=== design 1 ===
File: src/rtl/button_debouncer.sv
// Mechanical-switch debouncer: synchronizer, four-state qualification FSM,
// registered level with rise/fall strobes and a saturating glitch counter.
module button_debouncer #(
  parameter int STABLE_CYCLES = 1_000_000,
  parameter int SYNC_STAGES   = 2,
  parameter int GLITCH_W      = 8
) (
  input  logic                clk,
  input  logic                rst,
  input  logic                i_btn,
  output logic                o_level,
  output logic                o_rise,
  output logic                o_fall,
  output logic [GLITCH_W-1:0] o_glitch_cnt
);

  localparam int CNT_W = $clog2(STABLE_CYCLES + 1);

  // The entering cycle already counts as 1, so qualification completes when
  // the stored count equals STABLE_CYCLES-1 and s still holds the new value.
  localparam logic [CNT_W-1:0] CNT_ONE  = CNT_W'(1);
  localparam logic [CNT_W-1:0] CNT_LAST = CNT_W'(STABLE_CYCLES - 1);

  localparam logic [1:0] IDLE_LOW  = 2'd0;
  localparam logic [1:0] WAIT_HIGH = 2'd1;
  localparam logic [1:0] IDLE_HIGH = 2'd2;
  localparam logic [1:0] WAIT_LOW  = 2'd3;

  logic [SYNC_STAGES-1:0] sync_q;
  logic                   s;

  logic [1:0]       state_q, state_d;
  logic [CNT_W-1:0] cnt_q, cnt_d;
  logic             level_d;
  logic             rise_d;
  logic             fall_d;
  logic             glitch_inc;

  // NOTE: sequential state uses non-blocking assignments so every flop
  // samples the pre-edge value; blocking here would collapse the chain.
  always_ff @(posedge clk) begin
    if (rst) begin
      sync_q <= '0;
    end else begin
      sync_q <= {sync_q[SYNC_STAGES-2:0], i_btn};
    end
  end

  assign s = sync_q[SYNC_STAGES-1];

  // NOTE: every output of this block gets a default first, so no path can
  // leave one unassigned and infer a latch.
  always_comb begin
    state_d    = state_q;
    cnt_d      = cnt_q;
    rise_d     = 1'b0;
    fall_d     = 1'b0;
    glitch_inc = 1'b0;

    case (state_q)
      IDLE_LOW: begin
        if (s) begin
          state_d = WAIT_HIGH;
          cnt_d   = CNT_ONE;
        end
      end

      WAIT_HIGH: begin
        if (!s) begin
          state_d    = IDLE_LOW;
          cnt_d      = '0;
          glitch_inc = 1'b1;
        end else if (cnt_q == CNT_LAST) begin
          state_d = IDLE_HIGH;
          cnt_d   = '0;
          rise_d  = 1'b1;
        end else begin
          cnt_d = cnt_q + CNT_ONE;
        end
      end

      IDLE_HIGH: begin
        if (!s) begin
          state_d = WAIT_LOW;
          cnt_d   = CNT_ONE;
        end
      end

      WAIT_LOW: begin
        if (s) begin
          state_d    = IDLE_HIGH;
          cnt_d      = '0;
          glitch_inc = 1'b1;
        end else if (cnt_q == CNT_LAST) begin
          state_d = IDLE_LOW;
          cnt_d   = '0;
          fall_d  = 1'b1;
        end else begin
          cnt_d = cnt_q + CNT_ONE;
        end
      end

      default: begin
        state_d = IDLE_LOW;
        cnt_d   = '0;
      end
    endcase

    // The level is decoded from the next state so it registers alongside it.
    level_d = (state_d == IDLE_HIGH) || (state_d == WAIT_LOW);
  end

  always_ff @(posedge clk) begin
    if (rst) begin
      state_q      <= IDLE_LOW;
      cnt_q        <= '0;
      o_level      <= 1'b0;
      o_rise       <= 1'b0;
      o_fall       <= 1'b0;
      o_glitch_cnt <= '0;
    end else begin
      state_q <= state_d;
      cnt_q   <= cnt_d;
      o_level <= level_d;
      o_rise  <= rise_d;
      o_fall  <= fall_d;
      if (glitch_inc && (o_glitch_cnt != '1)) begin
        o_glitch_cnt <= o_glitch_cnt + GLITCH_W'(1);
      end
    end
  end

endmodule

File: config.mk
export PLATFORM = sky130hd
export DESIGN_NAME = button_debouncer
export DESIGN_NICKNAME = d
export VERILOG_FILES = /design/src/rtl/button_debouncer.sv
export SDC_FILE = /design/constraint.sdc
export NUM_CORES = 1
export LEC_CHECK = 0
export CAP_MARGIN = 10
export CORE_UTILIZATION = 50
export CTS_CLUSTER_DIAMETER = 100
export DETAILED_ROUTE_END_ITERATION = 12
export GPL_TIMING_DRIVEN = 0
export PLACE_DENSITY = 0.73
export SYNTH_ARGS = -nofsm -noshare
export SYNTH_HDL_FRONTEND = slang
export SYNTH_SLANG_ARGS = --single-unit
File: constraint.sdc
create_clock -name clk -period 1.59 [get_ports clk]
set_clock_uncertainty 0.1 [all_clocks]
set_input_delay 0.2385 -clock clk [delete_from_list [all_inputs] [get_ports clk]]
set_output_delay 0.2385 -clock clk [all_outputs]
set_load 0.03 [all_outputs]
Design 1, cells coloured by class:
Scale: 8 px per um. Fill, decap, tap and diode cells in grey.
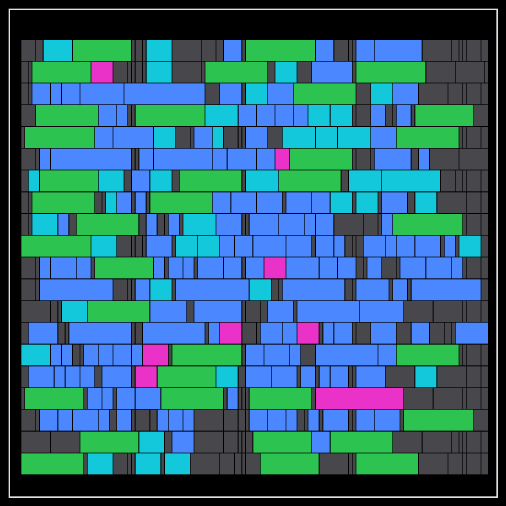
blue -> remaining logic cells  # cells 148, share of their area 50%
green -> sequential cells  # cells 35, share of their area 32%
magenta -> clock drivers and dummy loads  # cells 8, share of their area 3.5%
cyan -> remaining buffers and delay cells  # cells 40, share of their area 15%
Rows: 20
Final Core Density: 75.8%
flop share of the area: 31.2%
Core Footprint: 3180 um^2

Design 1, routed clock nets over the placement:
Scale: 6 px per um.
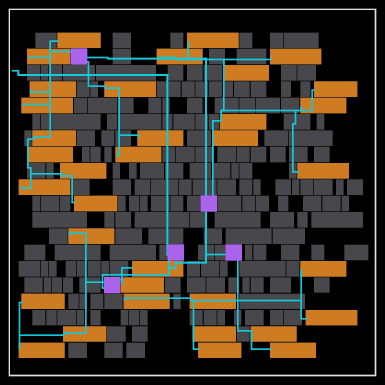
cyan -> clock wires  # length 431 um
orange -> flip-flops  # count 35
purple -> clock-net drivers  # count 5
routed clock nets = 6
Clock group: 644 uW
Clk pwr share: 40.5%
worst-skew pair later-pin latency: 0.35 ns

==> job_summary.md <==
## PnR job results

| Metric | Value |
|---|---|
| Status | finished, violations left |
| Failing checks | negative setup slack |
| Synth warn | 0 |
| Crit end category | register |
| Register area | 752 um^2 |
| Share of post-route cells with drive strength above 1 | 39.8% |
| Clock transition at path regs | 0.12 ns |
| Pre-Place Util | 54.4% |
| Buffers & Inverters on Critical Path | 2 |
| Buffers outside the clock class | 40 |
| Setup-failing EPs final | 22 |
| Synth Area in Simple Gates | 29.8% |
| Worst hold path depth | 2 |
| Routed Antenna Nets | 0 |
| Final instance area | 2410 um^2 |
| Xor/xnor share | 8.47% |
| WL per Instance | 15.0 um |
| CTS tree | yes |
| Min-Delay Startpoint | rst |
| Register area share after synthesis | 40.5% |
| Final worst slack | -0.129 ns |
| IO Pins | 14 |
stage by stage:
stage,hold WS [ns],setup slack [ns]
after CTS,0.175,-0.163
after floorplan,0.267,-0.0309
final,0.170,-0.129
after detailed placement,0.334,-0.282
after global placement,0.331,-0.242
after global routing,0.187,-0.187
repair_timing:
item	CTS	global route
buffers inserted	18	3
pin swaps	22	20
setup endpoints to repair	36	32
gates cloned	2	0
gates resized	58	21
per-layer routing:
layer | share of wire, % | GRT usage (%)
met5 | 0 | 0
met1 | 43 | 27.8
met4 | 3.3 | 14.0
met3 | 3.6 | 7.04
met2 | 50 | 41.6

=== design 2 ===
Design 2, power grid:
Scale: 4 px per um. Pins as bars on the die edge. Tap cells in grey.
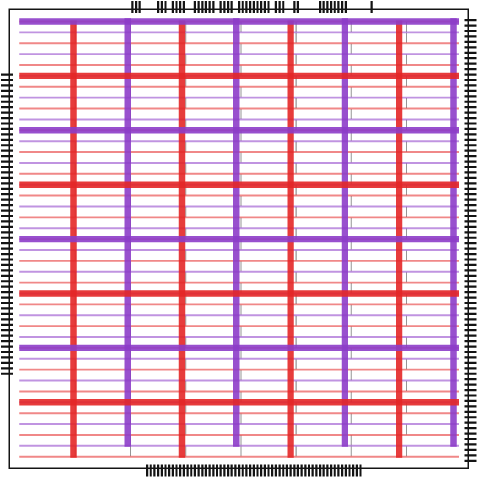
Design 2, cells coloured by class:
Scale: 4 px per um. Fill, decap, tap and diode cells in grey.
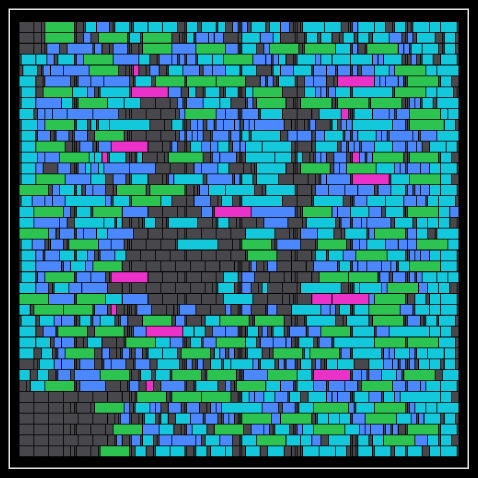
[src/rtl/dpram_req_if.sv]
// Core-side request/response bus between a core and dpram_req_adapter.
// Handshake: a request transfers on a rising clk edge where req_valid && req_ready,
// and a response transfers on an edge where resp_valid && resp_ready. Each producer
// holds valid and its payload stable until that edge; ready may change at any time.
interface dpram_req_if;
  logic        req_valid;
  logic        req_ready;
  logic        req_we;
  logic [31:0] req_addr;
  logic [3:0]  req_be;
  logic [31:0] req_wdata;
  logic        resp_valid;
  logic        resp_ready;
  logic [31:0] resp_rdata;
  logic        resp_err;

  // Core side: issues requests, consumes responses.
  modport master (
    output req_valid, req_we, req_addr, req_be, req_wdata, resp_ready,
    input  req_ready, resp_valid, resp_rdata, resp_err
  );

  // Adapter side: accepts requests, produces responses.
  modport slave (
    input  req_valid, req_we, req_addr, req_be, req_wdata, resp_ready,
    output req_ready, resp_valid, resp_rdata, resp_err
  );
endinterface

[src/rtl/dpram_req_adapter.sv]
// Request/response front end for a 32-bit RAM with 1-cycle registered read and
// full-word write. One request in flight; range/alignment checked; byte-enable
// writes done by read-modify-write.
// Optional feature macro: DPRAM_RMW_EN. When undefined, partial byte-enable
// writes are rejected with an error response and the MERGE state is absent.
module dpram_req_adapter #(
  parameter int unsigned SIZE      = 65536,
  parameter logic [31:0] BASE_ADDR = 32'h8000_0000
) (
  input  logic        clk,
  input  logic        rst,
  dpram_req_if.slave  bus,
  output logic        mem_we,
  output logic [31:0] mem_waddr,
  output logic [31:0] mem_raddr,
  output logic [31:0] mem_din,
  input  logic [31:0] mem_dout,
  output logic [2:0]  dbg_state
);

  localparam logic [31:0] LAST_OFF = 32'(SIZE - 4);

`ifdef DPRAM_RMW_EN
  typedef enum logic [2:0] {
    IDLE  = 3'd0,
    ISSUE = 3'd1,
    MERGE = 3'd2,
    CAPT  = 3'd3,
    RESP  = 3'd4
  } state_t;
`else
  typedef enum logic [2:0] {
    IDLE  = 3'd0,
    ISSUE = 3'd1,
    CAPT  = 3'd3,
    RESP  = 3'd4
  } state_t;
`endif

  state_t      state;
  logic        we_q;
  logic [3:0]  be_q;
  logic [31:0] wdata_q;
  logic [31:0] offset_q;
  logic        resp_valid_q;
  logic        resp_err_q;
  logic [31:0] resp_rdata_q;

  logic        ready;
  logic        accept;
  logic [31:0] offset_in;
  logic        req_bad;

  assign ready     = (state == IDLE) && !resp_valid_q && !rst;
  assign accept    = bus.req_valid && ready;
  assign offset_in = bus.req_addr - BASE_ADDR;

  // Classify the incoming request: misaligned, below the window, or past the last word.
  always_comb begin
    req_bad = (bus.req_addr[1:0] != 2'b00) || (bus.req_addr < BASE_ADDR) ||
              (offset_in > LAST_OFF);
`ifndef DPRAM_RMW_EN
    // Without read-modify-write a partial write cannot be honoured.
    if (bus.req_we && (bus.req_be != 4'h0) && (bus.req_be != 4'hF)) req_bad = 1'b1;
`endif
  end

`ifdef DPRAM_RMW_EN
  logic [31:0] merged;

  // Overlay enabled write bytes onto the word read back during ISSUE.
  always_comb begin
    merged = mem_dout;
    for (int i = 0; i < 4; i++) begin
      if (be_q[i]) merged[8*i +: 8] = wdata_q[8*i +: 8];
    end
  end
`endif

  // Request sequencing: accept, access RAM, then hold the response until consumed.
  always_ff @(posedge clk) begin
    if (rst) begin
      state        <= IDLE;
      we_q         <= 1'b0;
      be_q         <= 4'h0;
      wdata_q      <= 32'h0;
      offset_q     <= 32'h0;
      resp_valid_q <= 1'b0;
      resp_err_q   <= 1'b0;
      resp_rdata_q <= 32'h0;
    end else begin
      case (state)
        IDLE: begin
          if (accept) begin
            we_q         <= bus.req_we;
            be_q         <= bus.req_be;
            wdata_q      <= bus.req_wdata;
            offset_q     <= offset_in;
            resp_rdata_q <= 32'h0;
            resp_err_q   <= req_bad;
            if (req_bad) begin
              state        <= RESP;
              resp_valid_q <= 1'b1;
            end else begin
              state <= ISSUE;
            end
          end
        end
        ISSUE: begin
          if (!we_q) begin
            state <= CAPT;
`ifdef DPRAM_RMW_EN
          end else if ((be_q != 4'hF) && (be_q != 4'h0)) begin
            state <= MERGE;
`endif
          end else begin
            state        <= RESP;
            resp_valid_q <= 1'b1;
          end
        end
`ifdef DPRAM_RMW_EN
        MERGE: begin
          state        <= RESP;
          resp_valid_q <= 1'b1;
        end
`endif
        CAPT: begin
          resp_rdata_q <= mem_dout;
          state        <= RESP;
          resp_valid_q <= 1'b1;
        end
        RESP: begin
          if (bus.resp_ready) begin
            resp_valid_q <= 1'b0;
            state        <= IDLE;
          end
        end
        default: state <= IDLE;
      endcase
    end
  end

  // RAM write strobe decoded from state; rst suppresses a write in its own cycle.
  always_comb begin
    mem_we = 1'b0;
    if (!rst) begin
      if ((state == ISSUE) && we_q && (be_q == 4'hF)) mem_we = 1'b1;
`ifdef DPRAM_RMW_EN
      if (state == MERGE) mem_we = 1'b1;
`endif
    end
  end

  // Write data: the merged word during MERGE, otherwise the request word.
  always_comb begin
    mem_din = wdata_q;
`ifdef DPRAM_RMW_EN
    if (state == MERGE) mem_din = merged;
`endif
  end

  assign mem_waddr      = offset_q;
  assign mem_raddr      = offset_q;
  assign bus.req_ready  = ready;
  assign bus.resp_valid = resp_valid_q;
  assign bus.resp_err   = resp_err_q;
  assign bus.resp_rdata = resp_rdata_q;
  assign dbg_state      = state;

endmodule
[src/flat_wrapper.sv]
// flat-port wrapper written by rule: the top's interface ports become plain ports
module dpram_req_adapter_flat 
#(
  parameter int unsigned SIZE      = 65536,
  parameter logic [31:0] BASE_ADDR = 32'h8000_0000
)
  (clk, rst, mem_we, mem_waddr, mem_raddr, mem_din, mem_dout, dbg_state, bus_req_valid, bus_req_we, bus_req_addr, bus_req_be, bus_req_wdata, bus_resp_ready, bus_req_ready, bus_resp_valid, bus_resp_rdata, bus_resp_err);
  dpram_req_if bus_i ();
  input  logic clk;
  input  logic rst;
  output logic mem_we;
  output logic [31:0] mem_waddr;
  output logic [31:0] mem_raddr;
  output logic [31:0] mem_din;
  input  logic [31:0] mem_dout;
  output logic [2:0] dbg_state;
  input wire logic [$bits(bus_i.req_valid)-1:0] bus_req_valid;
  input wire logic [$bits(bus_i.req_we)-1:0] bus_req_we;
  input wire logic [$bits(bus_i.req_addr)-1:0] bus_req_addr;
  input wire logic [$bits(bus_i.req_be)-1:0] bus_req_be;
  input wire logic [$bits(bus_i.req_wdata)-1:0] bus_req_wdata;
  input wire logic [$bits(bus_i.resp_ready)-1:0] bus_resp_ready;
  output wire logic [$bits(bus_i.req_ready)-1:0] bus_req_ready;
  output wire logic [$bits(bus_i.resp_valid)-1:0] bus_resp_valid;
  output wire logic [$bits(bus_i.resp_rdata)-1:0] bus_resp_rdata;
  output wire logic [$bits(bus_i.resp_err)-1:0] bus_resp_err;
  assign bus_i.req_valid = bus_req_valid;
  assign bus_i.req_we = bus_req_we;
  assign bus_i.req_addr = bus_req_addr;
  assign bus_i.req_be = bus_req_be;
  assign bus_i.req_wdata = bus_req_wdata;
  assign bus_i.resp_ready = bus_resp_ready;
  assign bus_req_ready = bus_i.req_ready;
  assign bus_resp_valid = bus_i.resp_valid;
  assign bus_resp_rdata = bus_i.resp_rdata;
  assign bus_resp_err = bus_i.resp_err;
  dpram_req_adapter #(.SIZE(SIZE), .BASE_ADDR(BASE_ADDR)) u_core (.clk(clk), .rst(rst), .bus(bus_i), .mem_we(mem_we), .mem_waddr(mem_waddr), .mem_raddr(mem_raddr), .mem_din(mem_din), .mem_dout(mem_dout), .dbg_state(dbg_state));
endmodule
[config.mk]
export PLATFORM = sky130hd
export DESIGN_NAME = dpram_req_adapter_flat
export DESIGN_NICKNAME = d
export VERILOG_FILES = /design/src/rtl/dpram_req_if.sv /design/src/rtl/dpram_req_adapter.sv /design/src/flat_wrapper.sv
export SDC_FILE = /design/constraint.sdc
export NUM_CORES = 1
export LEC_CHECK = 0
export ABC_AREA = 1
export ABC_CLOCK_PERIOD_IN_PS = 1400
export CAP_MARGIN = 10
export CORE_MARGIN = 2
export CORE_UTILIZATION = 35
export DETAILED_ROUTE_END_ITERATION = 12
export GPL_TIMING_DRIVEN = 0
export PLACE_DENSITY = 0.85
export SLEW_MARGIN = 10
export SYNTH_ARGS = -nofsm -noshare
export SYNTH_HDL_FRONTEND = slang
export SYNTH_SLANG_ARGS = --single-unit
[constraint.sdc]
create_clock -name clk -period 1.4 [get_ports clk]
set_input_delay 0.42 -clock clk [delete_from_list [all_inputs] [get_ports clk]]
set_output_delay 0.42 -clock clk [all_outputs]
set_load 0.05 [all_outputs]
==> job_summary.md <==
## PnR job results

| Metric | Value |
|---|---|
| Status | finished, violations left |
| Failing checks | negative setup slack |
| Post-synthesis compound-gate area fraction | 12.8% |
| Adder Share, Synth | 0% |
| Setup-failing EPs final | 106 |
| Peak Freq | 559 MHz |
| Register area | 2180 um^2 |
| Most frequent cells in the layout | nor2_1, buf_4, clkdlybuf4s50_1 |
| Starting DRT DRC Count | 192 |
| Slowest-stage cell, CP | dfxtp_4 |
| Syn avg cell area | 7.80 um^2 |
| GPL Wtd Cong | 0.843 |
| Yosys stat chip area | 4270 um^2 |
| Cycle use final | 128% |
| Routed Antenna Nets | 0 |
| Comb area share | 29.1% |
| GR Overflow Total | 0 |
| Routed Wire Length | 17,200 um |
| Yosys cell types | 20 |
| WL per Instance | 17.4 um |
| Buffers & Inverters on Critical Path | 3 |
| First-pass GRT wire length | 25,100 um |
| Rows | 40 |
| Final worst slack | -0.388 ns |
| Area leader share | 49.8% |
| Number of diodes | 0 |
| Depth of the most critical reg-to-reg path | 12 |
Notes on 'power grid' of design 2 above:
red -> VSS
purple -> VDD
tap cells = 147
met1 rails = 41
met4 straps = 8

Notes on 'cells coloured by class' of design 2 above:
magenta -> clock drivers and dummy loads  # cells 16, share of their area 3.0%
cyan -> remaining buffers and delay cells  # cells 344, share of their area 41%
green -> sequential cells  # cells 106, share of their area 25%
blue -> remaining logic cells  # cells 372, share of their area 31%

-- flip-flops by register name (all words and copies together), names as in the netlist --
signal / cells
u_core.we_q: 1
u_core.bus.resp_rdata: 32
u_core.mem_din: 32
u_core.dbg_state: 3
u_core.bus.resp_err: 1
u_core.mem_raddr: 32
u_core.be_q: 4
u_core.bus.resp_valid: 1
-- power by group --
group	internal (uW)	total [uW]	switching [uW]
Combinational	1480	3430	1950
Sequential	3230	3410	172
Clock	1250	2350	1100
Total	5960	9190	3230

=== design 3 ===
Design 3, power grid:
Scale: 6 px per um. Pins as bars on the die edge. Tap cells in grey.
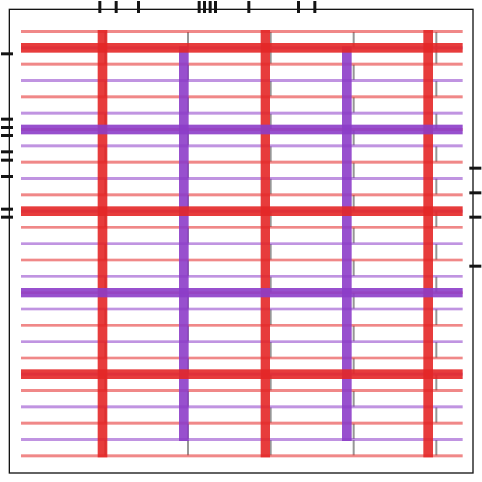
Design 3, cells coloured by class:
Scale: 6 px per um. Fill, decap, tap and diode cells in grey.
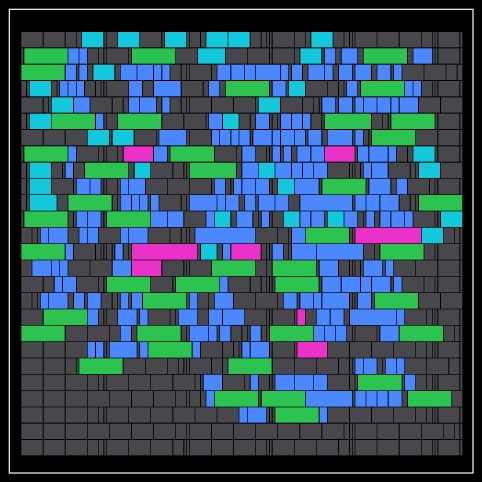
**config.mk**
```make
export PLATFORM = sky130hd
export DESIGN_NAME = pll_phase_seq
export DESIGN_NICKNAME = d
export VERILOG_FILES = /design/src/rtl/pll_phase_seq_pkg.sv /design/src/rtl/pll_phase_seq_lock_sync_filter.sv /design/src/rtl/pll_phase_seq.sv
export SDC_FILE = /design/constraint.sdc
export NUM_CORES = 1
export LEC_CHECK = 0
export CAP_MARGIN = 20
export CORE_MARGIN = 1.5
export CORE_UTILIZATION = 40
export DETAILED_ROUTE_END_ITERATION = 8
export PLACE_DENSITY = 0.62
export SLEW_MARGIN = 20
export SYNTH_ARGS = -nofsm -noshare
export SYNTH_HDL_FRONTEND = slang
export SYNTH_SLANG_ARGS = --single-unit
```
**constraint.sdc**
```tcl
create_clock -name clock -period 2.23 [get_ports clock]
set_input_delay 0.446 -clock clock [delete_from_list [all_inputs] [get_ports clock]]
set_output_delay 0.446 -clock clock [all_outputs]
set_load 0.02 [all_outputs]
```
**src/rtl/pll_phase_seq_pkg.sv**
```systemverilog
// pll_phase_seq_pkg: sequencer states, PLL output-select codes and default timing.
package pll_phase_seq_pkg;
    typedef enum logic [2:0] {LOCK_WAIT, READY, SETUP, STEP_LO, STEP_HI, LOAD_LO, LOAD_HI} state_t;
    localparam logic [1:0] SEL_CLKOP  = 2'd0;
    localparam logic [1:0] SEL_CLKOS  = 2'd1;
    localparam logic [1:0] SEL_CLKOS2 = 2'd2;
    localparam logic [1:0] SEL_CLKOS3 = 2'd3;
    localparam int LOCK_CYCLES_DEF   = 1024;
    localparam int SETUP_CYCLES_DEF  = 4;
    localparam int PULSE_CYCLES_DEF  = 4;
    localparam int SETTLE_CYCLES_DEF = 8;
    localparam int STEP_W_DEF        = 6;
endpackage

```
**src/rtl/pll_phase_seq_lock_sync_filter.sv**
```systemverilog
// lock_sync_filter: 2-flop PLL lock synchroniser plus stable-lock cycle qualifier.
module lock_sync_filter #(
    parameter int LOCK_CYCLES = 1024
) (
    input  logic clock,
    input  logic reset,
    input  logic i_lock,
    input  logic i_en,
    output logic o_lk_s,
    output logic o_ok
);
    localparam int CW = $clog2(LOCK_CYCLES);
    logic r_s1;
    logic r_s2;
    logic [CW-1:0] r_cnt;
    always_ff @(posedge clock) begin
        if (reset) begin
            r_s1  <= 1'b0;
            r_s2  <= 1'b0;
            r_cnt <= '0;
        end else begin
            r_s1  <= i_lock;
            r_s2  <= r_s1;
            r_cnt <= (i_en && r_s2) ? r_cnt + CW'(1) : '0;
        end
    end
    assign o_lk_s = r_s2;
    assign o_ok   = i_en && r_s2 && (r_cnt == CW'(LOCK_CYCLES - 1));
endmodule

```
**src/rtl/pll_phase_seq.sv**
```systemverilog
// pll_phase_seq: ECP5 EHXPLLL lock-qualified reset release and dynamic phase stepping.
// Optional per-output net phase counters on phase_pos when PLL_PHASE_SEQ_POS_EN is defined.
module pll_phase_seq
    import pll_phase_seq_pkg::*;
#(
    parameter int LOCK_CYCLES   = LOCK_CYCLES_DEF,
    parameter int SETUP_CYCLES  = SETUP_CYCLES_DEF,
    parameter int PULSE_CYCLES  = PULSE_CYCLES_DEF,
    parameter int SETTLE_CYCLES = SETTLE_CYCLES_DEF,
    parameter int STEP_W        = STEP_W_DEF
) (
    input  logic              clock,
    input  logic              reset,
    input  logic              pll_locked,
    input  logic              req_valid,
    output logic              req_ready,
    input  logic [1:0]        req_sel,
    input  logic              req_dir,
    input  logic [STEP_W-1:0] req_steps,
    output logic              done,
    output logic              done_err,
    output logic [1:0]        phasesel,
    output logic              phasedir,
    output logic              phasestep,
    output logic              phaseloadreg,
    output logic              sys_reset,
`ifdef PLL_PHASE_SEQ_POS_EN
    output logic [31:0]       phase_pos,
`endif
    output logic              lock_lost
);
    state_t r_state;
    state_t w_next;
    logic [15:0] r_tcnt;
    logic [15:0] w_lim;
    logic [STEP_W-1:0] r_steps;
    logic [1:0] r_sel;
    logic r_dir;
    logic r_done;
    logic r_err;
    logic r_lost;
    logic w_lk_s;
    logic w_lock_ok;
    logic w_last;
    logic w_busy;
    logic w_loss;

    lock_sync_filter #(.LOCK_CYCLES(LOCK_CYCLES)) u_lock (
        .clock (clock),
        .reset (reset),
        .i_lock(pll_locked),
        .i_en  (r_state == LOCK_WAIT),
        .o_lk_s(w_lk_s),
        .o_ok  (w_lock_ok)
    );

    // One shared phase timer; its terminal count depends on the phase being timed.
    assign w_lim  = (r_state == SETUP) ? 16'(SETUP_CYCLES - 1) :
                    (r_state == STEP_LO || r_state == LOAD_LO) ? 16'(PULSE_CYCLES - 1) :
                    16'(SETTLE_CYCLES - 1);
    assign w_last = r_tcnt == w_lim;
    assign w_busy = r_state != LOCK_WAIT && r_state != READY;
    assign w_loss = r_state != LOCK_WAIT && !w_lk_s;

    always_ff @(posedge clock) begin
        if (reset) begin
            r_state <= LOCK_WAIT;
            r_tcnt  <= '0;
            r_steps <= '0;
            r_sel   <= SEL_CLKOP;
            r_dir   <= 1'b1;
            r_done  <= 1'b0;
            r_err   <= 1'b0;
            r_lost  <= 1'b0;
        end else begin
            r_state <= w_next;
            r_tcnt  <= (w_next != r_state || !w_busy) ? '0 : r_tcnt + 16'd1;
            if (r_state == READY && w_next == SETUP) begin
                r_sel   <= req_sel;
                r_dir   <= req_dir;
                r_steps <= req_steps;
            end
            if (r_state == STEP_HI && w_last) r_steps <= r_steps - STEP_W'(1);
            r_done <= w_busy && (w_loss || (r_state == LOAD_HI && w_last));
            r_err  <= w_busy && w_loss;
            r_lost <= r_lost | w_loss;
        end
    end

    always_comb begin
        w_next = r_state;
        case (r_state)
            LOCK_WAIT: w_next = w_lock_ok ? READY : LOCK_WAIT;
            READY:     w_next = req_valid ? SETUP : READY;
            SETUP:     if (w_last) w_next = (r_steps == '0) ? LOAD_LO : STEP_LO;
            STEP_LO:   if (w_last) w_next = STEP_HI;
            STEP_HI:   if (w_last) w_next = (r_steps == STEP_W'(1)) ? LOAD_LO : STEP_LO;
            LOAD_LO:   if (w_last) w_next = LOAD_HI;
            LOAD_HI:   if (w_last) w_next = READY;
            default:   w_next = LOCK_WAIT;
        endcase
        if (w_loss) w_next = LOCK_WAIT;
    end

    always_comb begin
        req_ready    = r_state == READY;
        sys_reset    = r_state == LOCK_WAIT;
        phasestep    = r_state != STEP_LO;
        phaseloadreg = r_state != LOAD_LO;
        phasesel     = r_sel;
        phasedir     = r_dir;
        done         = r_done;
        done_err     = r_err;
        lock_lost    = r_lost;
    end

`ifdef PLL_PHASE_SEQ_POS_EN
    logic [31:0] r_pos;
    // Counted at the end of each settle, so steps finished before an abort stay counted.
    always_ff @(posedge clock) begin
        if (reset) r_pos <= '0;
        else if (r_state == STEP_HI && w_last)
            r_pos[{r_sel, 3'b000} +: 8] <= r_pos[{r_sel, 3'b000} +: 8] + (r_dir ? 8'd1 : 8'hFF);
    end
    assign phase_pos = r_pos;
`endif
endmodule

```
==> job_summary.md <==
## PnR job results

| Metric | Value |
|---|---|
| Status | finished clean |
| IO Pins | 23 |
| Post-synthesis compound-gate area fraction | 13.2% |
| Worst setup SP type | register |
| First-pass GRT wire length | 8450 um |
| Die height | 77.0 um |
| Critical Path Max Stage Delay | 0.61 ns |
| Number of port buffers | 22 |
| GRT Total Usage | 17.9% |
| Filler cells | 495 |
| Number of diodes | 0 |
| Worst slack, placed | 0.262 ns |
| Max reg flops | 16 |
| Die X | 77.0 um |
| Syn nets | 274 |
| Worst hold path class | reg -> reg |
| Starting DRT DRC Count | 183 |
| Most numerous cell in the Yosys netlist | dfxtp_1 |
Notes on 'power grid' of design 3 above:
purple -> VDD
red -> VSS
signal pins = 23
tap cells = 70
met5 straps = 5
rows = 26
met1 rails = 27

Notes on 'cells coloured by class' of design 3 above:
cyan -> remaining buffers and delay cells  # cells 31, share of their area 11%
blue -> remaining logic cells  # cells 206, share of their area 50%
magenta -> clock drivers and dummy loads  # cells 8, share of their area 5.1%
green -> sequential cells  # cells 43, share of their area 33%

where the power goes:
part | switching, uW | leakage, uW | internal (uW)
logic | 25.0 | 0.000489 | 33.8
registers | 5.34 | 0.000348 | 771
clock network | 269 | 0.0000654 | 448
total | 299 | 0.000903 | 1250
area by class of cell:
class | instances | area, um^2 | share of cell area (%)
clock inverters | 2 | 60.1 | 2.25
repair buffers | 31 | 293 | 11.0
multi-input cells | 195 | 1250 | 46.9
well taps | 70 | 87.6 | 3.28
flip-flops and latches | 43 | 863 | 32.3
clock buffers | 6 | 72.6 | 2.72
inverters | 11 | 41.3 | 1.55

=== design 4 ===
## src/rtl/vga_pkg.sv

```systemverilog
// Shared VGA timing constants, colour and key types, and the box clamp helper.
// Latency: none (types and constants only); backpressure: not applicable.
package vga_pkg;

    localparam int CLK_DIV  = 4;
    localparam int H_SYNC   = 96;
    localparam int H_BP     = 48;
    localparam int H_ACTIVE = 640;
    localparam int H_FP     = 16;
    localparam int V_SYNC   = 2;
    localparam int V_BP     = 29;
    localparam int V_ACTIVE = 480;
    localparam int V_FP     = 10;
    localparam int BOX      = 32;
    localparam int STEP     = 8;

    localparam int H_TOTAL    = H_SYNC + H_BP + H_ACTIVE + H_FP;
    localparam int V_TOTAL    = V_SYNC + V_BP + V_ACTIVE + V_FP;
    localparam int H_DE_START = H_SYNC + H_BP;
    localparam int V_DE_START = V_SYNC + V_BP;
    localparam int BOX_X_MAX  = H_ACTIVE - BOX;
    localparam int BOX_Y_MAX  = V_ACTIVE - BOX;
    localparam int BOX_X_RST  = BOX_X_MAX / 2;
    localparam int BOX_Y_RST  = BOX_Y_MAX / 2;

    typedef struct packed {
        logic [3:0] r;
        logic [3:0] g;
        logic [3:0] b;
    } rgb_t;

    typedef struct packed {
        logic up;
        logic down;
        logic left;
        logic right;
        logic center;
    } keys_t;

    // Candidate position is computed signed so a step past zero can be caught.
    function automatic logic [9:0] clamp_pos(input logic signed [10:0] v, input logic [9:0] hi);
        if (v[10])
            return '0;
        else if (v[9:0] > hi)
            return hi;
        else
            return v[9:0];
    endfunction

endpackage

```

## src/rtl/vga_timing.sv

```systemverilog
// Pixel-rate divider, h/v raster counters and combinational sync/blank/coordinate decode.
// Latency: decodes follow the counters combinationally; backpressure: none, free-running.
module vga_timing #(
    parameter int CLK_DIV  = vga_pkg::CLK_DIV,
    parameter int H_SYNC   = vga_pkg::H_SYNC,
    parameter int H_BP     = vga_pkg::H_BP,
    parameter int H_ACTIVE = vga_pkg::H_ACTIVE,
    parameter int H_FP     = vga_pkg::H_FP,
    parameter int V_SYNC   = vga_pkg::V_SYNC,
    parameter int V_BP     = vga_pkg::V_BP,
    parameter int V_ACTIVE = vga_pkg::V_ACTIVE,
    parameter int V_FP     = vga_pkg::V_FP
) (
    input  logic       clk,
    input  logic       rst_n,
    output logic       tick,
    output logic       frame_end,
    output logic       hs_c,
    output logic       vs_c,
    output logic       de_c,
    output logic [9:0] px,
    output logic [9:0] py
);

    localparam logic [1:0] DIV_LAST = 2'(CLK_DIV - 1);
    localparam logic [9:0] H_LAST   = 10'(H_SYNC + H_BP + H_ACTIVE + H_FP - 1);
    localparam logic [9:0] V_LAST   = 10'(V_SYNC + V_BP + V_ACTIVE + V_FP - 1);
    localparam logic [9:0] H_S_END  = 10'(H_SYNC);
    localparam logic [9:0] V_S_END  = 10'(V_SYNC);
    localparam logic [9:0] H_DE0    = 10'(H_SYNC + H_BP);
    localparam logic [9:0] H_DE1    = 10'(H_SYNC + H_BP + H_ACTIVE);
    localparam logic [9:0] V_DE0    = 10'(V_SYNC + V_BP);
    localparam logic [9:0] V_DE1    = 10'(V_SYNC + V_BP + V_ACTIVE);

    logic [1:0] div;
    logic [9:0] h_cnt;
    logic [9:0] v_cnt;

    assign tick = (div == DIV_LAST);

    always_ff @(posedge clk) begin
        if (!rst_n) begin
            div   <= '0;
            h_cnt <= '0;
            v_cnt <= '0;
        end else if (tick) begin
            div <= '0;
            if (h_cnt == H_LAST) begin
                h_cnt <= '0;
                v_cnt <= (v_cnt == V_LAST) ? 10'd0 : v_cnt + 10'd1;
            end else begin
                h_cnt <= h_cnt + 10'd1;
            end
        end else begin
            div <= div + 2'd1;
        end
    end

    assign frame_end = tick && (h_cnt == H_LAST) && (v_cnt == V_LAST);
    assign hs_c      = (h_cnt >= H_S_END);
    assign vs_c      = (v_cnt >= V_S_END);
    assign de_c      = (h_cnt >= H_DE0) && (h_cnt < H_DE1) && (v_cnt >= V_DE0) && (v_cnt < V_DE1);
    // Only meaningful while de_c is high; wraps harmlessly in blanking.
    assign px        = h_cnt - H_DE0;
    assign py        = v_cnt - V_DE0;

endmodule

```

## src/rtl/vga_frame_tx.sv

```systemverilog
// VGA transmit engine: key-driven 4:4:4 colour box over a white-bordered field, 640x480 timing.
// Latency: outputs registered one pixel tick after the counters; backpressure: none, free-running.
module vga_frame_tx
    import vga_pkg::*;
#(
    parameter int CLK_DIV  = vga_pkg::CLK_DIV,
    parameter int H_SYNC   = vga_pkg::H_SYNC,
    parameter int H_BP     = vga_pkg::H_BP,
    parameter int H_ACTIVE = vga_pkg::H_ACTIVE,
    parameter int H_FP     = vga_pkg::H_FP,
    parameter int V_SYNC   = vga_pkg::V_SYNC,
    parameter int V_BP     = vga_pkg::V_BP,
    parameter int V_ACTIVE = vga_pkg::V_ACTIVE,
    parameter int V_FP     = vga_pkg::V_FP,
    parameter int BOX      = vga_pkg::BOX,
    parameter int STEP     = vga_pkg::STEP
) (
    input  logic        clk,
    input  logic        rst_n,
    input  logic [11:0] sw,
    input  logic        up,
    input  logic        down,
    input  logic        left,
    input  logic        right,
    input  logic        center,
    output logic [3:0]  red,
    output logic [3:0]  green,
    output logic [3:0]  blue,
    output logic        hs,
    output logic        vs,
    output logic        de
);

    localparam logic [9:0]         X_MAX  = 10'(H_ACTIVE - BOX);
    localparam logic [9:0]         Y_MAX  = 10'(V_ACTIVE - BOX);
    localparam logic [9:0]         X_RST  = 10'((H_ACTIVE - BOX) / 2);
    localparam logic [9:0]         Y_RST  = 10'((V_ACTIVE - BOX) / 2);
    localparam logic [9:0]         X_LAST = 10'(H_ACTIVE - 1);
    localparam logic [9:0]         Y_LAST = 10'(V_ACTIVE - 1);
    localparam logic [10:0]        BOX_W  = 11'(BOX);
    localparam logic signed [10:0] STEP_S = 11'(STEP);

    logic       tick;
    logic       frame_end;
    logic       hs_c;
    logic       vs_c;
    logic       de_c;
    logic [9:0] px;
    logic [9:0] py;

    vga_timing #(
        .CLK_DIV  (CLK_DIV),
        .H_SYNC   (H_SYNC),
        .H_BP     (H_BP),
        .H_ACTIVE (H_ACTIVE),
        .H_FP     (H_FP),
        .V_SYNC   (V_SYNC),
        .V_BP     (V_BP),
        .V_ACTIVE (V_ACTIVE),
        .V_FP     (V_FP)
    ) u_timing (
        .clk       (clk),
        .rst_n     (rst_n),
        .tick      (tick),
        .frame_end (frame_end),
        .hs_c      (hs_c),
        .vs_c      (vs_c),
        .de_c      (de_c),
        .px        (px),
        .py        (py)
    );

    keys_t             key_raw;
    keys_t             key_s1;
    keys_t             key_s2;
    keys_t             key_s3;
    keys_t             key_edge;
    keys_t             pend;
    logic [9:0]        box_x;
    logic [9:0]        box_y;
    rgb_t              col;
    logic signed [10:0] dx;
    logic signed [10:0] dy;
    logic signed [10:0] nx;
    logic signed [10:0] ny;

    assign key_raw  = {up, down, left, right, center};
    assign key_edge = key_s2 & ~key_s3;

    always_comb begin
        dx = '0;
        dy = '0;
        if (pend.right && !pend.left)
            dx = STEP_S;
        else if (pend.left && !pend.right)
            dx = -STEP_S;
        if (pend.down && !pend.up)
            dy = STEP_S;
        else if (pend.up && !pend.down)
            dy = -STEP_S;
        nx = $signed({1'b0, box_x}) + dx;
        ny = $signed({1'b0, box_y}) + dy;
    end

    // Box state and colour only change at the frame boundary, so each frame is uniform.
    always_ff @(posedge clk) begin
        if (!rst_n) begin
            key_s1 <= '0;
            key_s2 <= '0;
            key_s3 <= '0;
            pend   <= '0;
            box_x  <= X_RST;
            box_y  <= Y_RST;
            col    <= '0;
        end else begin
            key_s1 <= key_raw;
            key_s2 <= key_s1;
            key_s3 <= key_s2;
            if (frame_end) begin
                pend <= key_edge;
                col  <= sw;
                if (pend.center) begin
                    box_x <= X_RST;
                    box_y <= Y_RST;
                end else begin
                    box_x <= clamp_pos(nx, X_MAX);
                    box_y <= clamp_pos(ny, Y_MAX);
                end
            end else begin
                pend <= pend | key_edge;
            end
        end
    end

    logic hit;
    logic border;
    rgb_t pix;

    always_comb begin
        hit = (px >= box_x) && ({1'b0, px} < {1'b0, box_x} + BOX_W) &&
              (py >= box_y) && ({1'b0, py} < {1'b0, box_y} + BOX_W);
        border = (px == 10'd0) || (px == X_LAST) || (py == 10'd0) || (py == Y_LAST);
        pix = '0;
        if (de_c) begin
            if (hit)
                pix = col;
            else if (border)
                pix = 12'hFFF;
        end
    end

    always_ff @(posedge clk) begin
        if (!rst_n) begin
            hs    <= 1'b1;
            vs    <= 1'b1;
            de    <= 1'b0;
            red   <= '0;
            green <= '0;
            blue  <= '0;
        end else if (tick) begin
            hs    <= hs_c;
            vs    <= vs_c;
            de    <= de_c;
            red   <= pix.r;
            green <= pix.g;
            blue  <= pix.b;
        end
    end

endmodule

```

## config.mk

```make
export PLATFORM = sky130hd
export DESIGN_NAME = vga_frame_tx
export DESIGN_NICKNAME = d
export VERILOG_FILES = /design/src/rtl/vga_pkg.sv /design/src/rtl/vga_timing.sv /design/src/rtl/vga_frame_tx.sv
export SDC_FILE = /design/constraint.sdc
export NUM_CORES = 1
export LEC_CHECK = 0
export CAP_MARGIN = 20
export CORE_MARGIN = 4
export CORE_UTILIZATION = 38
export DETAILED_ROUTE_END_ITERATION = 10
export GPL_ROUTABILITY_DRIVEN = 0
export MAX_ROUTING_LAYER = met4
export SETUP_SLACK_MARGIN = 0.02
export SLEW_MARGIN = 20
export SYNTH_ARGS = -nofsm -noshare
export SYNTH_HDL_FRONTEND = slang
export SYNTH_SLANG_ARGS = --single-unit
export TNS_END_PERCENT = 1
```

## constraint.sdc

```tcl
create_clock -name clk -period 3.8 [get_ports clk]
set_input_delay 1.14 -clock clk [delete_from_list [all_inputs] [get_ports clk]]
set_output_delay 1.14 -clock clk [all_outputs]
set_load 0.03 [all_outputs]
```

==> job_summary.md <==
## PnR job results

| Metric | Value |
|---|---|
| Status | finished clean |
| Max Cap Viol | 0 |
| Most used routing layer | met2 |
| Cell repeated most along the worst path | ha_1 |
| Min-Delay Startpoint | key_s3[3]$_SDFF_PN0_ |
| Starting DRT DRC Count | 327 |
| Seq power | 890 uW |
| Non-clock inverters | 43 |
| Setup TNS | 0 ns |
| Synth Area in Simple Gates | 21.7% |
| Max reg flops | 12 |
| Highest-power group | registers |
| Crit path DRT | 4.05 ns |
| Worst Path Arrival | 3.73 ns |
| Adder Share, Synth | 12.8% |
| Synthesized area | 5240 um^2 |
| Syn avg cell area | 8.32 um^2 |
| Clock Tree Root | clkbuf_16 |
| Initial antenna violation count | 0 |
| Hold Buf Count CTS | 0 |
| Die Size | 15,700 um^2 |
| Predominant post-synthesis flop cell | dfxtp_1 |
| Buffers outside the clock class | 42 |
| Worst path cell trace | ha_1 -> nand4_1 -> nor3b_1 -> or2_2 -> ha_1 -> a211oi_1 -> and3_1 -> a21oi_1 -> or4_1 -> o221a_4 -> o31ai_1 |
| Routed Antenna Nets | 0 |
| Switching pwr | 435 uW |
[metrics by stage]
step	setup slack [ns]	hold slack (ns)	power (uW)	std cells	instance area, um^2
2_1_floorplan	0.657	0.388	1020	629	5240
3_3_place_gp	0.496	0.393	1070	810	5690
3_5_place_dp	0.367	0.402	1080	810	5690
4_1_cts	0.343	0.423	1940	826	5980
5_1_grt	0.0945	0.433	2000	826	5980
6_report	0.314	0.414	1920	826	5980
[layer usage]
layer  vias up  routed length (um)  part of all wire, %
met5         -                   0                    0
met4         0                 269                  2.2
met3        22                 478                  4.0
met2       110                5520                   46
met1      2098                5720                   48
li1       2283                   -                    -
Design 4, power grid:
Scale: 4 px per um. Pins as bars on the die edge. Tap cells in grey.
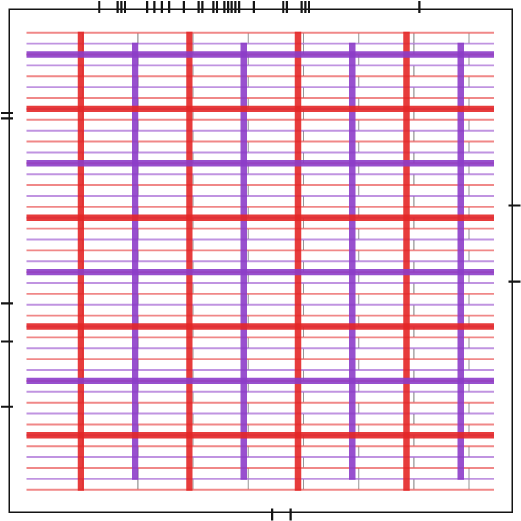
purple -> VDD
red -> VSS
tap cells = 176
met4 straps = 8
met1 rails = 43
rows = 42
met5 straps = 8
die height: 125 um
Core Footprint: 13,300 um^2
maximum VDD drop: 0.201 mV
Die X: 125 um

Design 4, cells coloured by class:
Scale: 4 px per um. Fill, decap, tap and diode cells in grey.
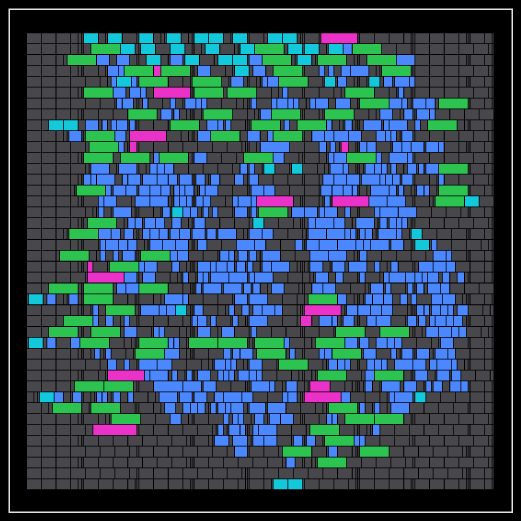
magenta -> clock drivers and dummy loads  # cells 16, share of their area 5.1%
blue -> remaining logic cells  # cells 509, share of their area 59%
cyan -> remaining buffers and delay cells  # cells 42, share of their area 6.9%
green -> sequential cells  # cells 83, share of their area 29%

Design 4, routed clock nets over the placement:
Scale: 3 px per um.
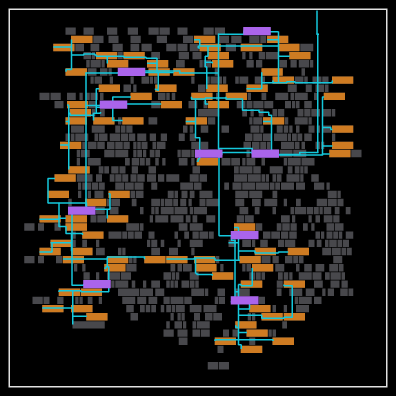
orange -> flip-flops  # count 83
cyan -> clock wires  # length 1,080 um
purple -> clock-net drivers  # count 9
routed clock nets = 10
Clock Skew: 0.00718 ns
Clk pwr share: 44.9%


=== design 5 ===
Design 5, power grid:
Scale: 8 px per um. Pins as bars on the die edge. Tap cells in grey.
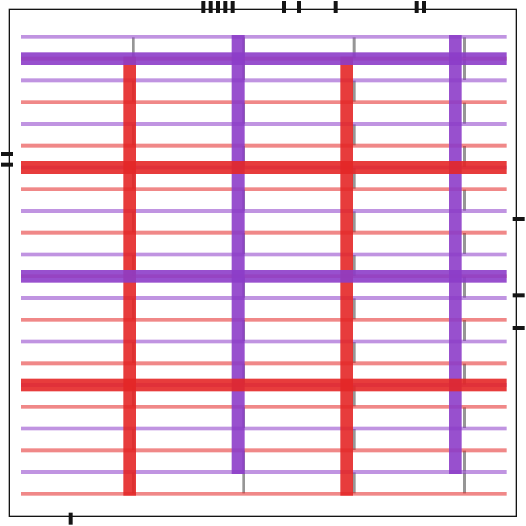
Design 5, cells coloured by class:
Scale: 8 px per um. Fill, decap, tap and diode cells in grey.
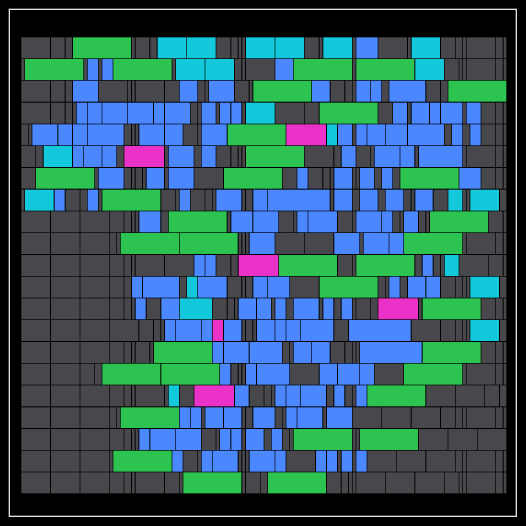
--- src/rtl/pll_seq_pkg.sv ---
// Shared state encoding and constant helpers for the PLL lock sequencer.
package pll_seq_pkg;

  localparam int unsigned STATE_W = 3;

  typedef enum logic [STATE_W-1:0] {
    PLL_RST   = 3'd0,
    WAIT_LOCK = 3'd1,
    STABLE    = 3'd2,
    RUN       = 3'd3,
    FAIL      = 3'd4
  } pll_state_e;

  // Largest of three values; sizes the shared timer.
  function automatic int unsigned max3(input int unsigned a, input int unsigned b,
                                       input int unsigned c);
    int unsigned m;
    m = (a > b) ? a : b;
    return (m > c) ? m : c;
  endfunction

endpackage

--- src/rtl/sync2.sv ---
// Generic two-flop synchroniser, synchronous active-high reset to 0.
module sync2 (
  input  logic clk_i,
  input  logic rst_i,
  input  logic d_i,
  output logic q_o
);

  logic meta_q;
  logic sync_q;

  // Two-stage capture of an asynchronous level.
  always_ff @(posedge clk_i) begin
    if (rst_i) begin
      meta_q <= 1'b0;
      sync_q <= 1'b0;
    end else begin
      meta_q <= d_i;
      sync_q <= meta_q;
    end
  end

  assign q_o = sync_q;

endmodule

--- src/rtl/pll_lock_sequencer.sv ---
// PLL reset/lock sequencer: pulses RESETB, waits for a qualified lock with
// timeout and retry limit, and holds the design in reset until lock is stable.
module pll_lock_sequencer
  import pll_seq_pkg::*;
#(
  parameter int unsigned RST_CYCLES    = 16,
  parameter int unsigned LOCK_TIMEOUT  = 12000,
  parameter int unsigned STABLE_CYCLES = 1024,
  parameter int unsigned MAX_RETRIES   = 4,
  parameter int unsigned CNT_W         = 8
) (
  input  logic             clock,
  input  logic             reset,
  input  logic             pll_lock,
  input  logic             relock_req,
  output logic             pll_resetb,
  output logic             sys_reset,
  output logic             locked,
  output logic             fail,
  output logic [CNT_W-1:0] loss_count
);

  localparam int unsigned TIMER_W = $clog2(max3(RST_CYCLES, LOCK_TIMEOUT, STABLE_CYCLES)) + 1;
  localparam int unsigned RET_W   = $clog2(MAX_RETRIES + 1);

  pll_state_e         state_q, state_d;
  logic [TIMER_W-1:0] timer_q, timer_d;
  logic [RET_W-1:0]   retries_q, retries_d;
  logic [CNT_W-1:0]   loss_q, loss_d;
  logic               pll_resetb_q, pll_resetb_d;
  logic               sys_reset_q, sys_reset_d;
  logic               locked_q, locked_d;
  logic               fail_q, fail_d;
  logic               lk;

  sync2 u_lock_sync (
    .clk_i (clock),
    .rst_i (reset),
    .d_i   (pll_lock),
    .q_o   (lk)
  );

  // State, timer, counters and registered outputs.
  always_ff @(posedge clock) begin
    if (reset) begin
      state_q      <= PLL_RST;
      timer_q      <= '0;
      retries_q    <= '0;
      loss_q       <= '0;
      pll_resetb_q <= 1'b0;
      sys_reset_q  <= 1'b1;
      locked_q     <= 1'b0;
      fail_q       <= 1'b0;
    end else begin
      state_q      <= state_d;
      timer_q      <= timer_d;
      retries_q    <= retries_d;
      loss_q       <= loss_d;
      pll_resetb_q <= pll_resetb_d;
      sys_reset_q  <= sys_reset_d;
      locked_q     <= locked_d;
      fail_q       <= fail_d;
    end
  end

  // Next-state logic; relock beats lock drop, which beats timer expiry.
  always_comb begin
    state_d   = state_q;
    timer_d   = timer_q + TIMER_W'(1);
    retries_d = retries_q;
    loss_d    = loss_q;

    if (relock_req) begin
      state_d   = PLL_RST;
      timer_d   = '0;
      retries_d = '0;
    end else begin
      unique case (state_q)
        PLL_RST: begin
          if (timer_q == TIMER_W'(RST_CYCLES - 1)) begin
            state_d = WAIT_LOCK;
            timer_d = '0;
          end
        end
        WAIT_LOCK: begin
          if (lk) begin
            state_d = STABLE;
            timer_d = '0;
          end else if (timer_q == TIMER_W'(LOCK_TIMEOUT - 1)) begin
            retries_d = retries_q + RET_W'(1);
            timer_d   = '0;
            state_d   = (retries_d == RET_W'(MAX_RETRIES)) ? FAIL : PLL_RST;
          end
        end
        STABLE: begin
          if (!lk) begin
            state_d = WAIT_LOCK;
            timer_d = '0;
          end else if (timer_q == TIMER_W'(STABLE_CYCLES - 1)) begin
            state_d   = RUN;
            timer_d   = '0;
            retries_d = '0;
          end
        end
        RUN: begin
          timer_d = '0;
          // The PLL relocks on its own; only the design reset is re-applied.
          if (!lk) begin
            state_d = WAIT_LOCK;
            if (loss_q != '1) begin
              loss_d = loss_q + CNT_W'(1);
            end
          end
        end
        FAIL: begin
          timer_d = '0;
        end
        default: begin
          state_d = PLL_RST;
          timer_d = '0;
        end
      endcase
    end

    pll_resetb_d = (state_d != PLL_RST);
    sys_reset_d  = (state_d != RUN);
    locked_d     = (state_d == RUN);
    fail_d       = (state_d == FAIL);
  end

  assign pll_resetb = pll_resetb_q;
  assign sys_reset  = sys_reset_q;
  assign locked     = locked_q;
  assign fail       = fail_q;
  assign loss_count = loss_q;

endmodule

--- config.mk ---
export PLATFORM = sky130hd
export DESIGN_NAME = pll_lock_sequencer
export DESIGN_NICKNAME = d
export VERILOG_FILES = /design/src/rtl/pll_seq_pkg.sv /design/src/rtl/sync2.sv /design/src/rtl/pll_lock_sequencer.sv
export SDC_FILE = /design/constraint.sdc
export NUM_CORES = 1
export LEC_CHECK = 0
export CORE_UTILIZATION = 45
export DETAILED_ROUTE_END_ITERATION = 16
export GPL_TIMING_DRIVEN = 0
export PLACE_DENSITY = 0.76
export SETUP_SLACK_MARGIN = 0.15
export SKIP_CTS_REPAIR_TIMING = 1
export SYNTH_ARGS = -nofsm -noshare
export SYNTH_HDL_FRONTEND = slang
export SYNTH_SLANG_ARGS = --single-unit
export TNS_END_PERCENT = 30
--- constraint.sdc ---
create_clock -name clock -period 5.4 [get_ports clock]
set_input_delay 1.08 -clock clock [delete_from_list [all_inputs] [get_ports clock]]
set_output_delay 1.08 -clock clock [all_outputs]
set_load 0.02 [all_outputs]
==> job_summary.md <==
## PnR job results

| Metric | Value |
|---|---|
| Status | finished clean |
| Setup crit start | relock_req |
| M1 GR Usage | 22.7% |
| Slowest-stage cell, CP | clkdlybuf4s50_1 |
| Buffer share of cell area | 9.29% |
| Die height | 63.2 um |
| Comb power frac | 2.3% |
| Worst path cell trace | clkdlybuf4s50_1 -> or3_2 -> buf_2 -> a21oi_1 -> clkbuf_1 -> nand2_1 -> nor2_1 |
| Max reg flops | 15 |
| Worst slack, placed | 2.07 ns |
| Buffers outside the clock class | 21 |
| Adder Share, Synth | 2.97% |
| Multiplexer share | 0% |
| Clock group | 169 uW |
| Worst hold path class | reg -> reg |
| Starting DRT DRC Count | 58 |
| Final instance area | 1970 um^2 |
| Most used routing layer | met2 |
| RSZ-0062 raised after global routing | no |
| Predominant post-synthesis flop cell | dfxtp_1 |
| Yosys stat chip area | 1690 um^2 |
| H-tree levels | 2 |
| Seq power | 260 uW |
| Maximum VDD drop | 0.135 mV |
| Synthesized area | 1690 um^2 |
| Clk pwr share | 38.5% |
| Sw Share | 20.5% |
## Picture notes: 'power grid' of design 5
red -> VSS
purple -> VDD
rows = 21
signal pins = 16
met5 straps = 4

## Picture notes: 'cells coloured by class' of design 5
cyan -> remaining buffers and delay cells  # cells 21, share of their area 9.6%
magenta -> clock drivers and dummy loads  # cells 6, share of their area 3.8%
green -> sequential cells  # cells 35, share of their area 37%
blue -> remaining logic cells  # cells 148, share of their area 50%
Core Footprint: 3470 um^2
flop share of the area: 35.6%

layout by cell type, fill, tap and decap left out, types with 2 or more instances in the layout:
master,instances
nor4_4,2
nor3b_1,3
xnor2_1,7
o21ai_0,2
and3_1,2
nor4_1,3
xor2_1,12
a21oi_1,3
and4_1,3
nand4_1,7
nand2b_1,3
nand2_1,20
clkbuf_1,4
nor2b_1,2
clkdlybuf4s50_1,15
clkbuf_8,5
a211oi_1,2
nor2_1,27
a41oi_1,2
dfxtp_1,35
or2_2,2
ha_1,4
nand3_1,8
and2_1,3
inv_1,4
nor3_1,10

=== design 6 ===
Design 6, cells coloured by class:
Scale: 3 px per um. Fill, decap, tap and diode cells in grey.
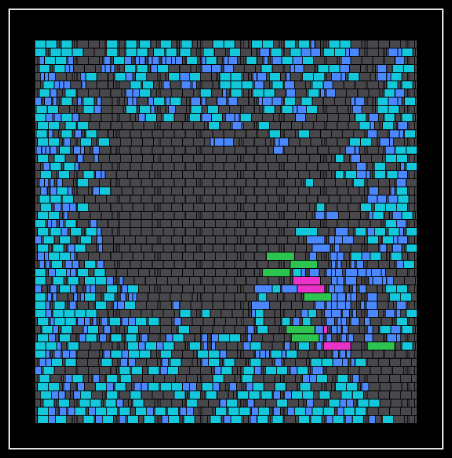
Design 6, congestion heat map:
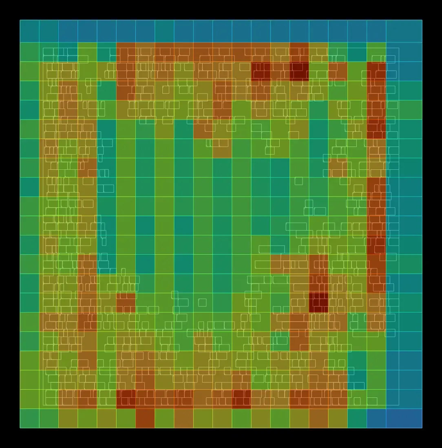
[src/rtl/coherence_ctrl.sv]
// Snooping MSI bus controller: arbitrates two L1 dcaches onto one RAM port and snoops the peer.
// Optional macro C2C_FORWARD_EN: forward dirty peer data straight to the requester during the writeback.
module coherence_ctrl #(
  parameter int WORD_W    = 32,
  parameter int SNOOP_LAT = 1
) (
  input  logic                   CLK,
  input  logic                   nRST,
  input  logic [1:0]             dREN,
  input  logic [1:0]             dWEN,
  input  logic [1:0][WORD_W-1:0] daddr,
  input  logic [1:0][WORD_W-1:0] dstore,
  input  logic [1:0]             cctrans,
  input  logic [1:0]             ccwrite,
  output logic [1:0]             dwait,
  output logic [1:0][WORD_W-1:0] dload,
  output logic [1:0]             ccwait,
  output logic [1:0]             ccinv,
  output logic [1:0][WORD_W-1:0] ccsnoopaddr,
  output logic                   ramREN,
  output logic                   ramWEN,
  output logic [WORD_W-1:0]      ramaddr,
  output logic [WORD_W-1:0]      ramstore,
  input  logic [WORD_W-1:0]      ramload,
  input  logic                   ramwait
);

  localparam int CNT_W = (SNOOP_LAT > 1) ? $clog2(SNOOP_LAT) : 1;

  typedef enum logic [2:0] {
    S_IDLE, S_WB0, S_WB1, S_SNP, S_FW0, S_FW1, S_RD0, S_RD1
  } state_t;

  state_t             r_state;
  state_t             w_next;
  logic               r_rr;
  logic               r_req;
  logic               r_upg;
  logic [CNT_W-1:0]   r_cnt;

  logic [1:0]         w_reqv;
  logic               w_sel;
  logic               w_peer;
  logic               w_snp_done;
  logic               w_last;
  logic               w_fw_done;

  assign w_reqv     = dREN | dWEN | cctrans;
  // Single requester wins outright; round-robin pointer breaks a tie.
  assign w_sel      = (&w_reqv) ? r_rr : w_reqv[1];
  assign w_peer     = ~r_req;
  assign w_snp_done = (r_cnt == CNT_W'(SNOOP_LAT - 1));
  assign w_fw_done  = dWEN[w_peer] & ~ramwait;

  // NOTE: sequential state uses non-blocking assignments so every register samples pre-edge values.
  always_ff @(posedge CLK or negedge nRST) begin
    if (!nRST) begin
      r_state <= S_IDLE;
      r_rr    <= 1'b0;
      r_req   <= 1'b0;
      r_upg   <= 1'b0;
      r_cnt   <= '0;
    end else begin
      r_state <= w_next;
      if (r_state == S_IDLE) begin
        r_cnt <= '0;
        if (|w_reqv) begin
          r_req <= w_sel;
          r_upg <= ~dREN[w_sel] & ~dWEN[w_sel];
        end
      end else if (r_state == S_SNP && !w_snp_done) begin
        r_cnt <= r_cnt + CNT_W'(1);
      end
      if (w_last) r_rr <= ~r_req;
    end
  end

  // NOTE: every output and w_next gets a default first, so no path through the case can infer a latch.
  always_comb begin
    w_next      = r_state;
    w_last      = 1'b0;
    dwait       = 2'b11;
    dload       = '0;
    ccwait      = 2'b00;
    ccinv       = 2'b00;
    ccsnoopaddr = '0;
    ramREN      = 1'b0;
    ramWEN      = 1'b0;
    ramaddr     = '0;
    ramstore    = '0;

    unique case (r_state)
      S_IDLE: begin
        if (|w_reqv) begin
          if (dWEN[w_sel]) w_next = S_WB0;
          else             w_next = S_SNP;
        end
      end

      S_WB0, S_WB1: begin
        ramWEN        = 1'b1;
        ramaddr       = daddr[r_req];
        ramstore      = dstore[r_req];
        dwait[r_req]  = ramwait;
        if (!ramwait) begin
          if (r_state == S_WB0) begin
            w_next = S_WB1;
          end else begin
            w_next = S_IDLE;
            w_last = 1'b1;
          end
        end
      end

      S_SNP: begin
        ccwait[w_peer]      = 1'b1;
        ccsnoopaddr[w_peer] = daddr[r_req];
        ccinv[w_peer]       = ccwrite[r_req];
        if (w_snp_done) begin
          if (r_upg) begin
            dwait[r_req] = 1'b0;
            w_next       = S_IDLE;
            w_last       = 1'b1;
          end else if (ccwrite[w_peer]) begin
            w_next = S_FW0;
          end else begin
            w_next = S_RD0;
          end
        end
      end

      S_FW0, S_FW1: begin
        // Peer stays snooped while it flushes its dirty block through the RAM port.
        ccwait[w_peer]      = 1'b1;
        ccsnoopaddr[w_peer] = daddr[r_req];
        ccinv[w_peer]       = ccwrite[r_req];
        ramWEN              = dWEN[w_peer];
        ramaddr             = daddr[w_peer];
        ramstore            = dstore[w_peer];
        if (w_fw_done) begin
          dwait[w_peer] = 1'b0;
`ifdef C2C_FORWARD_EN
          dwait[r_req]  = 1'b0;
          dload[r_req]  = dstore[w_peer];
`endif
          if (r_state == S_FW0) begin
            w_next = S_FW1;
          end else begin
`ifdef C2C_FORWARD_EN
            w_next = S_IDLE;
            w_last = 1'b1;
`else
            w_next = S_RD0;
`endif
          end
        end
      end

      S_RD0, S_RD1: begin
        ramREN       = 1'b1;
        ramaddr      = {daddr[r_req][WORD_W-1:3],
                        (r_state == S_RD1) ? 3'b100 : 3'b000};
        dload[r_req] = ramload;
        dwait[r_req] = ramwait;
        if (!ramwait) begin
          if (r_state == S_RD0) begin
            w_next = S_RD1;
          end else begin
            w_next = S_IDLE;
            w_last = 1'b1;
          end
        end
      end

      default: w_next = S_IDLE;
    endcase
  end

endmodule

[config.mk]
export PLATFORM = sky130hd
export DESIGN_NAME = coherence_ctrl
export DESIGN_NICKNAME = d
export VERILOG_FILES = /design/src/rtl/coherence_ctrl.sv
export SDC_FILE = /design/constraint.sdc
export NUM_CORES = 1
export LEC_CHECK = 0
export CAP_MARGIN = 10
export CORE_AREA = 8 8 136 138
export CTS_CLUSTER_DIAMETER = 100
export DETAILED_ROUTE_END_ITERATION = 16
export DIE_AREA = 0 0 144 146
export PLACE_DENSITY = 0.61
export SKIP_LAST_GASP = 1
export SYNTH_ARGS = -nofsm -noshare
export SYNTH_HDL_FRONTEND = slang
export SYNTH_SLANG_ARGS = --single-unit
[constraint.sdc]
create_clock -name CLK -period 4.2 [get_ports CLK]
set_clock_uncertainty 0.05 [all_clocks]
set_input_delay 0.84 -clock CLK [delete_from_list [all_inputs] [get_ports CLK]]
set_output_delay 0.84 -clock CLK [all_outputs]
set_load 0.02 [all_outputs]
==> job_summary.md <==
## PnR job results

| Metric | Value |
|---|---|
| Status | finished clean |
| Depth of the most critical reg-to-reg path | 4 |
| Clock group | 163 uW |
| Synth area leaders | and3_1, a221oi_1, nand2_1 |
| Post-layout minimum cycle time | 3.70 ns |
| Synth warn | 0 |
| Main logic family | simple AND/OR/NAND/NOR gates |
| Worst Path Arrival | 2.81 ns |
| Peak Freq | 270 MHz |
| Register area share after synthesis | 6.04% |
| Cell repeated most along the worst path | clkdlybuf4s50_1 |
| Placed cell areas | 6750 um^2 |
| Worst-skew pair later-pin latency | 0.23 ns |
| TAP cells | 220 |
| Most frequent cells in the layout | clkdlybuf4s50_1, and3_1, a221oi_1 |
| Top Family by Delay on Critical Path | buffers and inverters |
Notes on 'cells coloured by class' of design 6 above:
green -> sequential cells  # cells 7, share of their area 2.7%
cyan -> remaining buffers and delay cells  # cells 384, share of their area 58%
blue -> remaining logic cells  # cells 404, share of their area 38%
magenta -> clock drivers and dummy loads  # cells 4, share of their area 1.2%
Core Footprint: 16,300 um^2
flop share of the area: 2.59%
final instance area: 6820 um^2
Final Core Density: 41.9%

Notes on 'congestion heat map' of design 6 above:
M1 GR Usage: 19.5%
WL per Instance: 20.1 um
met2 Use GR: 32.1%
grt met3 use: 7.38%

cell usage after synthesis, types with 2 or more instances:
cell type and number:
dfrtp_1 7, and3_1 99, clkbuf_1 40, o21ai_0 9
o31ai_1 2, a211oi_1 3, nor3_1 5, nand4_1 3
nand3_1 3, a21oi_1 34, a221oi_1 69, buf_2 11
and2_1 35, xnor2_1 2, buf_4 9, inv_1 4
o211ai_1 2, nor2_1 41, mux2i_1 4, a22o_1 2
nor2b_1 4, nand2_1 65, clkbuf_2 3, mux2_2 2
registers in the layout (all words and copies together), names as in the netlist:
register / count
r_state: 3
r_upg: 1
r_rr: 1
r_req: 1
r_cnt: 1

=== design 7 ===
--- config.mk ---
export PLATFORM = sky130hd
export DESIGN_NAME = seq_multiplier
export DESIGN_NICKNAME = d
export VERILOG_FILES = /design/src/rtl/mult_pkg.sv /design/src/rtl/mult_ctrl.sv /design/src/rtl/seq_multiplier.sv
export SDC_FILE = /design/constraint.sdc
export NUM_CORES = 1
export LEC_CHECK = 0
export CAP_MARGIN = 30
export CORE_ASPECT_RATIO = 0.9
export CORE_MARGIN = 1
export CORE_UTILIZATION = 56
export CTS_CLUSTER_DIAMETER = 80
export DETAILED_ROUTE_END_ITERATION = 12
export PLACE_DENSITY = 0.84
export SKIP_LAST_GASP = 1
export SLEW_MARGIN = 20
export SYNTH_ARGS = -nofsm -noshare
export SYNTH_HDL_FRONTEND = slang
export SYNTH_SLANG_ARGS = --single-unit
--- constraint.sdc ---
create_clock -name CLK -period 4.1 [get_ports CLK]
set_clock_uncertainty 0.15 [all_clocks]
set_input_delay 1.025 -clock CLK [delete_from_list [all_inputs] [get_ports CLK]]
set_output_delay 1.025 -clock CLK [all_outputs]
set_load 0.01 [all_outputs]
--- src/rtl/mult_pkg.sv ---
// Shared types and constants for the sequential shift-add multiplier.
package mult_pkg;
  typedef enum logic [1:0] {IDLE = 2'd0, CALC = 2'd1, DONE = 2'd2} state_t;

  localparam int   MULT_N_DEFAULT       = 8;
  localparam logic MULT_PRODUCT_RST_BIT = 1'b0;

  // Counter holds 0..N so it never wraps within an operation.
  function automatic int mult_cnt_w(input int n);
    return $clog2(n) + 1;
  endfunction
endpackage

--- src/rtl/mult_ctrl.sv ---
// FSM and iteration counter for seq_multiplier; emits load/step/last/busy/done.
module mult_ctrl
  import mult_pkg::*;
#(
  parameter int N  = MULT_N_DEFAULT,
  parameter int CW = mult_cnt_w(N)
) (
  input  logic CLK,
  input  logic rst_n,
  input  logic i_start,
  output logic o_load,
  output logic o_step,
  output logic o_last,
  output logic o_busy,
  output logic o_done
);
  state_t          r_state;
  state_t          w_state_nxt;
  logic [CW-1:0]   r_cnt;

  always_ff @(posedge CLK or negedge rst_n) begin
    if (!rst_n) r_state <= IDLE;
    else        r_state <= w_state_nxt;
  end

  always_comb begin
    w_state_nxt = r_state;
    case (r_state)
      IDLE:    if (i_start) w_state_nxt = CALC;
      CALC:    if (o_last)  w_state_nxt = DONE;
      DONE:    w_state_nxt = i_start ? CALC : IDLE;
      default: w_state_nxt = IDLE;
    endcase
  end

  // start is only honoured outside CALC, so a mid-operation pulse is dropped
  always_comb begin
    o_load = i_start && (r_state != CALC);
    o_step = (r_state == CALC);
    o_last = o_step && (r_cnt == CW'(N - 1));
    o_busy = (r_state == CALC);
    o_done = (r_state == DONE);
  end

  always_ff @(posedge CLK or negedge rst_n) begin
    if (!rst_n)      r_cnt <= '0;
    else if (o_load) r_cnt <= '0;
    else if (o_step) r_cnt <= r_cnt + CW'(1);
  end
endmodule

--- src/rtl/seq_multiplier.sv ---
// N x N shift-add multiplier, one partial product per clock, start/done handshake.
// Define SEQ_MULT_SIGNED_EN to add the sgn port and two's-complement operand support.
module seq_multiplier
  import mult_pkg::*;
#(
  parameter int N = MULT_N_DEFAULT
) (
  input  logic           CLK,
  input  logic           rst_n,
  input  logic           start,
  input  logic [N-1:0]   a,
  input  logic [N-1:0]   b,
`ifdef SEQ_MULT_SIGNED_EN
  input  logic           sgn,
`endif
  output logic           busy,
  output logic           done,
  output logic [2*N-1:0] product
);
  logic           w_load, w_step, w_last;
  logic [N-1:0]   r_mcand;
  logic [2*N:0]   r_acc;       // {acc_hi[N:0], acc_lo[N-1:0]}
  logic [N:0]     w_sum;
  logic [2*N-1:0] w_prod_raw;
  logic [2*N-1:0] w_prod_final;
  logic [N-1:0]   w_a_mag, w_b_mag;
  logic [2*N-1:0] r_product;

  mult_ctrl #(.N(N)) u_ctrl (
    .CLK    (CLK),
    .rst_n  (rst_n),
    .i_start(start),
    .o_load (w_load),
    .o_step (w_step),
    .o_last (w_last),
    .o_busy (busy),
    .o_done (done)
  );

`ifdef SEQ_MULT_SIGNED_EN
  logic r_neg;
  // -2^(N-1) negates to itself, which reads correctly as the unsigned magnitude
  assign w_a_mag      = (sgn && a[N-1]) ? (~a + {{(N-1){1'b0}}, 1'b1}) : a;
  assign w_b_mag      = (sgn && b[N-1]) ? (~b + {{(N-1){1'b0}}, 1'b1}) : b;
  assign w_prod_final = r_neg ? (~w_prod_raw + {{(2*N-1){1'b0}}, 1'b1}) : w_prod_raw;

  always_ff @(posedge CLK or negedge rst_n) begin
    if (!rst_n)      r_neg <= 1'b0;
    else if (w_load) r_neg <= sgn && (a[N-1] ^ b[N-1]);
  end
`else
  assign w_a_mag      = a;
  assign w_b_mag      = b;
  assign w_prod_final = w_prod_raw;
`endif

  assign w_sum      = r_acc[2*N:N] + (r_acc[0] ? {1'b0, r_mcand} : {(N+1){1'b0}});
  assign w_prod_raw = {w_sum, r_acc[N-1:1]};

  always_ff @(posedge CLK or negedge rst_n) begin
    if (!rst_n) begin
      r_mcand   <= '0;
      r_acc     <= '0;
      r_product <= {(2*N){MULT_PRODUCT_RST_BIT}};
    end else if (w_load) begin
      r_mcand <= w_a_mag;
      r_acc   <= {{(N+1){1'b0}}, w_b_mag};
    end else if (w_step) begin
      r_acc <= {1'b0, w_prod_raw};
      if (w_last) r_product <= w_prod_final;
    end
  end

  assign product = r_product;
endmodule

Design 7, power grid:
Scale: 6 px per um. Pins as bars on the die edge. Tap cells in grey.
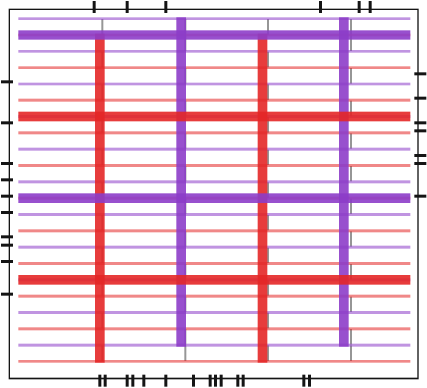
red -> VSS
purple -> VDD
rows = 21
met5 straps = 4
met4 straps = 4

==> stage by stage <==
step                      utilization, %  cells  area (um^2)
after floorplan                        -    213         2190
after global placement              68.7    287         2560
after detailed placement            69.2    288         2580
after CTS                           73.1    296         2730
after global routing                73.1    296         2730
final                               73.1    296         2730
==> critical path, stage by stage (launching register included) <==
cell,delay (ns)
dfrtp_1,0.38
nand2b_1,0.41
inv_4,0.36
clkdlybuf4s50_1,0.59
==> job_summary.md <==
## PnR job results

| Metric | Value |
|---|---|
| DR pass1 iterations | 4 |
| Reg-to-reg critical path startpoint | u_ctrl.r_state[1]$_DFFE_PN0P_ |
| TritonCTS buffer count | 5 |
| R2r setup slk | 1.64 ns |
| Status | finished clean |
| Die X | 67.9 um |
| Yosys reg bits | 46 |
| Crit end category | output pin |
| Final worst slack | 0.877 ns |
| Total design power | 2000 uW |
| Multi-Input Combinational | 155 |
| Crit path DRT | 2.92 ns |
| IO Pins | 37 |
| Comb. pwr | 804 uW |
| Main logic family | simple AND/OR/NAND/NOR gates |

=== design 8 ===
==> config.mk <==
export PLATFORM = sky130hd
export DESIGN_NAME = mode_select_fsm
export DESIGN_NICKNAME = d
export VERILOG_FILES = /design/src/rtl/mode_select_fsm.sv
export SDC_FILE = /design/constraint.sdc
export NUM_CORES = 1
export LEC_CHECK = 0
export CORE_AREA = 2 2 39 41
export CTS_CLUSTER_SIZE = 8
export DETAILED_ROUTE_END_ITERATION = 10
export DIE_AREA = 0 0 41 43
export HOLD_SLACK_MARGIN = 0.08
export PLACE_DENSITY = 0.69
export SYNTH_ARGS = -nofsm -noshare
export SYNTH_HDL_FRONTEND = slang
export SYNTH_SLANG_ARGS = --single-unit
==> constraint.sdc <==
create_clock -name clk -period 4.6 [get_ports clk]
set_input_delay 0.92 -clock clk [delete_from_list [all_inputs] [get_ports clk]]
set_output_delay 0.92 -clock clk [all_outputs]
set_load 0.02 [all_outputs]
==> src/rtl/mode_select_fsm.sv <==
// rtl/mode_select_fsm.sv - game mode selector with select-key debounce and release waits
module mode_select_fsm #(
    parameter int NUM_GAMES = 2,
    parameter int MODE_W    = 2,
    parameter int DEBOUNCE  = 4
) (
    input  logic                 clk,
    input  logic                 iReset,
    input  logic [NUM_GAMES-1:0] iSel,
    input  logic                 iBack,
    input  logic                 iGameDone,
    output logic [MODE_W-1:0]    oMode,
    output logic                 oStart,
    output logic                 oExit,
    output logic                 oMenu
);

    localparam int KW = (NUM_GAMES > 1) ? $clog2(NUM_GAMES) : 1;
    localparam int CW = $clog2(DEBOUNCE);

    typedef enum logic [2:0] {
        S_MENU      = 3'd0,
        S_SEL_DEB   = 3'd1,
        S_SEL_WAIT  = 3'd2,
        S_ACTIVE    = 3'd3,
        S_EXIT_WAIT = 3'd4
    } state_t;

    state_t            state_q, state_d;
    logic [KW-1:0]     k_q, k_d;
    logic [CW-1:0]     count_q, count_d;
    logic [MODE_W-1:0] mode_q, mode_d;
    logic              start_q, start_d;
    logic              exit_q, exit_d;
    logic              menu_q, menu_d;
    logic [KW-1:0]     low_idx;

    // Lowest-indexed pressed key wins when several are down together.
    always_comb begin
        low_idx = '0;
        for (int i = NUM_GAMES - 1; i >= 0; i--) begin
            if (iSel[i]) begin
                low_idx = KW'(i);
            end
        end
    end

    always_comb begin
        state_d = state_q;
        k_d     = k_q;
        count_d = count_q;
        case (state_q)
            S_MENU: begin
                if (iSel != '0) begin
                    k_d     = low_idx;
                    count_d = CW'(1);
                    state_d = S_SEL_DEB;
                end
            end
            S_SEL_DEB: begin
                if (!iSel[k_q]) begin
                    state_d = S_MENU;
                end else if (count_q == CW'(DEBOUNCE - 1)) begin
                    state_d = S_SEL_WAIT;
                end else begin
                    count_d = count_q + CW'(1);
                end
            end
            S_SEL_WAIT: begin
                if (iSel == '0) begin
                    state_d = S_ACTIVE;
                end
            end
            S_ACTIVE: begin
                if (iBack || iGameDone) begin
                    state_d = S_EXIT_WAIT;
                end
            end
            S_EXIT_WAIT: begin
                if (!iBack && (iSel == '0)) begin
                    state_d = S_MENU;
                end
            end
            default: begin
                state_d = S_MENU;
                k_d     = '0;
                count_d = '0;
            end
        endcase

        // Outputs are registered from the state being entered at this edge.
        mode_d  = (state_d == S_ACTIVE) ? (MODE_W'(k_d) + MODE_W'(1)) : '0;
        start_d = (state_q == S_SEL_WAIT) && (state_d == S_ACTIVE);
        exit_d  = (state_q == S_EXIT_WAIT) && (state_d == S_MENU);
        menu_d  = (state_d == S_MENU);
    end

    always_ff @(posedge clk) begin
        if (iReset) begin
            state_q <= S_MENU;
            k_q     <= '0;
            count_q <= '0;
            mode_q  <= '0;
            start_q <= 1'b0;
            exit_q  <= 1'b0;
            menu_q  <= 1'b1;
        end else begin
            state_q <= state_d;
            k_q     <= k_d;
            count_q <= count_d;
            mode_q  <= mode_d;
            start_q <= start_d;
            exit_q  <= exit_d;
            menu_q  <= menu_d;
        end
    end

    assign oMode  = mode_q;
    assign oStart = start_q;
    assign oExit  = exit_q;
    assign oMenu  = menu_q;

endmodule

Design 8, power grid:
Scale: 12 px per um. Pins as bars on the die edge. Tap cells in grey.
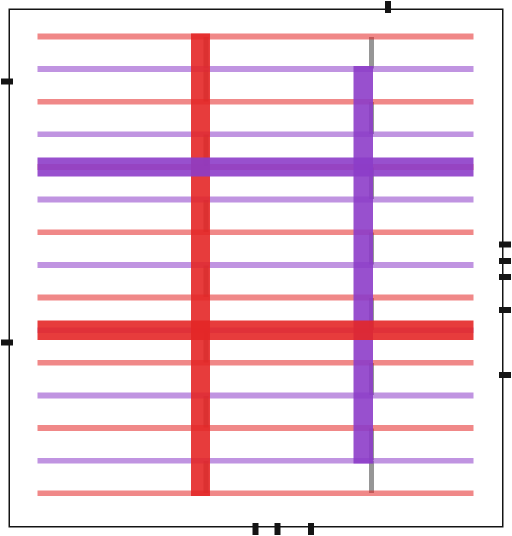
red -> VSS
purple -> VDD
signal pins = 11
tap cells = 16
met4 straps = 2
rows = 14
Die X: 41 um
die height: 43 um

Design 8, cells coloured by class:
Scale: 12 px per um. Fill, decap, tap and diode cells in grey.
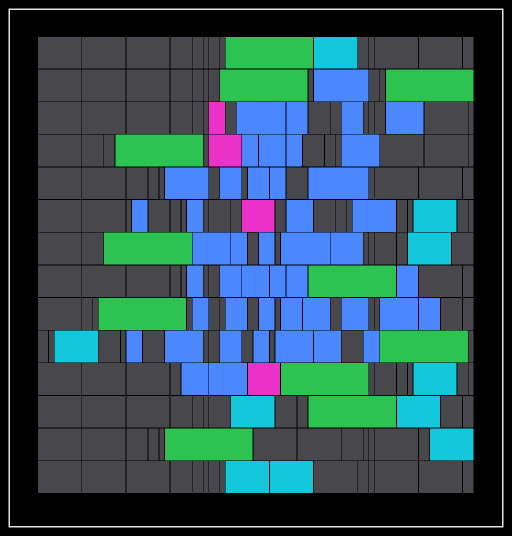
blue -> remaining logic cells  # cells 46, share of their area 45%
magenta -> clock drivers and dummy loads  # cells 4, share of their area 4.1%
cyan -> remaining buffers and delay cells  # cells 10, share of their area 16%
green -> sequential cells  # cells 11, share of their area 35%
flop share of the area: 33.6%
final instance area: 656 um^2
Final Core Density: 47.4%

Design 8, routed clock nets over the placement:
Scale: 8 px per um.
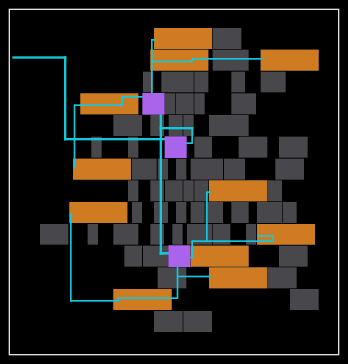
purple -> clock-net drivers  # count 3
cyan -> clock wires  # length 156 um
orange -> flip-flops  # count 11
routed clock nets = 4

==> job_summary.md <==
## PnR job results

| Metric | Value |
|---|---|
| IO Pins | 11 |
| Met2 Use GR | 19.7% |
| Synth area leaders | dfxtp_1, nor2_1, a21oi_1 |
| Clock Tree Root | clkbuf_4 |
| Worst setup SP type | input port |
| Vias/cell | 5.41 |
| M1 GR Usage | 17.3% |
| Initial antenna violation count | 0 |
| Worst-skew pair later-pin latency | 0.27 ns |
| First-pass GRT wire length | 1610 um |
| Grt met3 use | 3.14% |
| GR Overflow Total | 0 |
| Status | finished clean |
| Setup crit start | iSel[1] |
| TritonCTS buffer count | 3 |
| Clk sinks | 11 |
| Most numerous cell in the Yosys netlist | dfxtp_1 |
| Syn nets | 66 |
| Commonest cells in the netlist | dfxtp_1, nor2_1, a21oi_1, nand2_1, o21ai_0 |
| Post-layout minimum cycle time | 2.42 ns |
| Synthesized area | 526 um^2 |
| Min Hold Slack | 0.486 ns |
| Crit path capture | count_q[1]$_SDFFE_PP0P_ |
| Routed Antenna Nets | 0 |
| Worst hold path class | reg -> reg |
| Synth area leader | dfxtp_1 |
| Xor/xnor share | 0% |
| GRT Total Usage | 13.8% |
| Most flops, register | state_q |
==> worst max-delay path: stages <==
cell and delay, ns:
clkdlybuf4s50_1 0.54, mux2i_1 0.14, or4b_4 0.52, or3b_1 0.38, a21oi_2 0.13
==> power breakdown <==
part / internal (uW) / switching, uW
Clock: 33.6 / 32.5
Sequential: 99.8 / 4.29
Combinational: 17.8 / 16.5
==> cell type report <==
cell class,instances,area share [%]
Tap cell,16,3.05
Sequential cell,11,33.6
Multi-Input combinational cell,43,42.4
Clock buffer,4,4.01
Timing Repair Buffer,10,15.3
Inverter,3,1.72

=== design 9 ===
`src/rtl/mult_pkg.sv`:
```
// Shared types and constants for the partial-product multiplier family.
package mult_pkg;

    localparam int unsigned N_DEF  = 8;
    localparam int unsigned PROD_W = 2 * N_DEF;

    typedef enum logic [1:0] {IDLE, ACCUM, DONE} acc_state_t;

    function automatic logic [N_DEF-1:0] row_of(input logic [N_DEF*N_DEF-1:0] pp,
                                                 input int unsigned i);
        return N_DEF'(pp >> (i * N_DEF));
    endfunction

endpackage

```
`src/rtl/pp_row_adder.sv`:
```
// Adds ROWS_PER_CYCLE consecutive partial-product rows, starting at base, onto the accumulator.
module pp_row_adder
    import mult_pkg::*;
#(
    parameter int unsigned N              = N_DEF,
    parameter int unsigned ROWS_PER_CYCLE = 1,
    parameter int unsigned RW             = $clog2(N) + 1
) (
    input  logic [N*N-1:0] pp,
    input  logic [RW-1:0]  base,
    input  logic [2*N-1:0] acc_in,
    output logic [2*N-1:0] acc_out
);

    logic [2*N-1:0] terms [ROWS_PER_CYCLE];

    for (genvar k = 0; k < ROWS_PER_CYCLE; k++) begin : g_row
        logic [RW:0]  idx;
        logic [N-1:0] row;

        assign idx = {1'b0, base} + (RW+1)'(k);

        // Shift-based select yields zero for rows past N-1 instead of an out-of-range slice.
        if (N == N_DEF) begin : g_pkg
            assign row = row_of(pp, 32'(idx));
        end else begin : g_gen
            assign row = N'(pp >> (32'(idx) * N));
        end

        assign terms[k] = {{N{1'b0}}, row} << idx;
    end

    always_comb begin
        acc_out = acc_in;
        for (int k = 0; k < ROWS_PER_CYCLE; k++) begin
            acc_out = acc_out + terms[k];
        end
    end

endmodule

```
`src/rtl/pp_seq_accumulator.sv`:
```
// Sequential shift-add reducer: captures an N*N partial-product array and folds
// ROWS_PER_CYCLE rows per clock into a 2N-bit product with valid/ready on both sides.
module pp_seq_accumulator
    import mult_pkg::*;
#(
    parameter int unsigned N              = N_DEF,
    parameter int unsigned ROWS_PER_CYCLE = 1
) (
    input  logic           clk,
    input  logic           rst_n,
    input  logic [N*N-1:0] PP,
    input  logic           in_valid,
    output logic           in_ready,
    output logic [2*N-1:0] P,
    output logic           out_valid,
    input  logic           out_ready,
    output logic           busy
);

    localparam int unsigned RW = $clog2(N) + 1;
    localparam logic [RW-1:0] STEP     = RW'(ROWS_PER_CYCLE);
    localparam logic [RW-1:0] LAST_ROW = RW'(N);

    if (((ROWS_PER_CYCLE == 0) ? 1 : (N % ROWS_PER_CYCLE)) != 0) begin : g_bad_rows
        $error("ROWS_PER_CYCLE (%0d) must evenly divide N (%0d)", ROWS_PER_CYCLE, N);
    end

    acc_state_t     state_q;
    logic [N*N-1:0] pp_q;
    logic [2*N-1:0] acc_q;
    logic [2*N-1:0] acc_nxt;
    logic [RW-1:0]  row_q;
    logic [RW-1:0]  row_nxt;

    assign row_nxt = row_q + STEP;

    pp_row_adder #(
        .N              (N),
        .ROWS_PER_CYCLE (ROWS_PER_CYCLE),
        .RW             (RW)
    ) u_row_adder (
        .pp      (pp_q),
        .base    (row_q),
        .acc_in  (acc_q),
        .acc_out (acc_nxt)
    );

    always_ff @(posedge clk or negedge rst_n) begin
        if (!rst_n) begin
            state_q   <= IDLE;
            pp_q      <= '0;
            acc_q     <= '0;
            row_q     <= '0;
            P         <= '0;
            out_valid <= 1'b0;
            in_ready  <= 1'b1;
            busy      <= 1'b0;
        end else begin
            unique case (state_q)
                IDLE: begin
                    if (in_valid && in_ready) begin
                        pp_q     <= PP;
                        acc_q    <= '0;
                        row_q    <= '0;
                        in_ready <= 1'b0;
                        busy     <= 1'b1;
                        state_q  <= ACCUM;
                    end
                end
                ACCUM: begin
                    acc_q <= acc_nxt;
                    row_q <= row_nxt;
                    if (row_nxt == LAST_ROW) begin
                        P         <= acc_nxt;
                        out_valid <= 1'b1;
                        state_q   <= DONE;
                    end
                end
                DONE: begin
                    // in_ready stays low here, so a waiting PP is only taken once back in IDLE.
                    if (out_ready) begin
                        out_valid <= 1'b0;
                        in_ready  <= 1'b1;
                        busy      <= 1'b0;
                        state_q   <= IDLE;
                    end
                end
                default: begin
                    out_valid <= 1'b0;
                    in_ready  <= 1'b1;
                    busy      <= 1'b0;
                    state_q   <= IDLE;
                end
            endcase
        end
    end

endmodule
```
`config.mk`:
```
export PLATFORM = sky130hd
export DESIGN_NAME = pp_seq_accumulator
export DESIGN_NICKNAME = d
export VERILOG_FILES = /design/src/rtl/mult_pkg.sv /design/src/rtl/pp_row_adder.sv /design/src/rtl/pp_seq_accumulator.sv
export SDC_FILE = /design/constraint.sdc
export NUM_CORES = 1
export LEC_CHECK = 0
export CAP_MARGIN = 20
export CORE_MARGIN = 1.5
export CORE_UTILIZATION = 45
export DETAILED_ROUTE_END_ITERATION = 6
export GPL_TIMING_DRIVEN = 0
export PLACE_DENSITY = 0.69
export SLEW_MARGIN = 10
export SYNTH_ARGS = -nofsm -noshare
export SYNTH_HDL_FRONTEND = slang
export SYNTH_SLANG_ARGS = --single-unit
```
`constraint.sdc`:
```
create_clock -name clk -period 9.9 [get_ports clk]
set_input_delay 1.485 -clock clk [delete_from_list [all_inputs] [get_ports clk]]
set_output_delay 1.485 -clock clk [all_outputs]
set_load 0.02 [all_outputs]
```
==> job_summary.md <==
## PnR job results

| Metric | Value |
|---|---|
| Status | finished clean |
| Switching pwr | 929 uW |
| Log Warnings | 26 |
| Synth Area in Simple Gates | 23.1% |
| Non-clock inverters | 7 |
| Reg power frac | 32.6% |
| Grt met3 use | 5.51% |
| Largest fanout on the critical path | 10 |
| Syn nets | 712 |
| Buffers outside the clock class | 121 |
| Setup-failing EPs final | 0 |
| First-pass GRT wire length | 23,800 um |
| Reg-to-reg critical path startpoint | row_q[1]$_DFFE_PN0P_ |
| Share of post-route cells with drive strength above 1 | 8.08% |
| Final Hold Viols | 0 |
| Final Core Density | 57.5% |
| Layout area overhead | 24.2% |
| # Cells Yosys | 627 |
==> registers in the layout, indices dropped and copies added (netlist names) <==
signal / cells
pp_q: 64
P: 16
acc_q: 16
row_q: 4
state_q: 2
busy: 1
in_ready: 1
out_valid: 1
==> critical path, stage by stage, from the launching register on <==
cell and delay [ns]:
dfrtp_1 0.36, buf_2 0.29, buf_4 0.29, buf_4 0.22, clkbuf_1 0.35, nor4b_1 0.14
ha_1 0.25, fa_1 0.43, a211o_1 0.37, a2111oi_4 0.33, o21bai_2 0.16, o31a_1 0.26
a31oi_1 0.19, o211ai_1 0.13
Design 9, power grid:
Scale: 4 px per um. Pins as bars on the die edge. Tap cells in grey.
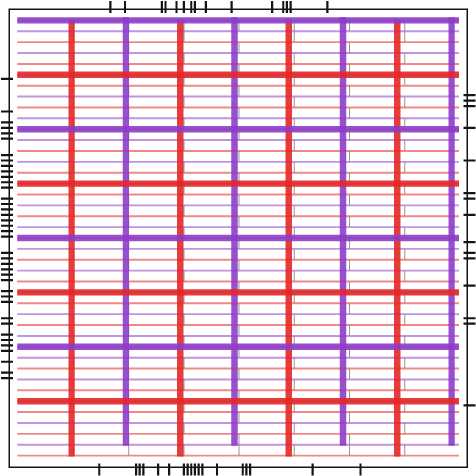
red -> VSS
purple -> VDD
tap cells = 147
met1 rails = 41
rows = 40
met4 straps = 8
die height: 114 um
Core Footprint: 12,000 um^2
Die X: 114 um
maximum VDD drop: 0.160 mV

Design 9, cells coloured by class:
Scale: 4 px per um. Fill, decap, tap and diode cells in grey.
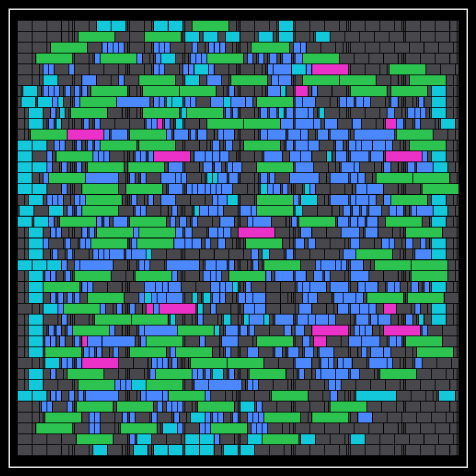
blue -> remaining logic cells  # cells 488, share of their area 41%
magenta -> clock drivers and dummy loads  # cells 16, share of their area 4.0%
green -> sequential cells  # cells 105, share of their area 39%
cyan -> remaining buffers and delay cells  # cells 121, share of their area 16%

Design 9, routed clock nets over the placement:
Scale: 3 px per um.
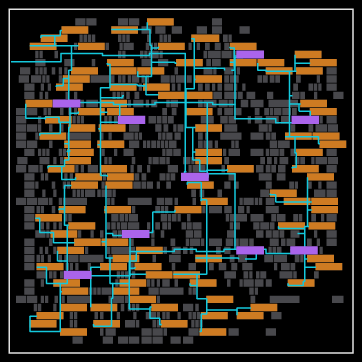
cyan -> clock wires  # length 1,320 um
orange -> flip-flops  # count 105
purple -> clock-net drivers  # count 9
flops lie = all over the die


=== design 10 ===
Design 10, power grid:
Scale: 8 px per um. Pins as bars on the die edge. Tap cells in grey.
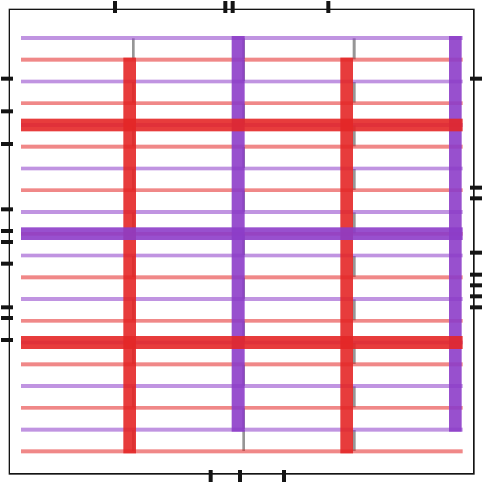
Design 10, cells coloured by class:
Scale: 8 px per um. Fill, decap, tap and diode cells in grey.
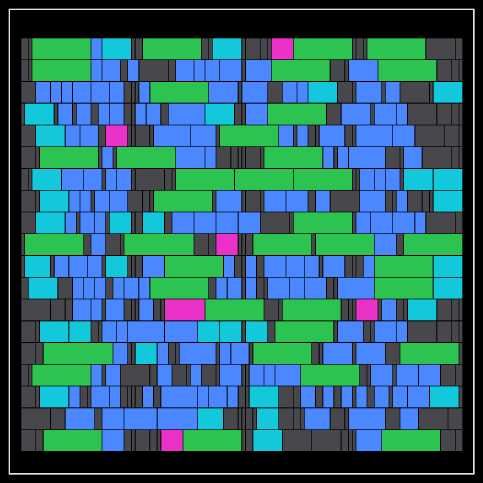
Design 10, routed clock nets over the placement:
Scale: 6 px per um.
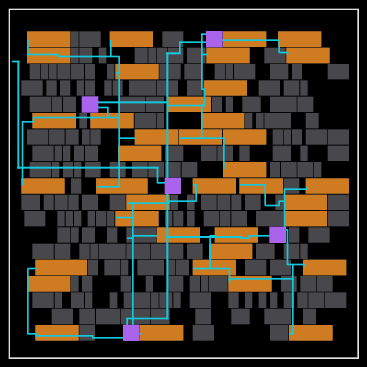
==> config.mk <==
export PLATFORM = sky130hd
export DESIGN_NAME = conversor_bin_bcd_8bits_flat
export DESIGN_NICKNAME = d
export VERILOG_FILES = /design/src/rtl/conversor_bin_bcd_8bits_if.sv /design/src/rtl/conversor_bin_bcd_8bits.sv /design/src/flat_wrapper.sv
export SDC_FILE = /design/constraint.sdc
export NUM_CORES = 1
export LEC_CHECK = 0
export CORE_UTILIZATION = 57
export DETAILED_ROUTE_END_ITERATION = 12
export HOLD_SLACK_MARGIN = 0.03
export PLACE_DENSITY_LB_ADDON = 0.05
export SETUP_SLACK_MARGIN = 0.4
export SLEW_MARGIN = 20
export SYNTH_ARGS = -nofsm -noshare
export SYNTH_HDL_FRONTEND = slang
export SYNTH_SLANG_ARGS = --single-unit
==> constraint.sdc <==
create_clock -name clk -period 2.2 [get_ports clk]
set_input_delay 0.44 -clock clk [delete_from_list [all_inputs] [get_ports clk]]
set_output_delay 0.44 -clock clk [all_outputs]
set_load 0.01 [all_outputs]
==> src/rtl/conversor_bin_bcd_8bits_if.sv <==
// Handshake and data bundle between the multiplier-side requester and the
// binary-to-BCD converter.
interface conversor_bin_bcd_8bits_if #(
  parameter int WIDTH  = 8,
  parameter int DIGITS = 3
);
  logic                  start;
  logic [WIDTH-1:0]      bin;
  logic                  busy;
  logic                  done;
  logic [4*DIGITS-1:0]   bcd;

  modport master (
    output start,
    output bin,
    input  busy,
    input  done,
    input  bcd
  );

  modport slave (
    input  start,
    input  bin,
    output busy,
    output done,
    output bcd
  );
endinterface

==> src/rtl/conversor_bin_bcd_8bits.sv <==
// Sequential binary-to-BCD converter (shift-and-add-3, one shift per clock).
// Takes the multiplier product and presents hundreds/tens/units digits that
// change only when a conversion completes.
module conversor_bin_bcd_8bits #(
  parameter int WIDTH  = 8,
  parameter int DIGITS = 3
) (
  input  logic                     clk,
  input  logic                     rst,
  conversor_bin_bcd_8bits_if.slave bus
);

  localparam int CNT_W = $clog2(WIDTH + 1);
  localparam int BCD_W = 4 * DIGITS;

  localparam logic [1:0] ST_IDLE = 2'd0;
  localparam logic [1:0] ST_CONV = 2'd1;
  localparam logic [1:0] ST_FIN  = 2'd2;

  logic [1:0]       state;
  logic [WIDTH-1:0] shreg;
  logic [BCD_W-1:0] scratch;
  logic [BCD_W-1:0] adjusted;
  logic [BCD_W-1:0] shifted;
  logic [BCD_W-1:0] bcd_q;
  logic [CNT_W-1:0] cnt;

  // Add 3 to every scratch digit >= 5, each judged on its pre-adjust value,
  // then form the next scratch by shifting in the binary MSB.
  always_comb begin
    adjusted = scratch;
    for (int unsigned d = 0; d < DIGITS; d++) begin
      if (scratch[4*d +: 4] >= 4'd5) begin
        adjusted[4*d +: 4] = scratch[4*d +: 4] + 4'd3;
      end
    end
    shifted = {adjusted[BCD_W-2:0], shreg[WIDTH-1]};
  end

  // Control FSM plus shift/scratch/result registers; bcd is only written on
  // the final iteration so partial values never reach the output.
  always_ff @(posedge clk) begin
    if (rst) begin
      state   <= ST_IDLE;
      shreg   <= '0;
      scratch <= '0;
      cnt     <= '0;
      bcd_q   <= '0;
    end else begin
      case (state)
        ST_IDLE: begin
          if (bus.start) begin
            shreg   <= bus.bin;
            scratch <= '0;
            cnt     <= CNT_W'(WIDTH);
            state   <= ST_CONV;
          end
        end
        ST_CONV: begin
          scratch <= shifted;
          shreg   <= {shreg[WIDTH-2:0], 1'b0};
          cnt     <= cnt - CNT_W'(1);
          if (cnt == CNT_W'(1)) begin
            bcd_q <= shifted;
            state <= ST_FIN;
          end
        end
        ST_FIN: begin
          state <= ST_IDLE;
        end
        default: begin
          state <= ST_IDLE;
        end
      endcase
    end
  end

  assign bus.busy = (state == ST_CONV);
  assign bus.done = (state == ST_FIN);
  assign bus.bcd  = bcd_q;

endmodule

==> src/flat_wrapper.sv <==
// flat-port wrapper written by rule: the top's interface ports become plain ports
module conversor_bin_bcd_8bits_flat 
#(
  parameter int WIDTH  = 8,
  parameter int DIGITS = 3
)
  (clk, rst, bus_start, bus_bin, bus_busy, bus_done, bus_bcd);
  conversor_bin_bcd_8bits_if #(.WIDTH(WIDTH), .DIGITS(DIGITS)) bus_i ();
  input  logic clk;
  input  logic rst;
  input wire logic [$bits(bus_i.start)-1:0] bus_start;
  input wire logic [$bits(bus_i.bin)-1:0] bus_bin;
  output wire logic [$bits(bus_i.busy)-1:0] bus_busy;
  output wire logic [$bits(bus_i.done)-1:0] bus_done;
  output wire logic [$bits(bus_i.bcd)-1:0] bus_bcd;
  assign bus_i.start = bus_start;
  assign bus_i.bin = bus_bin;
  assign bus_busy = bus_i.busy;
  assign bus_done = bus_i.done;
  assign bus_bcd = bus_i.bcd;
  conversor_bin_bcd_8bits #(.WIDTH(WIDTH), .DIGITS(DIGITS)) u_core (.clk(clk), .rst(rst), .bus(bus_i));
endmodule
==> job_summary.md <==
## PnR job results

| Metric | Value |
|---|---|
| Failing checks | design-rule violations |
| Xor/xnor share | 1.48% |
| Die X | 57.9 um |
| Max Root-Sink Buffers | 2 |
| Met2 Use GR | 43.5% |
| GRT Total Usage | 26.0% |
| Pre-Place Util | 62.4% |
| Hold-critical path endpoint | u_core.bus.bcd[0]$_SDFFE_PP0P_ |
| Worst path cell trace | buf_4 -> nor2b_4 -> dlygate4sd2_1 |
| Seq power | 742 uW |
| Status | finished, violations left |
| # DRC | 2 |
| Layout Cells excl Fill | 266 |
| Grt met3 use | 6.70% |
| GR Overflow Total | 0 |
About 'power grid' of design 10:
red -> VSS
purple -> VDD
met4 straps = 4
signal pins = 25
met5 straps = 3
maximum VDD drop: 0.407 mV
Core Footprint: 2850 um^2

About 'cells coloured by class' of design 10:
green -> sequential cells  # cells 38, share of their area 36%
magenta -> clock drivers and dummy loads  # cells 6, share of their area 2.4%
cyan -> remaining buffers and delay cells  # cells 33, share of their area 14%
blue -> remaining logic cells  # cells 158, share of their area 47%
Rows: 19
flop share of the area: 35.8%
final instance area: 2140 um^2
Final Core Density: 75.2%

About 'routed clock nets over the placement' of design 10:
purple -> clock-net drivers  # count 5
orange -> flip-flops  # count 38
cyan -> clock wires  # length 421 um
flops lie = all over the die
routed clock nets = 6
Clk pwr share: 27.5%
worst-skew pair later-pin latency: 0.34 ns
Clock group: 350 uW

[cell type report]
class / instances / area, um^2 / area share, %
inverter: 9 / 33.8 / 1.58
multi-input combinational: 149 / 947 / 44.2
clock buffer: 6 / 51.3 / 2.39
sequential: 38 / 768 / 35.8
timing repair buffer: 33 / 305 / 14.2
tap: 31 / 38.8 / 1.81
[repair_timing]
action,CTS,global route
setup endpoints to repair,2,2
buffers inserted,1,0
gates resized,7,2
hold buffers,0,0
[flip-flops by register name, indices dropped and copies added, names as in the netlist]
signal	cells
u_core.shreg	8
u_core.bus.bcd	12
u_core.cnt	4
u_core.state	2
u_core.scratch	12

=== design 11 ===
Design 11, power grid:
Scale: 3 px per um. Pins as bars on the die edge. Tap cells in grey.
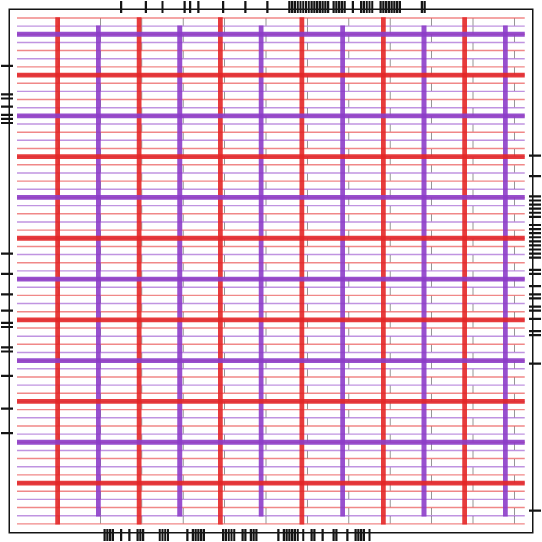
--- config.mk ---
export PLATFORM = sky130hd
export DESIGN_NAME = trap_run_ctrl
export DESIGN_NICKNAME = d
export VERILOG_FILES = /design/src/rtl/package_settings_V1.sv /design/src/rtl/trap_peak_capture.sv /design/src/rtl/trap_run_ctrl.sv
export SDC_FILE = /design/constraint.sdc
export NUM_CORES = 1
export LEC_CHECK = 0
export ABC_AREA = 1
export CAP_MARGIN = 20
export CORE_MARGIN = 2
export CORE_UTILIZATION = 30
export DETAILED_ROUTE_END_ITERATION = 8
export PLACE_DENSITY = 0.51
export SYNTH_ARGS = -nofsm -noshare
export SYNTH_HDL_FRONTEND = slang
export SYNTH_SLANG_ARGS = --single-unit
--- constraint.sdc ---
create_clock -name clk -period 3.9 [get_ports clk]
set_clock_uncertainty 0.2 [all_clocks]
set_input_delay 0.78 -clock clk [delete_from_list [all_inputs] [get_ports clk]]
set_output_delay 0.78 -clock clk [all_outputs]
set_load 0.02 [all_outputs]
--- src/rtl/package_settings_V1.sv ---
// Shared settings for the trapezoidal filter datapath and its run/configuration sequencer.
package package_settings_V1;

  localparam int SIZE_OUT_DATA = 16;

  localparam int PAR_W     = 8;
  localparam int TS_W      = 32;
  localparam int PIPE_LAT  = 5;
  localparam int FLUSH_CYC = 2;

  typedef enum logic [2:0] {
    IDLE  = 3'd0,
    FLUSH = 3'd1,
    WARM  = 3'd2,
    ARMED = 3'd3,
    PEAK  = 3'd4,
    EMIT  = 3'd5,
    HOLD  = 3'd6
  } trap_state_t;

  typedef struct packed {
    logic [PAR_W-1:0] k;
    logic [PAR_W-1:0] l;
    logic [PAR_W-1:0] m;
  } trap_cfg_t;

endpackage

--- src/rtl/trap_peak_capture.sv ---
// Peak amplitude/timestamp tracker for one pulse window; the pile-up flag is built only
// when TRAP_PILEUP_DETECT_EN is defined, otherwise ev_pileup is a constant 0.
module trap_peak_capture
  import package_settings_V1::*;
#(
  parameter int DATA_W  = SIZE_OUT_DATA,
  parameter int STAMP_W = 32
) (
  input  logic               clk,
  input  logic               reset,
  input  logic               clear,
  input  logic               en,
  input  logic               done,
  input  logic [DATA_W-1:0]  data,
  input  logic [STAMP_W-1:0] ts,
`ifdef TRAP_PILEUP_DETECT_EN
  input  logic               above,
`endif
  output logic [DATA_W-1:0]  amp,
  output logic [STAMP_W-1:0] amp_ts,
  output logic               pileup
);

  logic [DATA_W-1:0]  max_r, max_n;
  logic [STAMP_W-1:0] ts_r, ts_n;

  // Strict compare keeps the earliest sample on ties; clear seeds with the crossing sample.
  always_comb begin
    max_n = max_r;
    ts_n  = ts_r;
    if (clear) begin
      max_n = data;
      ts_n  = ts;
    end else if (en && (data > max_r)) begin
      max_n = data;
      ts_n  = ts;
    end
  end

  // Results are published on the window's last sample so that sample is included.
  always_ff @(posedge clk) begin
    if (!reset) begin
      max_r  <= '0;
      ts_r   <= '0;
      amp    <= '0;
      amp_ts <= '0;
    end else begin
      max_r <= max_n;
      ts_r  <= ts_n;
      if (done) begin
        amp    <= max_n;
        amp_ts <= ts_n;
      end
    end
  end

`ifdef TRAP_PILEUP_DETECT_EN
  logic dip_r, dip_n, pile_r, pile_n;

  always_comb begin
    dip_n  = dip_r;
    pile_n = pile_r;
    if (clear) begin
      dip_n  = 1'b0;
      pile_n = 1'b0;
    end else if (en) begin
      if (!above)
        dip_n = 1'b1;
      else if (dip_r)
        pile_n = 1'b1;
    end
  end

  always_ff @(posedge clk) begin
    if (!reset) begin
      dip_r  <= 1'b0;
      pile_r <= 1'b0;
      pileup <= 1'b0;
    end else begin
      dip_r  <= dip_n;
      pile_r <= pile_n;
      if (done)
        pileup <= pile_n;
    end
  end
`else
  assign pileup = 1'b0;
`endif

endmodule

--- src/rtl/trap_run_ctrl.sv ---
// Run/configuration sequencer for the trapezoidal shaping filter: flush, warm-up, arm,
// peak capture and event hand-off. Optional pile-up detection: TRAP_PILEUP_DETECT_EN.
module trap_run_ctrl
  import package_settings_V1::*;
#(
  parameter int K_DEF     = 4,
  parameter int L_DEF     = 8,
  parameter int M_DEF     = 16,
  parameter int PAR_W     = package_settings_V1::PAR_W,
  parameter int PIPE_LAT  = package_settings_V1::PIPE_LAT,
  parameter int FLUSH_CYC = package_settings_V1::FLUSH_CYC,
  parameter int TS_W      = package_settings_V1::TS_W
) (
  input  logic                     clk,
  input  logic                     reset,
  input  logic                     run,
  input  logic                     cfg_wr,
  input  logic [PAR_W-1:0]         cfg_k,
  input  logic [PAR_W-1:0]         cfg_l,
  input  logic [PAR_W-1:0]         cfg_m,
  output logic                     cfg_ready,
  input  logic [SIZE_OUT_DATA-1:0] threshold,
  output logic                     filt_rst_n,
  output logic [PAR_W-1:0]         filt_k,
  output logic [PAR_W-1:0]         filt_l,
  output logic [PAR_W-1:0]         filt_m,
  input  logic [SIZE_OUT_DATA-1:0] filt_data,
  output logic                     ev_valid,
  input  logic                     ev_ready,
  output logic [SIZE_OUT_DATA-1:0] ev_amp,
  output logic [TS_W-1:0]          ev_ts,
  output logic                     ev_pileup,
  output logic [2:0]               state_o
);

  // Two spare bits keep k+l+PIPE_LAT exact for any k, l.
  localparam int CNT_W = PAR_W + 2;

  trap_state_t       state;
  logic [TS_W-1:0]   ts;
  logic [CNT_W-1:0]  cnt;
  logic [CNT_W-1:0]  warm_len, win_len;
  logic              above, cfg_take, win_one, win_last;
  logic              cap_clear, cap_en, cap_done;

  assign warm_len  = CNT_W'(filt_k) + CNT_W'(filt_l) + CNT_W'(PIPE_LAT);
  assign win_len   = CNT_W'(filt_k) + CNT_W'(filt_l);
  assign win_one   = (win_len <= CNT_W'(1));
  assign win_last  = ((cnt + CNT_W'(1)) >= win_len);
  assign above     = (filt_data > threshold);

  assign cfg_ready  = (state == IDLE) || (state == ARMED);
  assign cfg_take   = cfg_wr && cfg_ready;
  assign filt_rst_n = !((state == IDLE) || (state == FLUSH));
  assign ev_valid   = (state == EMIT);
  assign state_o    = state;

  // The crossing sample is window cycle 1; a reconfiguration in ARMED wins over it.
  assign cap_clear = (state == ARMED) && run && !cfg_take && above;
  assign cap_en    = (state == PEAK);
  assign cap_done  = (cap_clear && win_one) || ((state == PEAK) && run && win_last);

  always_ff @(posedge clk) begin
    if (!reset) begin
      state  <= IDLE;
      cnt    <= '0;
      ts     <= '0;
      filt_k <= PAR_W'(K_DEF);
      filt_l <= PAR_W'(L_DEF);
      filt_m <= PAR_W'(M_DEF);
    end else begin
      ts <= ts + TS_W'(1);
      if (cfg_take) begin
        filt_k <= cfg_k;
        filt_l <= cfg_l;
        filt_m <= cfg_m;
      end
      case (state)
        IDLE: begin
          if (run) begin
            state <= FLUSH;
            cnt   <= '0;
          end
        end
        FLUSH: begin
          if (!run)
            state <= IDLE;
          else if ((cnt + CNT_W'(1)) >= CNT_W'(FLUSH_CYC)) begin
            state <= WARM;
            cnt   <= '0;
          end else
            cnt <= cnt + CNT_W'(1);
        end
        WARM: begin
          if (!run)
            state <= IDLE;
          else if ((cnt + CNT_W'(1)) >= warm_len)
            state <= ARMED;
          else
            cnt <= cnt + CNT_W'(1);
        end
        ARMED: begin
          if (!run)
            state <= IDLE;
          else if (cfg_take) begin
            state <= FLUSH;
            cnt   <= '0;
          end else if (above) begin
            state <= win_one ? EMIT : PEAK;
            cnt   <= CNT_W'(1);
          end
        end
        PEAK: begin
          if (!run)
            state <= IDLE;
          else if (win_last)
            state <= EMIT;
          else
            cnt <= cnt + CNT_W'(1);
        end
        EMIT: begin
          if (ev_ready)
            state <= run ? HOLD : IDLE;
        end
        HOLD: begin
          if (!run)
            state <= IDLE;
          else if (!above)
            state <= ARMED;
        end
        default: state <= IDLE;
      endcase
    end
  end

  trap_peak_capture #(
    .DATA_W (SIZE_OUT_DATA),
    .STAMP_W(TS_W)
  ) u_capture (
    .clk   (clk),
    .reset (reset),
    .clear (cap_clear),
    .en    (cap_en),
    .done  (cap_done),
    .data  (filt_data),
    .ts    (ts),
`ifdef TRAP_PILEUP_DETECT_EN
    .above (above),
`endif
    .amp   (ev_amp),
    .amp_ts(ev_ts),
    .pileup(ev_pileup)
  );

endmodule

==> job_summary.md <==
## PnR job results

| Metric | Value |
|---|---|
| Peak Freq | 267 MHz |
| Worst Path Arrival | 3.90 ns |
| Synth Area in Simple Gates | 30.1% |
| Grt met3 use | 2.52% |
| Setup crit start | filt_k[0]$_SDFFE_PN0P_ |
| Final Core Density | 39.3% |
| Total design power | 6180 uW |
| Worst-skew pair later-pin latency | 0.43 ns |
| R2r setup slk | 0.16 ns |
| Least-Margin Pin Slew | 0.909 ns |
| Worst hold path class | reg -> reg |
| Main logic family | simple AND/OR/NAND/NOR gates |
| Most used routing layer | met2 |
| Share of post-route cells with drive strength above 1 | 6.61% |
| Min-Delay Startpoint | ts[0]$_SDFF_PN0_ |
| Syn avg cell area | 6.88 um^2 |
| Adder Share, Synth | 9.47% |
| Die Size | 30,300 um^2 |
| Yosys reg bits | 165 |
| Met2 Use GR | 28.1% |
| Crit path capture | cnt[4]$_SDFFE_PN0P_ |
| Comb power frac | 39.7% |
| M1 GR Usage | 19.4% |
| Status | finished clean |
| Buffers & Inverters on Critical Path | 3 |
| Cells after synthesis | 1,260 |
| Sw Share | 38.8% |
| Cycle use final | 96.0% |
## Picture notes: 'power grid' of design 11
purple -> VDD
red -> VSS
met5 straps = 12
tap cells = 384
met1 rails = 63
met4 straps = 12
maximum VDD drop: 0.228 mV
Die X: 174 um
die height: 174 um
Core Footprint: 28,500 um^2

[state kept, by name, summed over array words and instances, names as in the netlist]
signal	count
u_capture.ts_r	32
state_o	3
filt_l	8
cnt	10
u_capture.amp	16
filt_m	8
u_capture.amp_ts	32
u_capture.max_r	16
ts	32
filt_k	8
[final cells by class]
type	count	area share [%]
Clock buffer	17	3.80
Clock inverter	15	1.59
Tap cell	384	4.29
Multi-Input combinational cell	920	42.3
Timing Repair Buffer	164	14.3
Inverter	126	4.22
Sequential cell	165	29.5

=== design 12 ===
Design 12, power grid:
Scale: 4 px per um. Pins as bars on the die edge. Tap cells in grey.
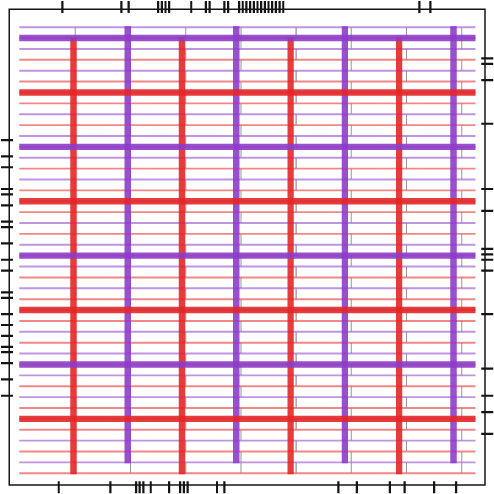
Design 12, cells coloured by class:
Scale: 4 px per um. Fill, decap, tap and diode cells in grey.
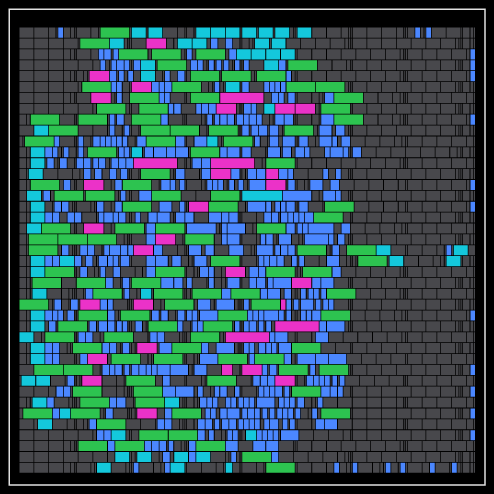
### config.mk
export PLATFORM = sky130hd
export DESIGN_NAME = imem_loader
export DESIGN_NICKNAME = d
export VERILOG_FILES = /design/src/rtl/imem_loader.sv
export SDC_FILE = /design/constraint.sdc
export NUM_CORES = 1
export LEC_CHECK = 0
export ABC_AREA = 1
export CAP_MARGIN = 30
export CORE_MARGIN = 2
export CORE_UTILIZATION = 40
export CTS_BUF_LIST = sky130_fd_sc_hd__clkbuf_8
export CTS_CLUSTER_SIZE = 16
export DETAILED_ROUTE_END_ITERATION = 8
export PLACE_DENSITY = 0.7
export SETUP_SLACK_MARGIN = 0.05
export SYNTH_ARGS = -nofsm -noshare
export SYNTH_HDL_FRONTEND = slang
export SYNTH_SLANG_ARGS = --single-unit
### constraint.sdc
create_clock -name clk -period 4.1 [get_ports clk]
set_input_delay 1.025 -clock clk [delete_from_list [all_inputs] [get_ports clk]]
set_output_delay 1.025 -clock clk [all_outputs]
set_load 0.1 [all_outputs]
### src/rtl/imem_loader.sv
// Boot loader: length-prefixed little-endian byte stream -> instruction memory writes.
// Optional trailing checksum word enabled by defining IMEM_LOADER_CHECKSUM_EN.
module imem_loader #(
  parameter int InstLength = 256
) (
  input  logic        clk,
  input  logic        rst,
  input  logic        start,
  input  logic        byte_valid,
  input  logic [7:0]  byte_data,
  output logic        byte_ready,
  output logic        we_IM,
  output logic [31:0] waddr_IM,
  output logic [31:0] wdata_IM,
  output logic        cpu_hold,
  output logic        done,
  output logic        error
);
  localparam int IdxW = $clog2(InstLength + 1);

  typedef enum logic [2:0] {S_LEN, S_DATA, S_CHK, S_DONE, S_ERR} state_t;

  state_t          state_q, state_d, fin_state;
  logic [1:0]      lane_q, lane_d;
  logic [23:0]     part_q, part_d;
  logic [IdxW-1:0] idx_q, idx_d;
  logic [31:0]     len_q, len_d;
  logic            we_q, we_d;
  logic [31:0]     waddr_q, waddr_d;
  logic [31:0]     wdata_q, wdata_d;
  logic            done_q, done_d;
  logic            err_q, err_d;
  logic            take, last_byte;
  logic [31:0]     word;
`ifdef IMEM_LOADER_CHECKSUM_EN
  logic [31:0]     acc_q, acc_d;
  assign fin_state = S_CHK;
`else
  assign fin_state = S_DONE;
`endif

  assign byte_ready = (state_q == S_LEN) || (state_q == S_DATA) || (state_q == S_CHK);
  assign take       = byte_valid && byte_ready;
  assign last_byte  = take && (lane_q == 2'd3);
  assign word       = {byte_data, part_q};

  always_comb begin
    state_d = state_q;
    lane_d  = lane_q;
    part_d  = part_q;
    idx_d   = idx_q;
    len_d   = len_q;
    we_d    = 1'b0;
    waddr_d = waddr_q;
    wdata_d = wdata_q;
`ifdef IMEM_LOADER_CHECKSUM_EN
    acc_d   = acc_q;
`endif
    if (take) begin
      lane_d = lane_q + 2'd1;
      part_d = {byte_data, part_q[23:8]};
    end
    case (state_q)
      S_LEN: if (last_byte) begin
        len_d = word;
        idx_d = '0;
        if (word == 32'd0)                   state_d = fin_state;
        else if (word > 32'(InstLength))     state_d = S_ERR;
        else                                 state_d = S_DATA;
      end
      S_DATA: if (last_byte) begin
        we_d    = 1'b1;
        waddr_d = {{(30 - IdxW){1'b0}}, idx_q, 2'b00};
        wdata_d = word;
        idx_d   = idx_q + 1'b1;
`ifdef IMEM_LOADER_CHECKSUM_EN
        acc_d   = acc_q + word;
`endif
        if (32'(idx_q) + 32'd1 == len_q) state_d = fin_state;
      end
`ifdef IMEM_LOADER_CHECKSUM_EN
      S_CHK: if (last_byte) state_d = (word == acc_q) ? S_DONE : S_ERR;
`endif
      S_DONE, S_ERR: if (start) begin
        state_d = S_LEN;
        lane_d  = 2'd0;
        idx_d   = '0;
        len_d   = 32'd0;
`ifdef IMEM_LOADER_CHECKSUM_EN
        acc_d   = 32'd0;
`endif
      end
      default: state_d = S_LEN;
    endcase
  end

  // Status flags lag state entry by one cycle so the final write commits first,
  // but drop on the same edge that leaves DONE/ERR.
  assign done_d = (state_q == S_DONE) && (state_d == S_DONE);
  assign err_d  = (state_q == S_ERR)  && (state_d == S_ERR);

  always_ff @(posedge clk) begin
    if (rst) begin
      state_q <= S_LEN;
      lane_q  <= 2'd0;
      part_q  <= 24'd0;
      idx_q   <= '0;
      len_q   <= 32'd0;
      we_q    <= 1'b0;
      waddr_q <= 32'd0;
      wdata_q <= 32'd0;
      done_q  <= 1'b0;
      err_q   <= 1'b0;
`ifdef IMEM_LOADER_CHECKSUM_EN
      acc_q   <= 32'd0;
`endif
    end else begin
      state_q <= state_d;
      lane_q  <= lane_d;
      part_q  <= part_d;
      idx_q   <= idx_d;
      len_q   <= len_d;
      we_q    <= we_d;
      waddr_q <= waddr_d;
      wdata_q <= wdata_d;
      done_q  <= done_d;
      err_q   <= err_d;
`ifdef IMEM_LOADER_CHECKSUM_EN
      acc_q   <= acc_d;
`endif
    end
  end

  assign we_IM    = we_q;
  assign waddr_IM = waddr_q;
  assign wdata_IM = wdata_q;
  assign done     = done_q;
  assign error    = err_q;
  assign cpu_hold = !done_q;
endmodule

==> job_summary.md <==
## PnR job results

| Metric | Value |
|---|---|
| Largest cell class | multi-input combinational cells |
| Yosys cell types | 38 |
| First-pass GRT wire length | 20,900 um |
| Hold-critical path endpoint | len_q[13]$_SDFFE_PP0P_ |
| Synth warn | 0 |
| TritonCTS buffer count | 17 |
| Clk pwr share | 47.8% |
| Clock transition at path regs | 0.07 ns |
| Die X | 119 um |
| Status | finished clean |
| Max_slew headroom | 33.6% |
| Routed Wire Length | 12,700 um |
| Detailed-placement wirelength estimate | 8630 um |
| Min Hold Slack | 0.475 ns |
| Core Footprint | 12,700 um^2 |
| TAP cells | 172 |
| Clock group | 1280 uW |
| Worst hold path class | reg -> reg |
| RR Endpoint | waddr_IM[6]$_SDFFE_PP0P_ |
| Commonest cells in the netlist | dfxtp_1, nor2_1, nand2_1, o21ai_0, a21oi_1 |
| Register area share after synthesis | 43.5% |
| Worst-skew pair later-pin latency | 0.44 ns |
| GRT Total Usage | 18.5% |
| Number of global-route vias before repair | 4,213 |
| Clock Skew | 0.0128 ns |
About 'power grid' of design 12:
red -> VSS
purple -> VDD
signal pins = 81
rows = 41
tap cells = 172

About 'cells coloured by class' of design 12:
blue -> remaining logic cells  # cells 496, share of their area 43%
green -> sequential cells  # cells 114, share of their area 38%
magenta -> clock drivers and dummy loads  # cells 32, share of their area 8.3%
cyan -> remaining buffers and delay cells  # cells 63, share of their area 10%

## registers in the layout, summed over array words and instances (netlist names), 2 cells and up
name	count
wdata_IM	32
idx_q	9
len_q	32
waddr_IM	9
state_q	3
lane_q	2
part_q	24
## worst register-to-register path, cell delays in order (launching register included)
cell	delay (ns)
dfxtp_1	0.42
inv_2	0.06
nor3_4	0.32
inv_2	0.17
nor2_4	0.34
buf_4	0.46
o21ai_0	0.16
a21oi_1	0.19
## per-layer routing
metal	up-vias	wire, um	GRT usage [%]
met1	2069	5940	24.4
met4	0	264	7.66
met5	-	0	0
met3	21	599	4.20
li1	2212	-	-
met2	131	5920	29.3


## Gallery

Routed clock nets over the placement.
panel A
Scale: 2 px per um.
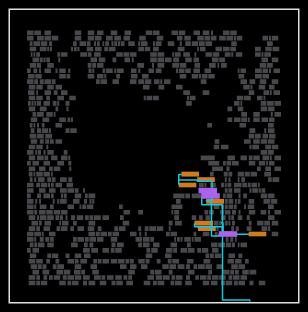
panel B
Scale: 3 px per um.
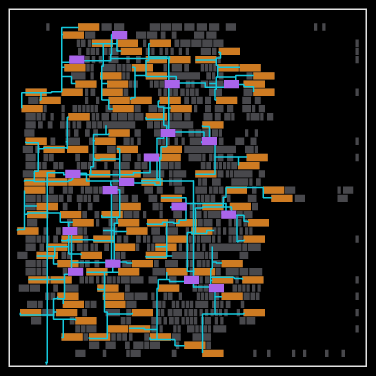
panel C
Scale: 2 px per um.
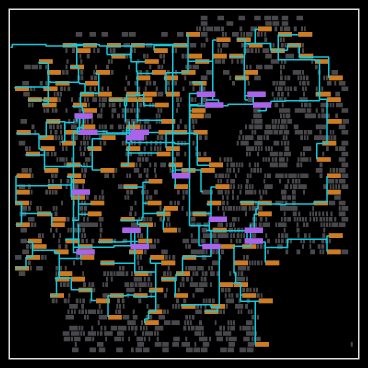
panel D
Scale: 3 px per um.
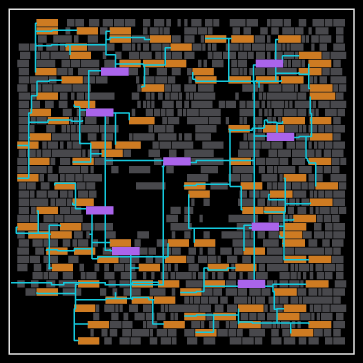
panel E
Scale: 6 px per um.
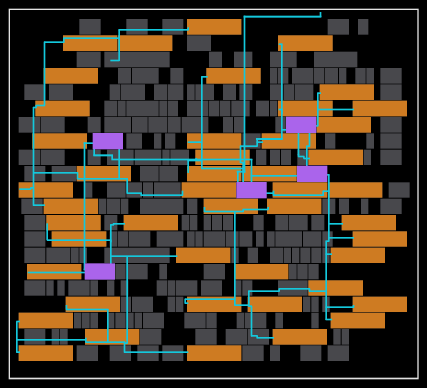
panel F
Scale: 4 px per um.
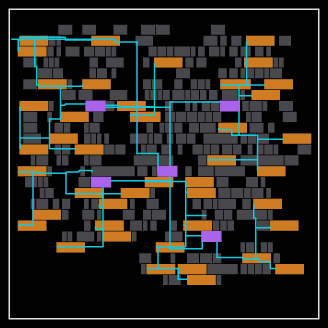
Panel F comes from design 3.
Panel D comes from design 2.
Panel E comes from design 7.
Panel C comes from design 11.
Panel B comes from design 12.
Panel A comes from design 6.
Of these, fewest sequential cells: panel A
Of these, smallest die: panel E

Key to panel A:
orange -> flip-flops  # count 7
purple -> clock-net drivers  # count 3
cyan -> clock wires  # length 181 um
routed clock nets = 4


==> layout pictures side by side <==
Congestion heat map.
Plate I
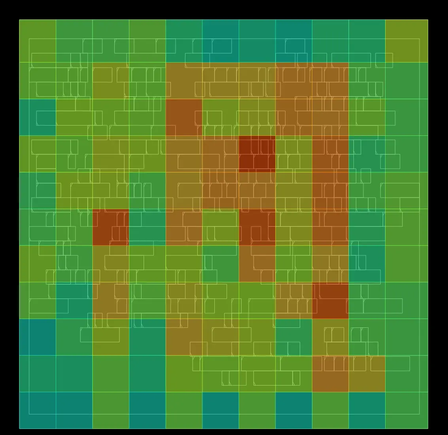
Plate II
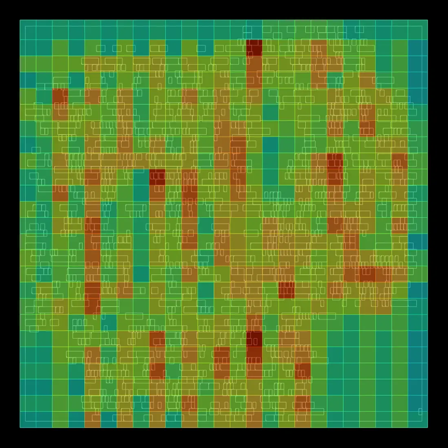
Plate III
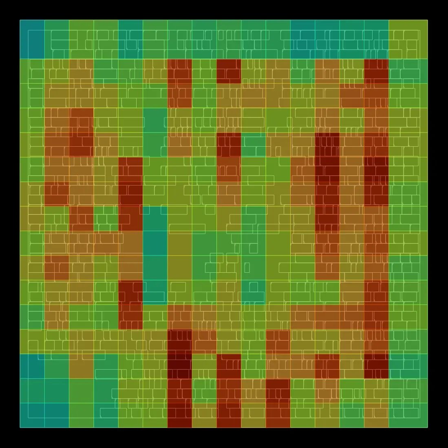
Plate IV
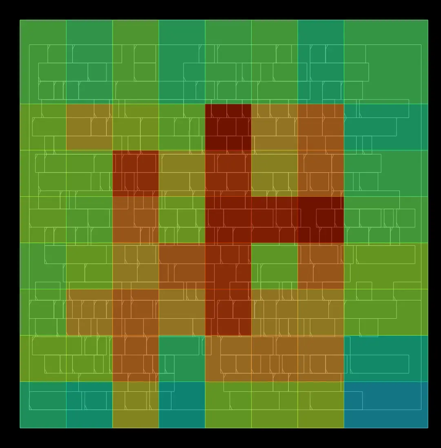
Plate V
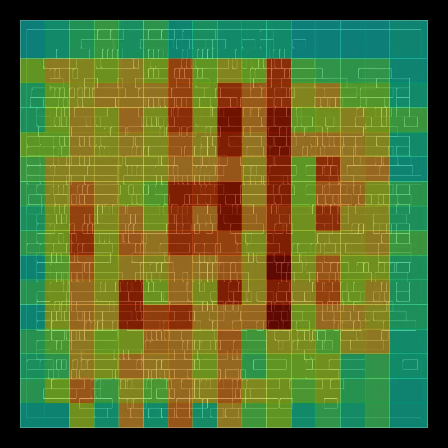
Plate VI
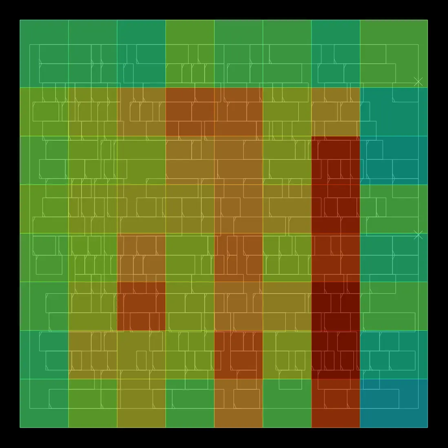
Plate IV -> design 1
Plate I -> design 3
Plate V -> design 9
Plate VI -> design 10
Plate II -> design 11
Plate III -> design 2

No activity file was given, so power comes from the tool's default toggle rates.
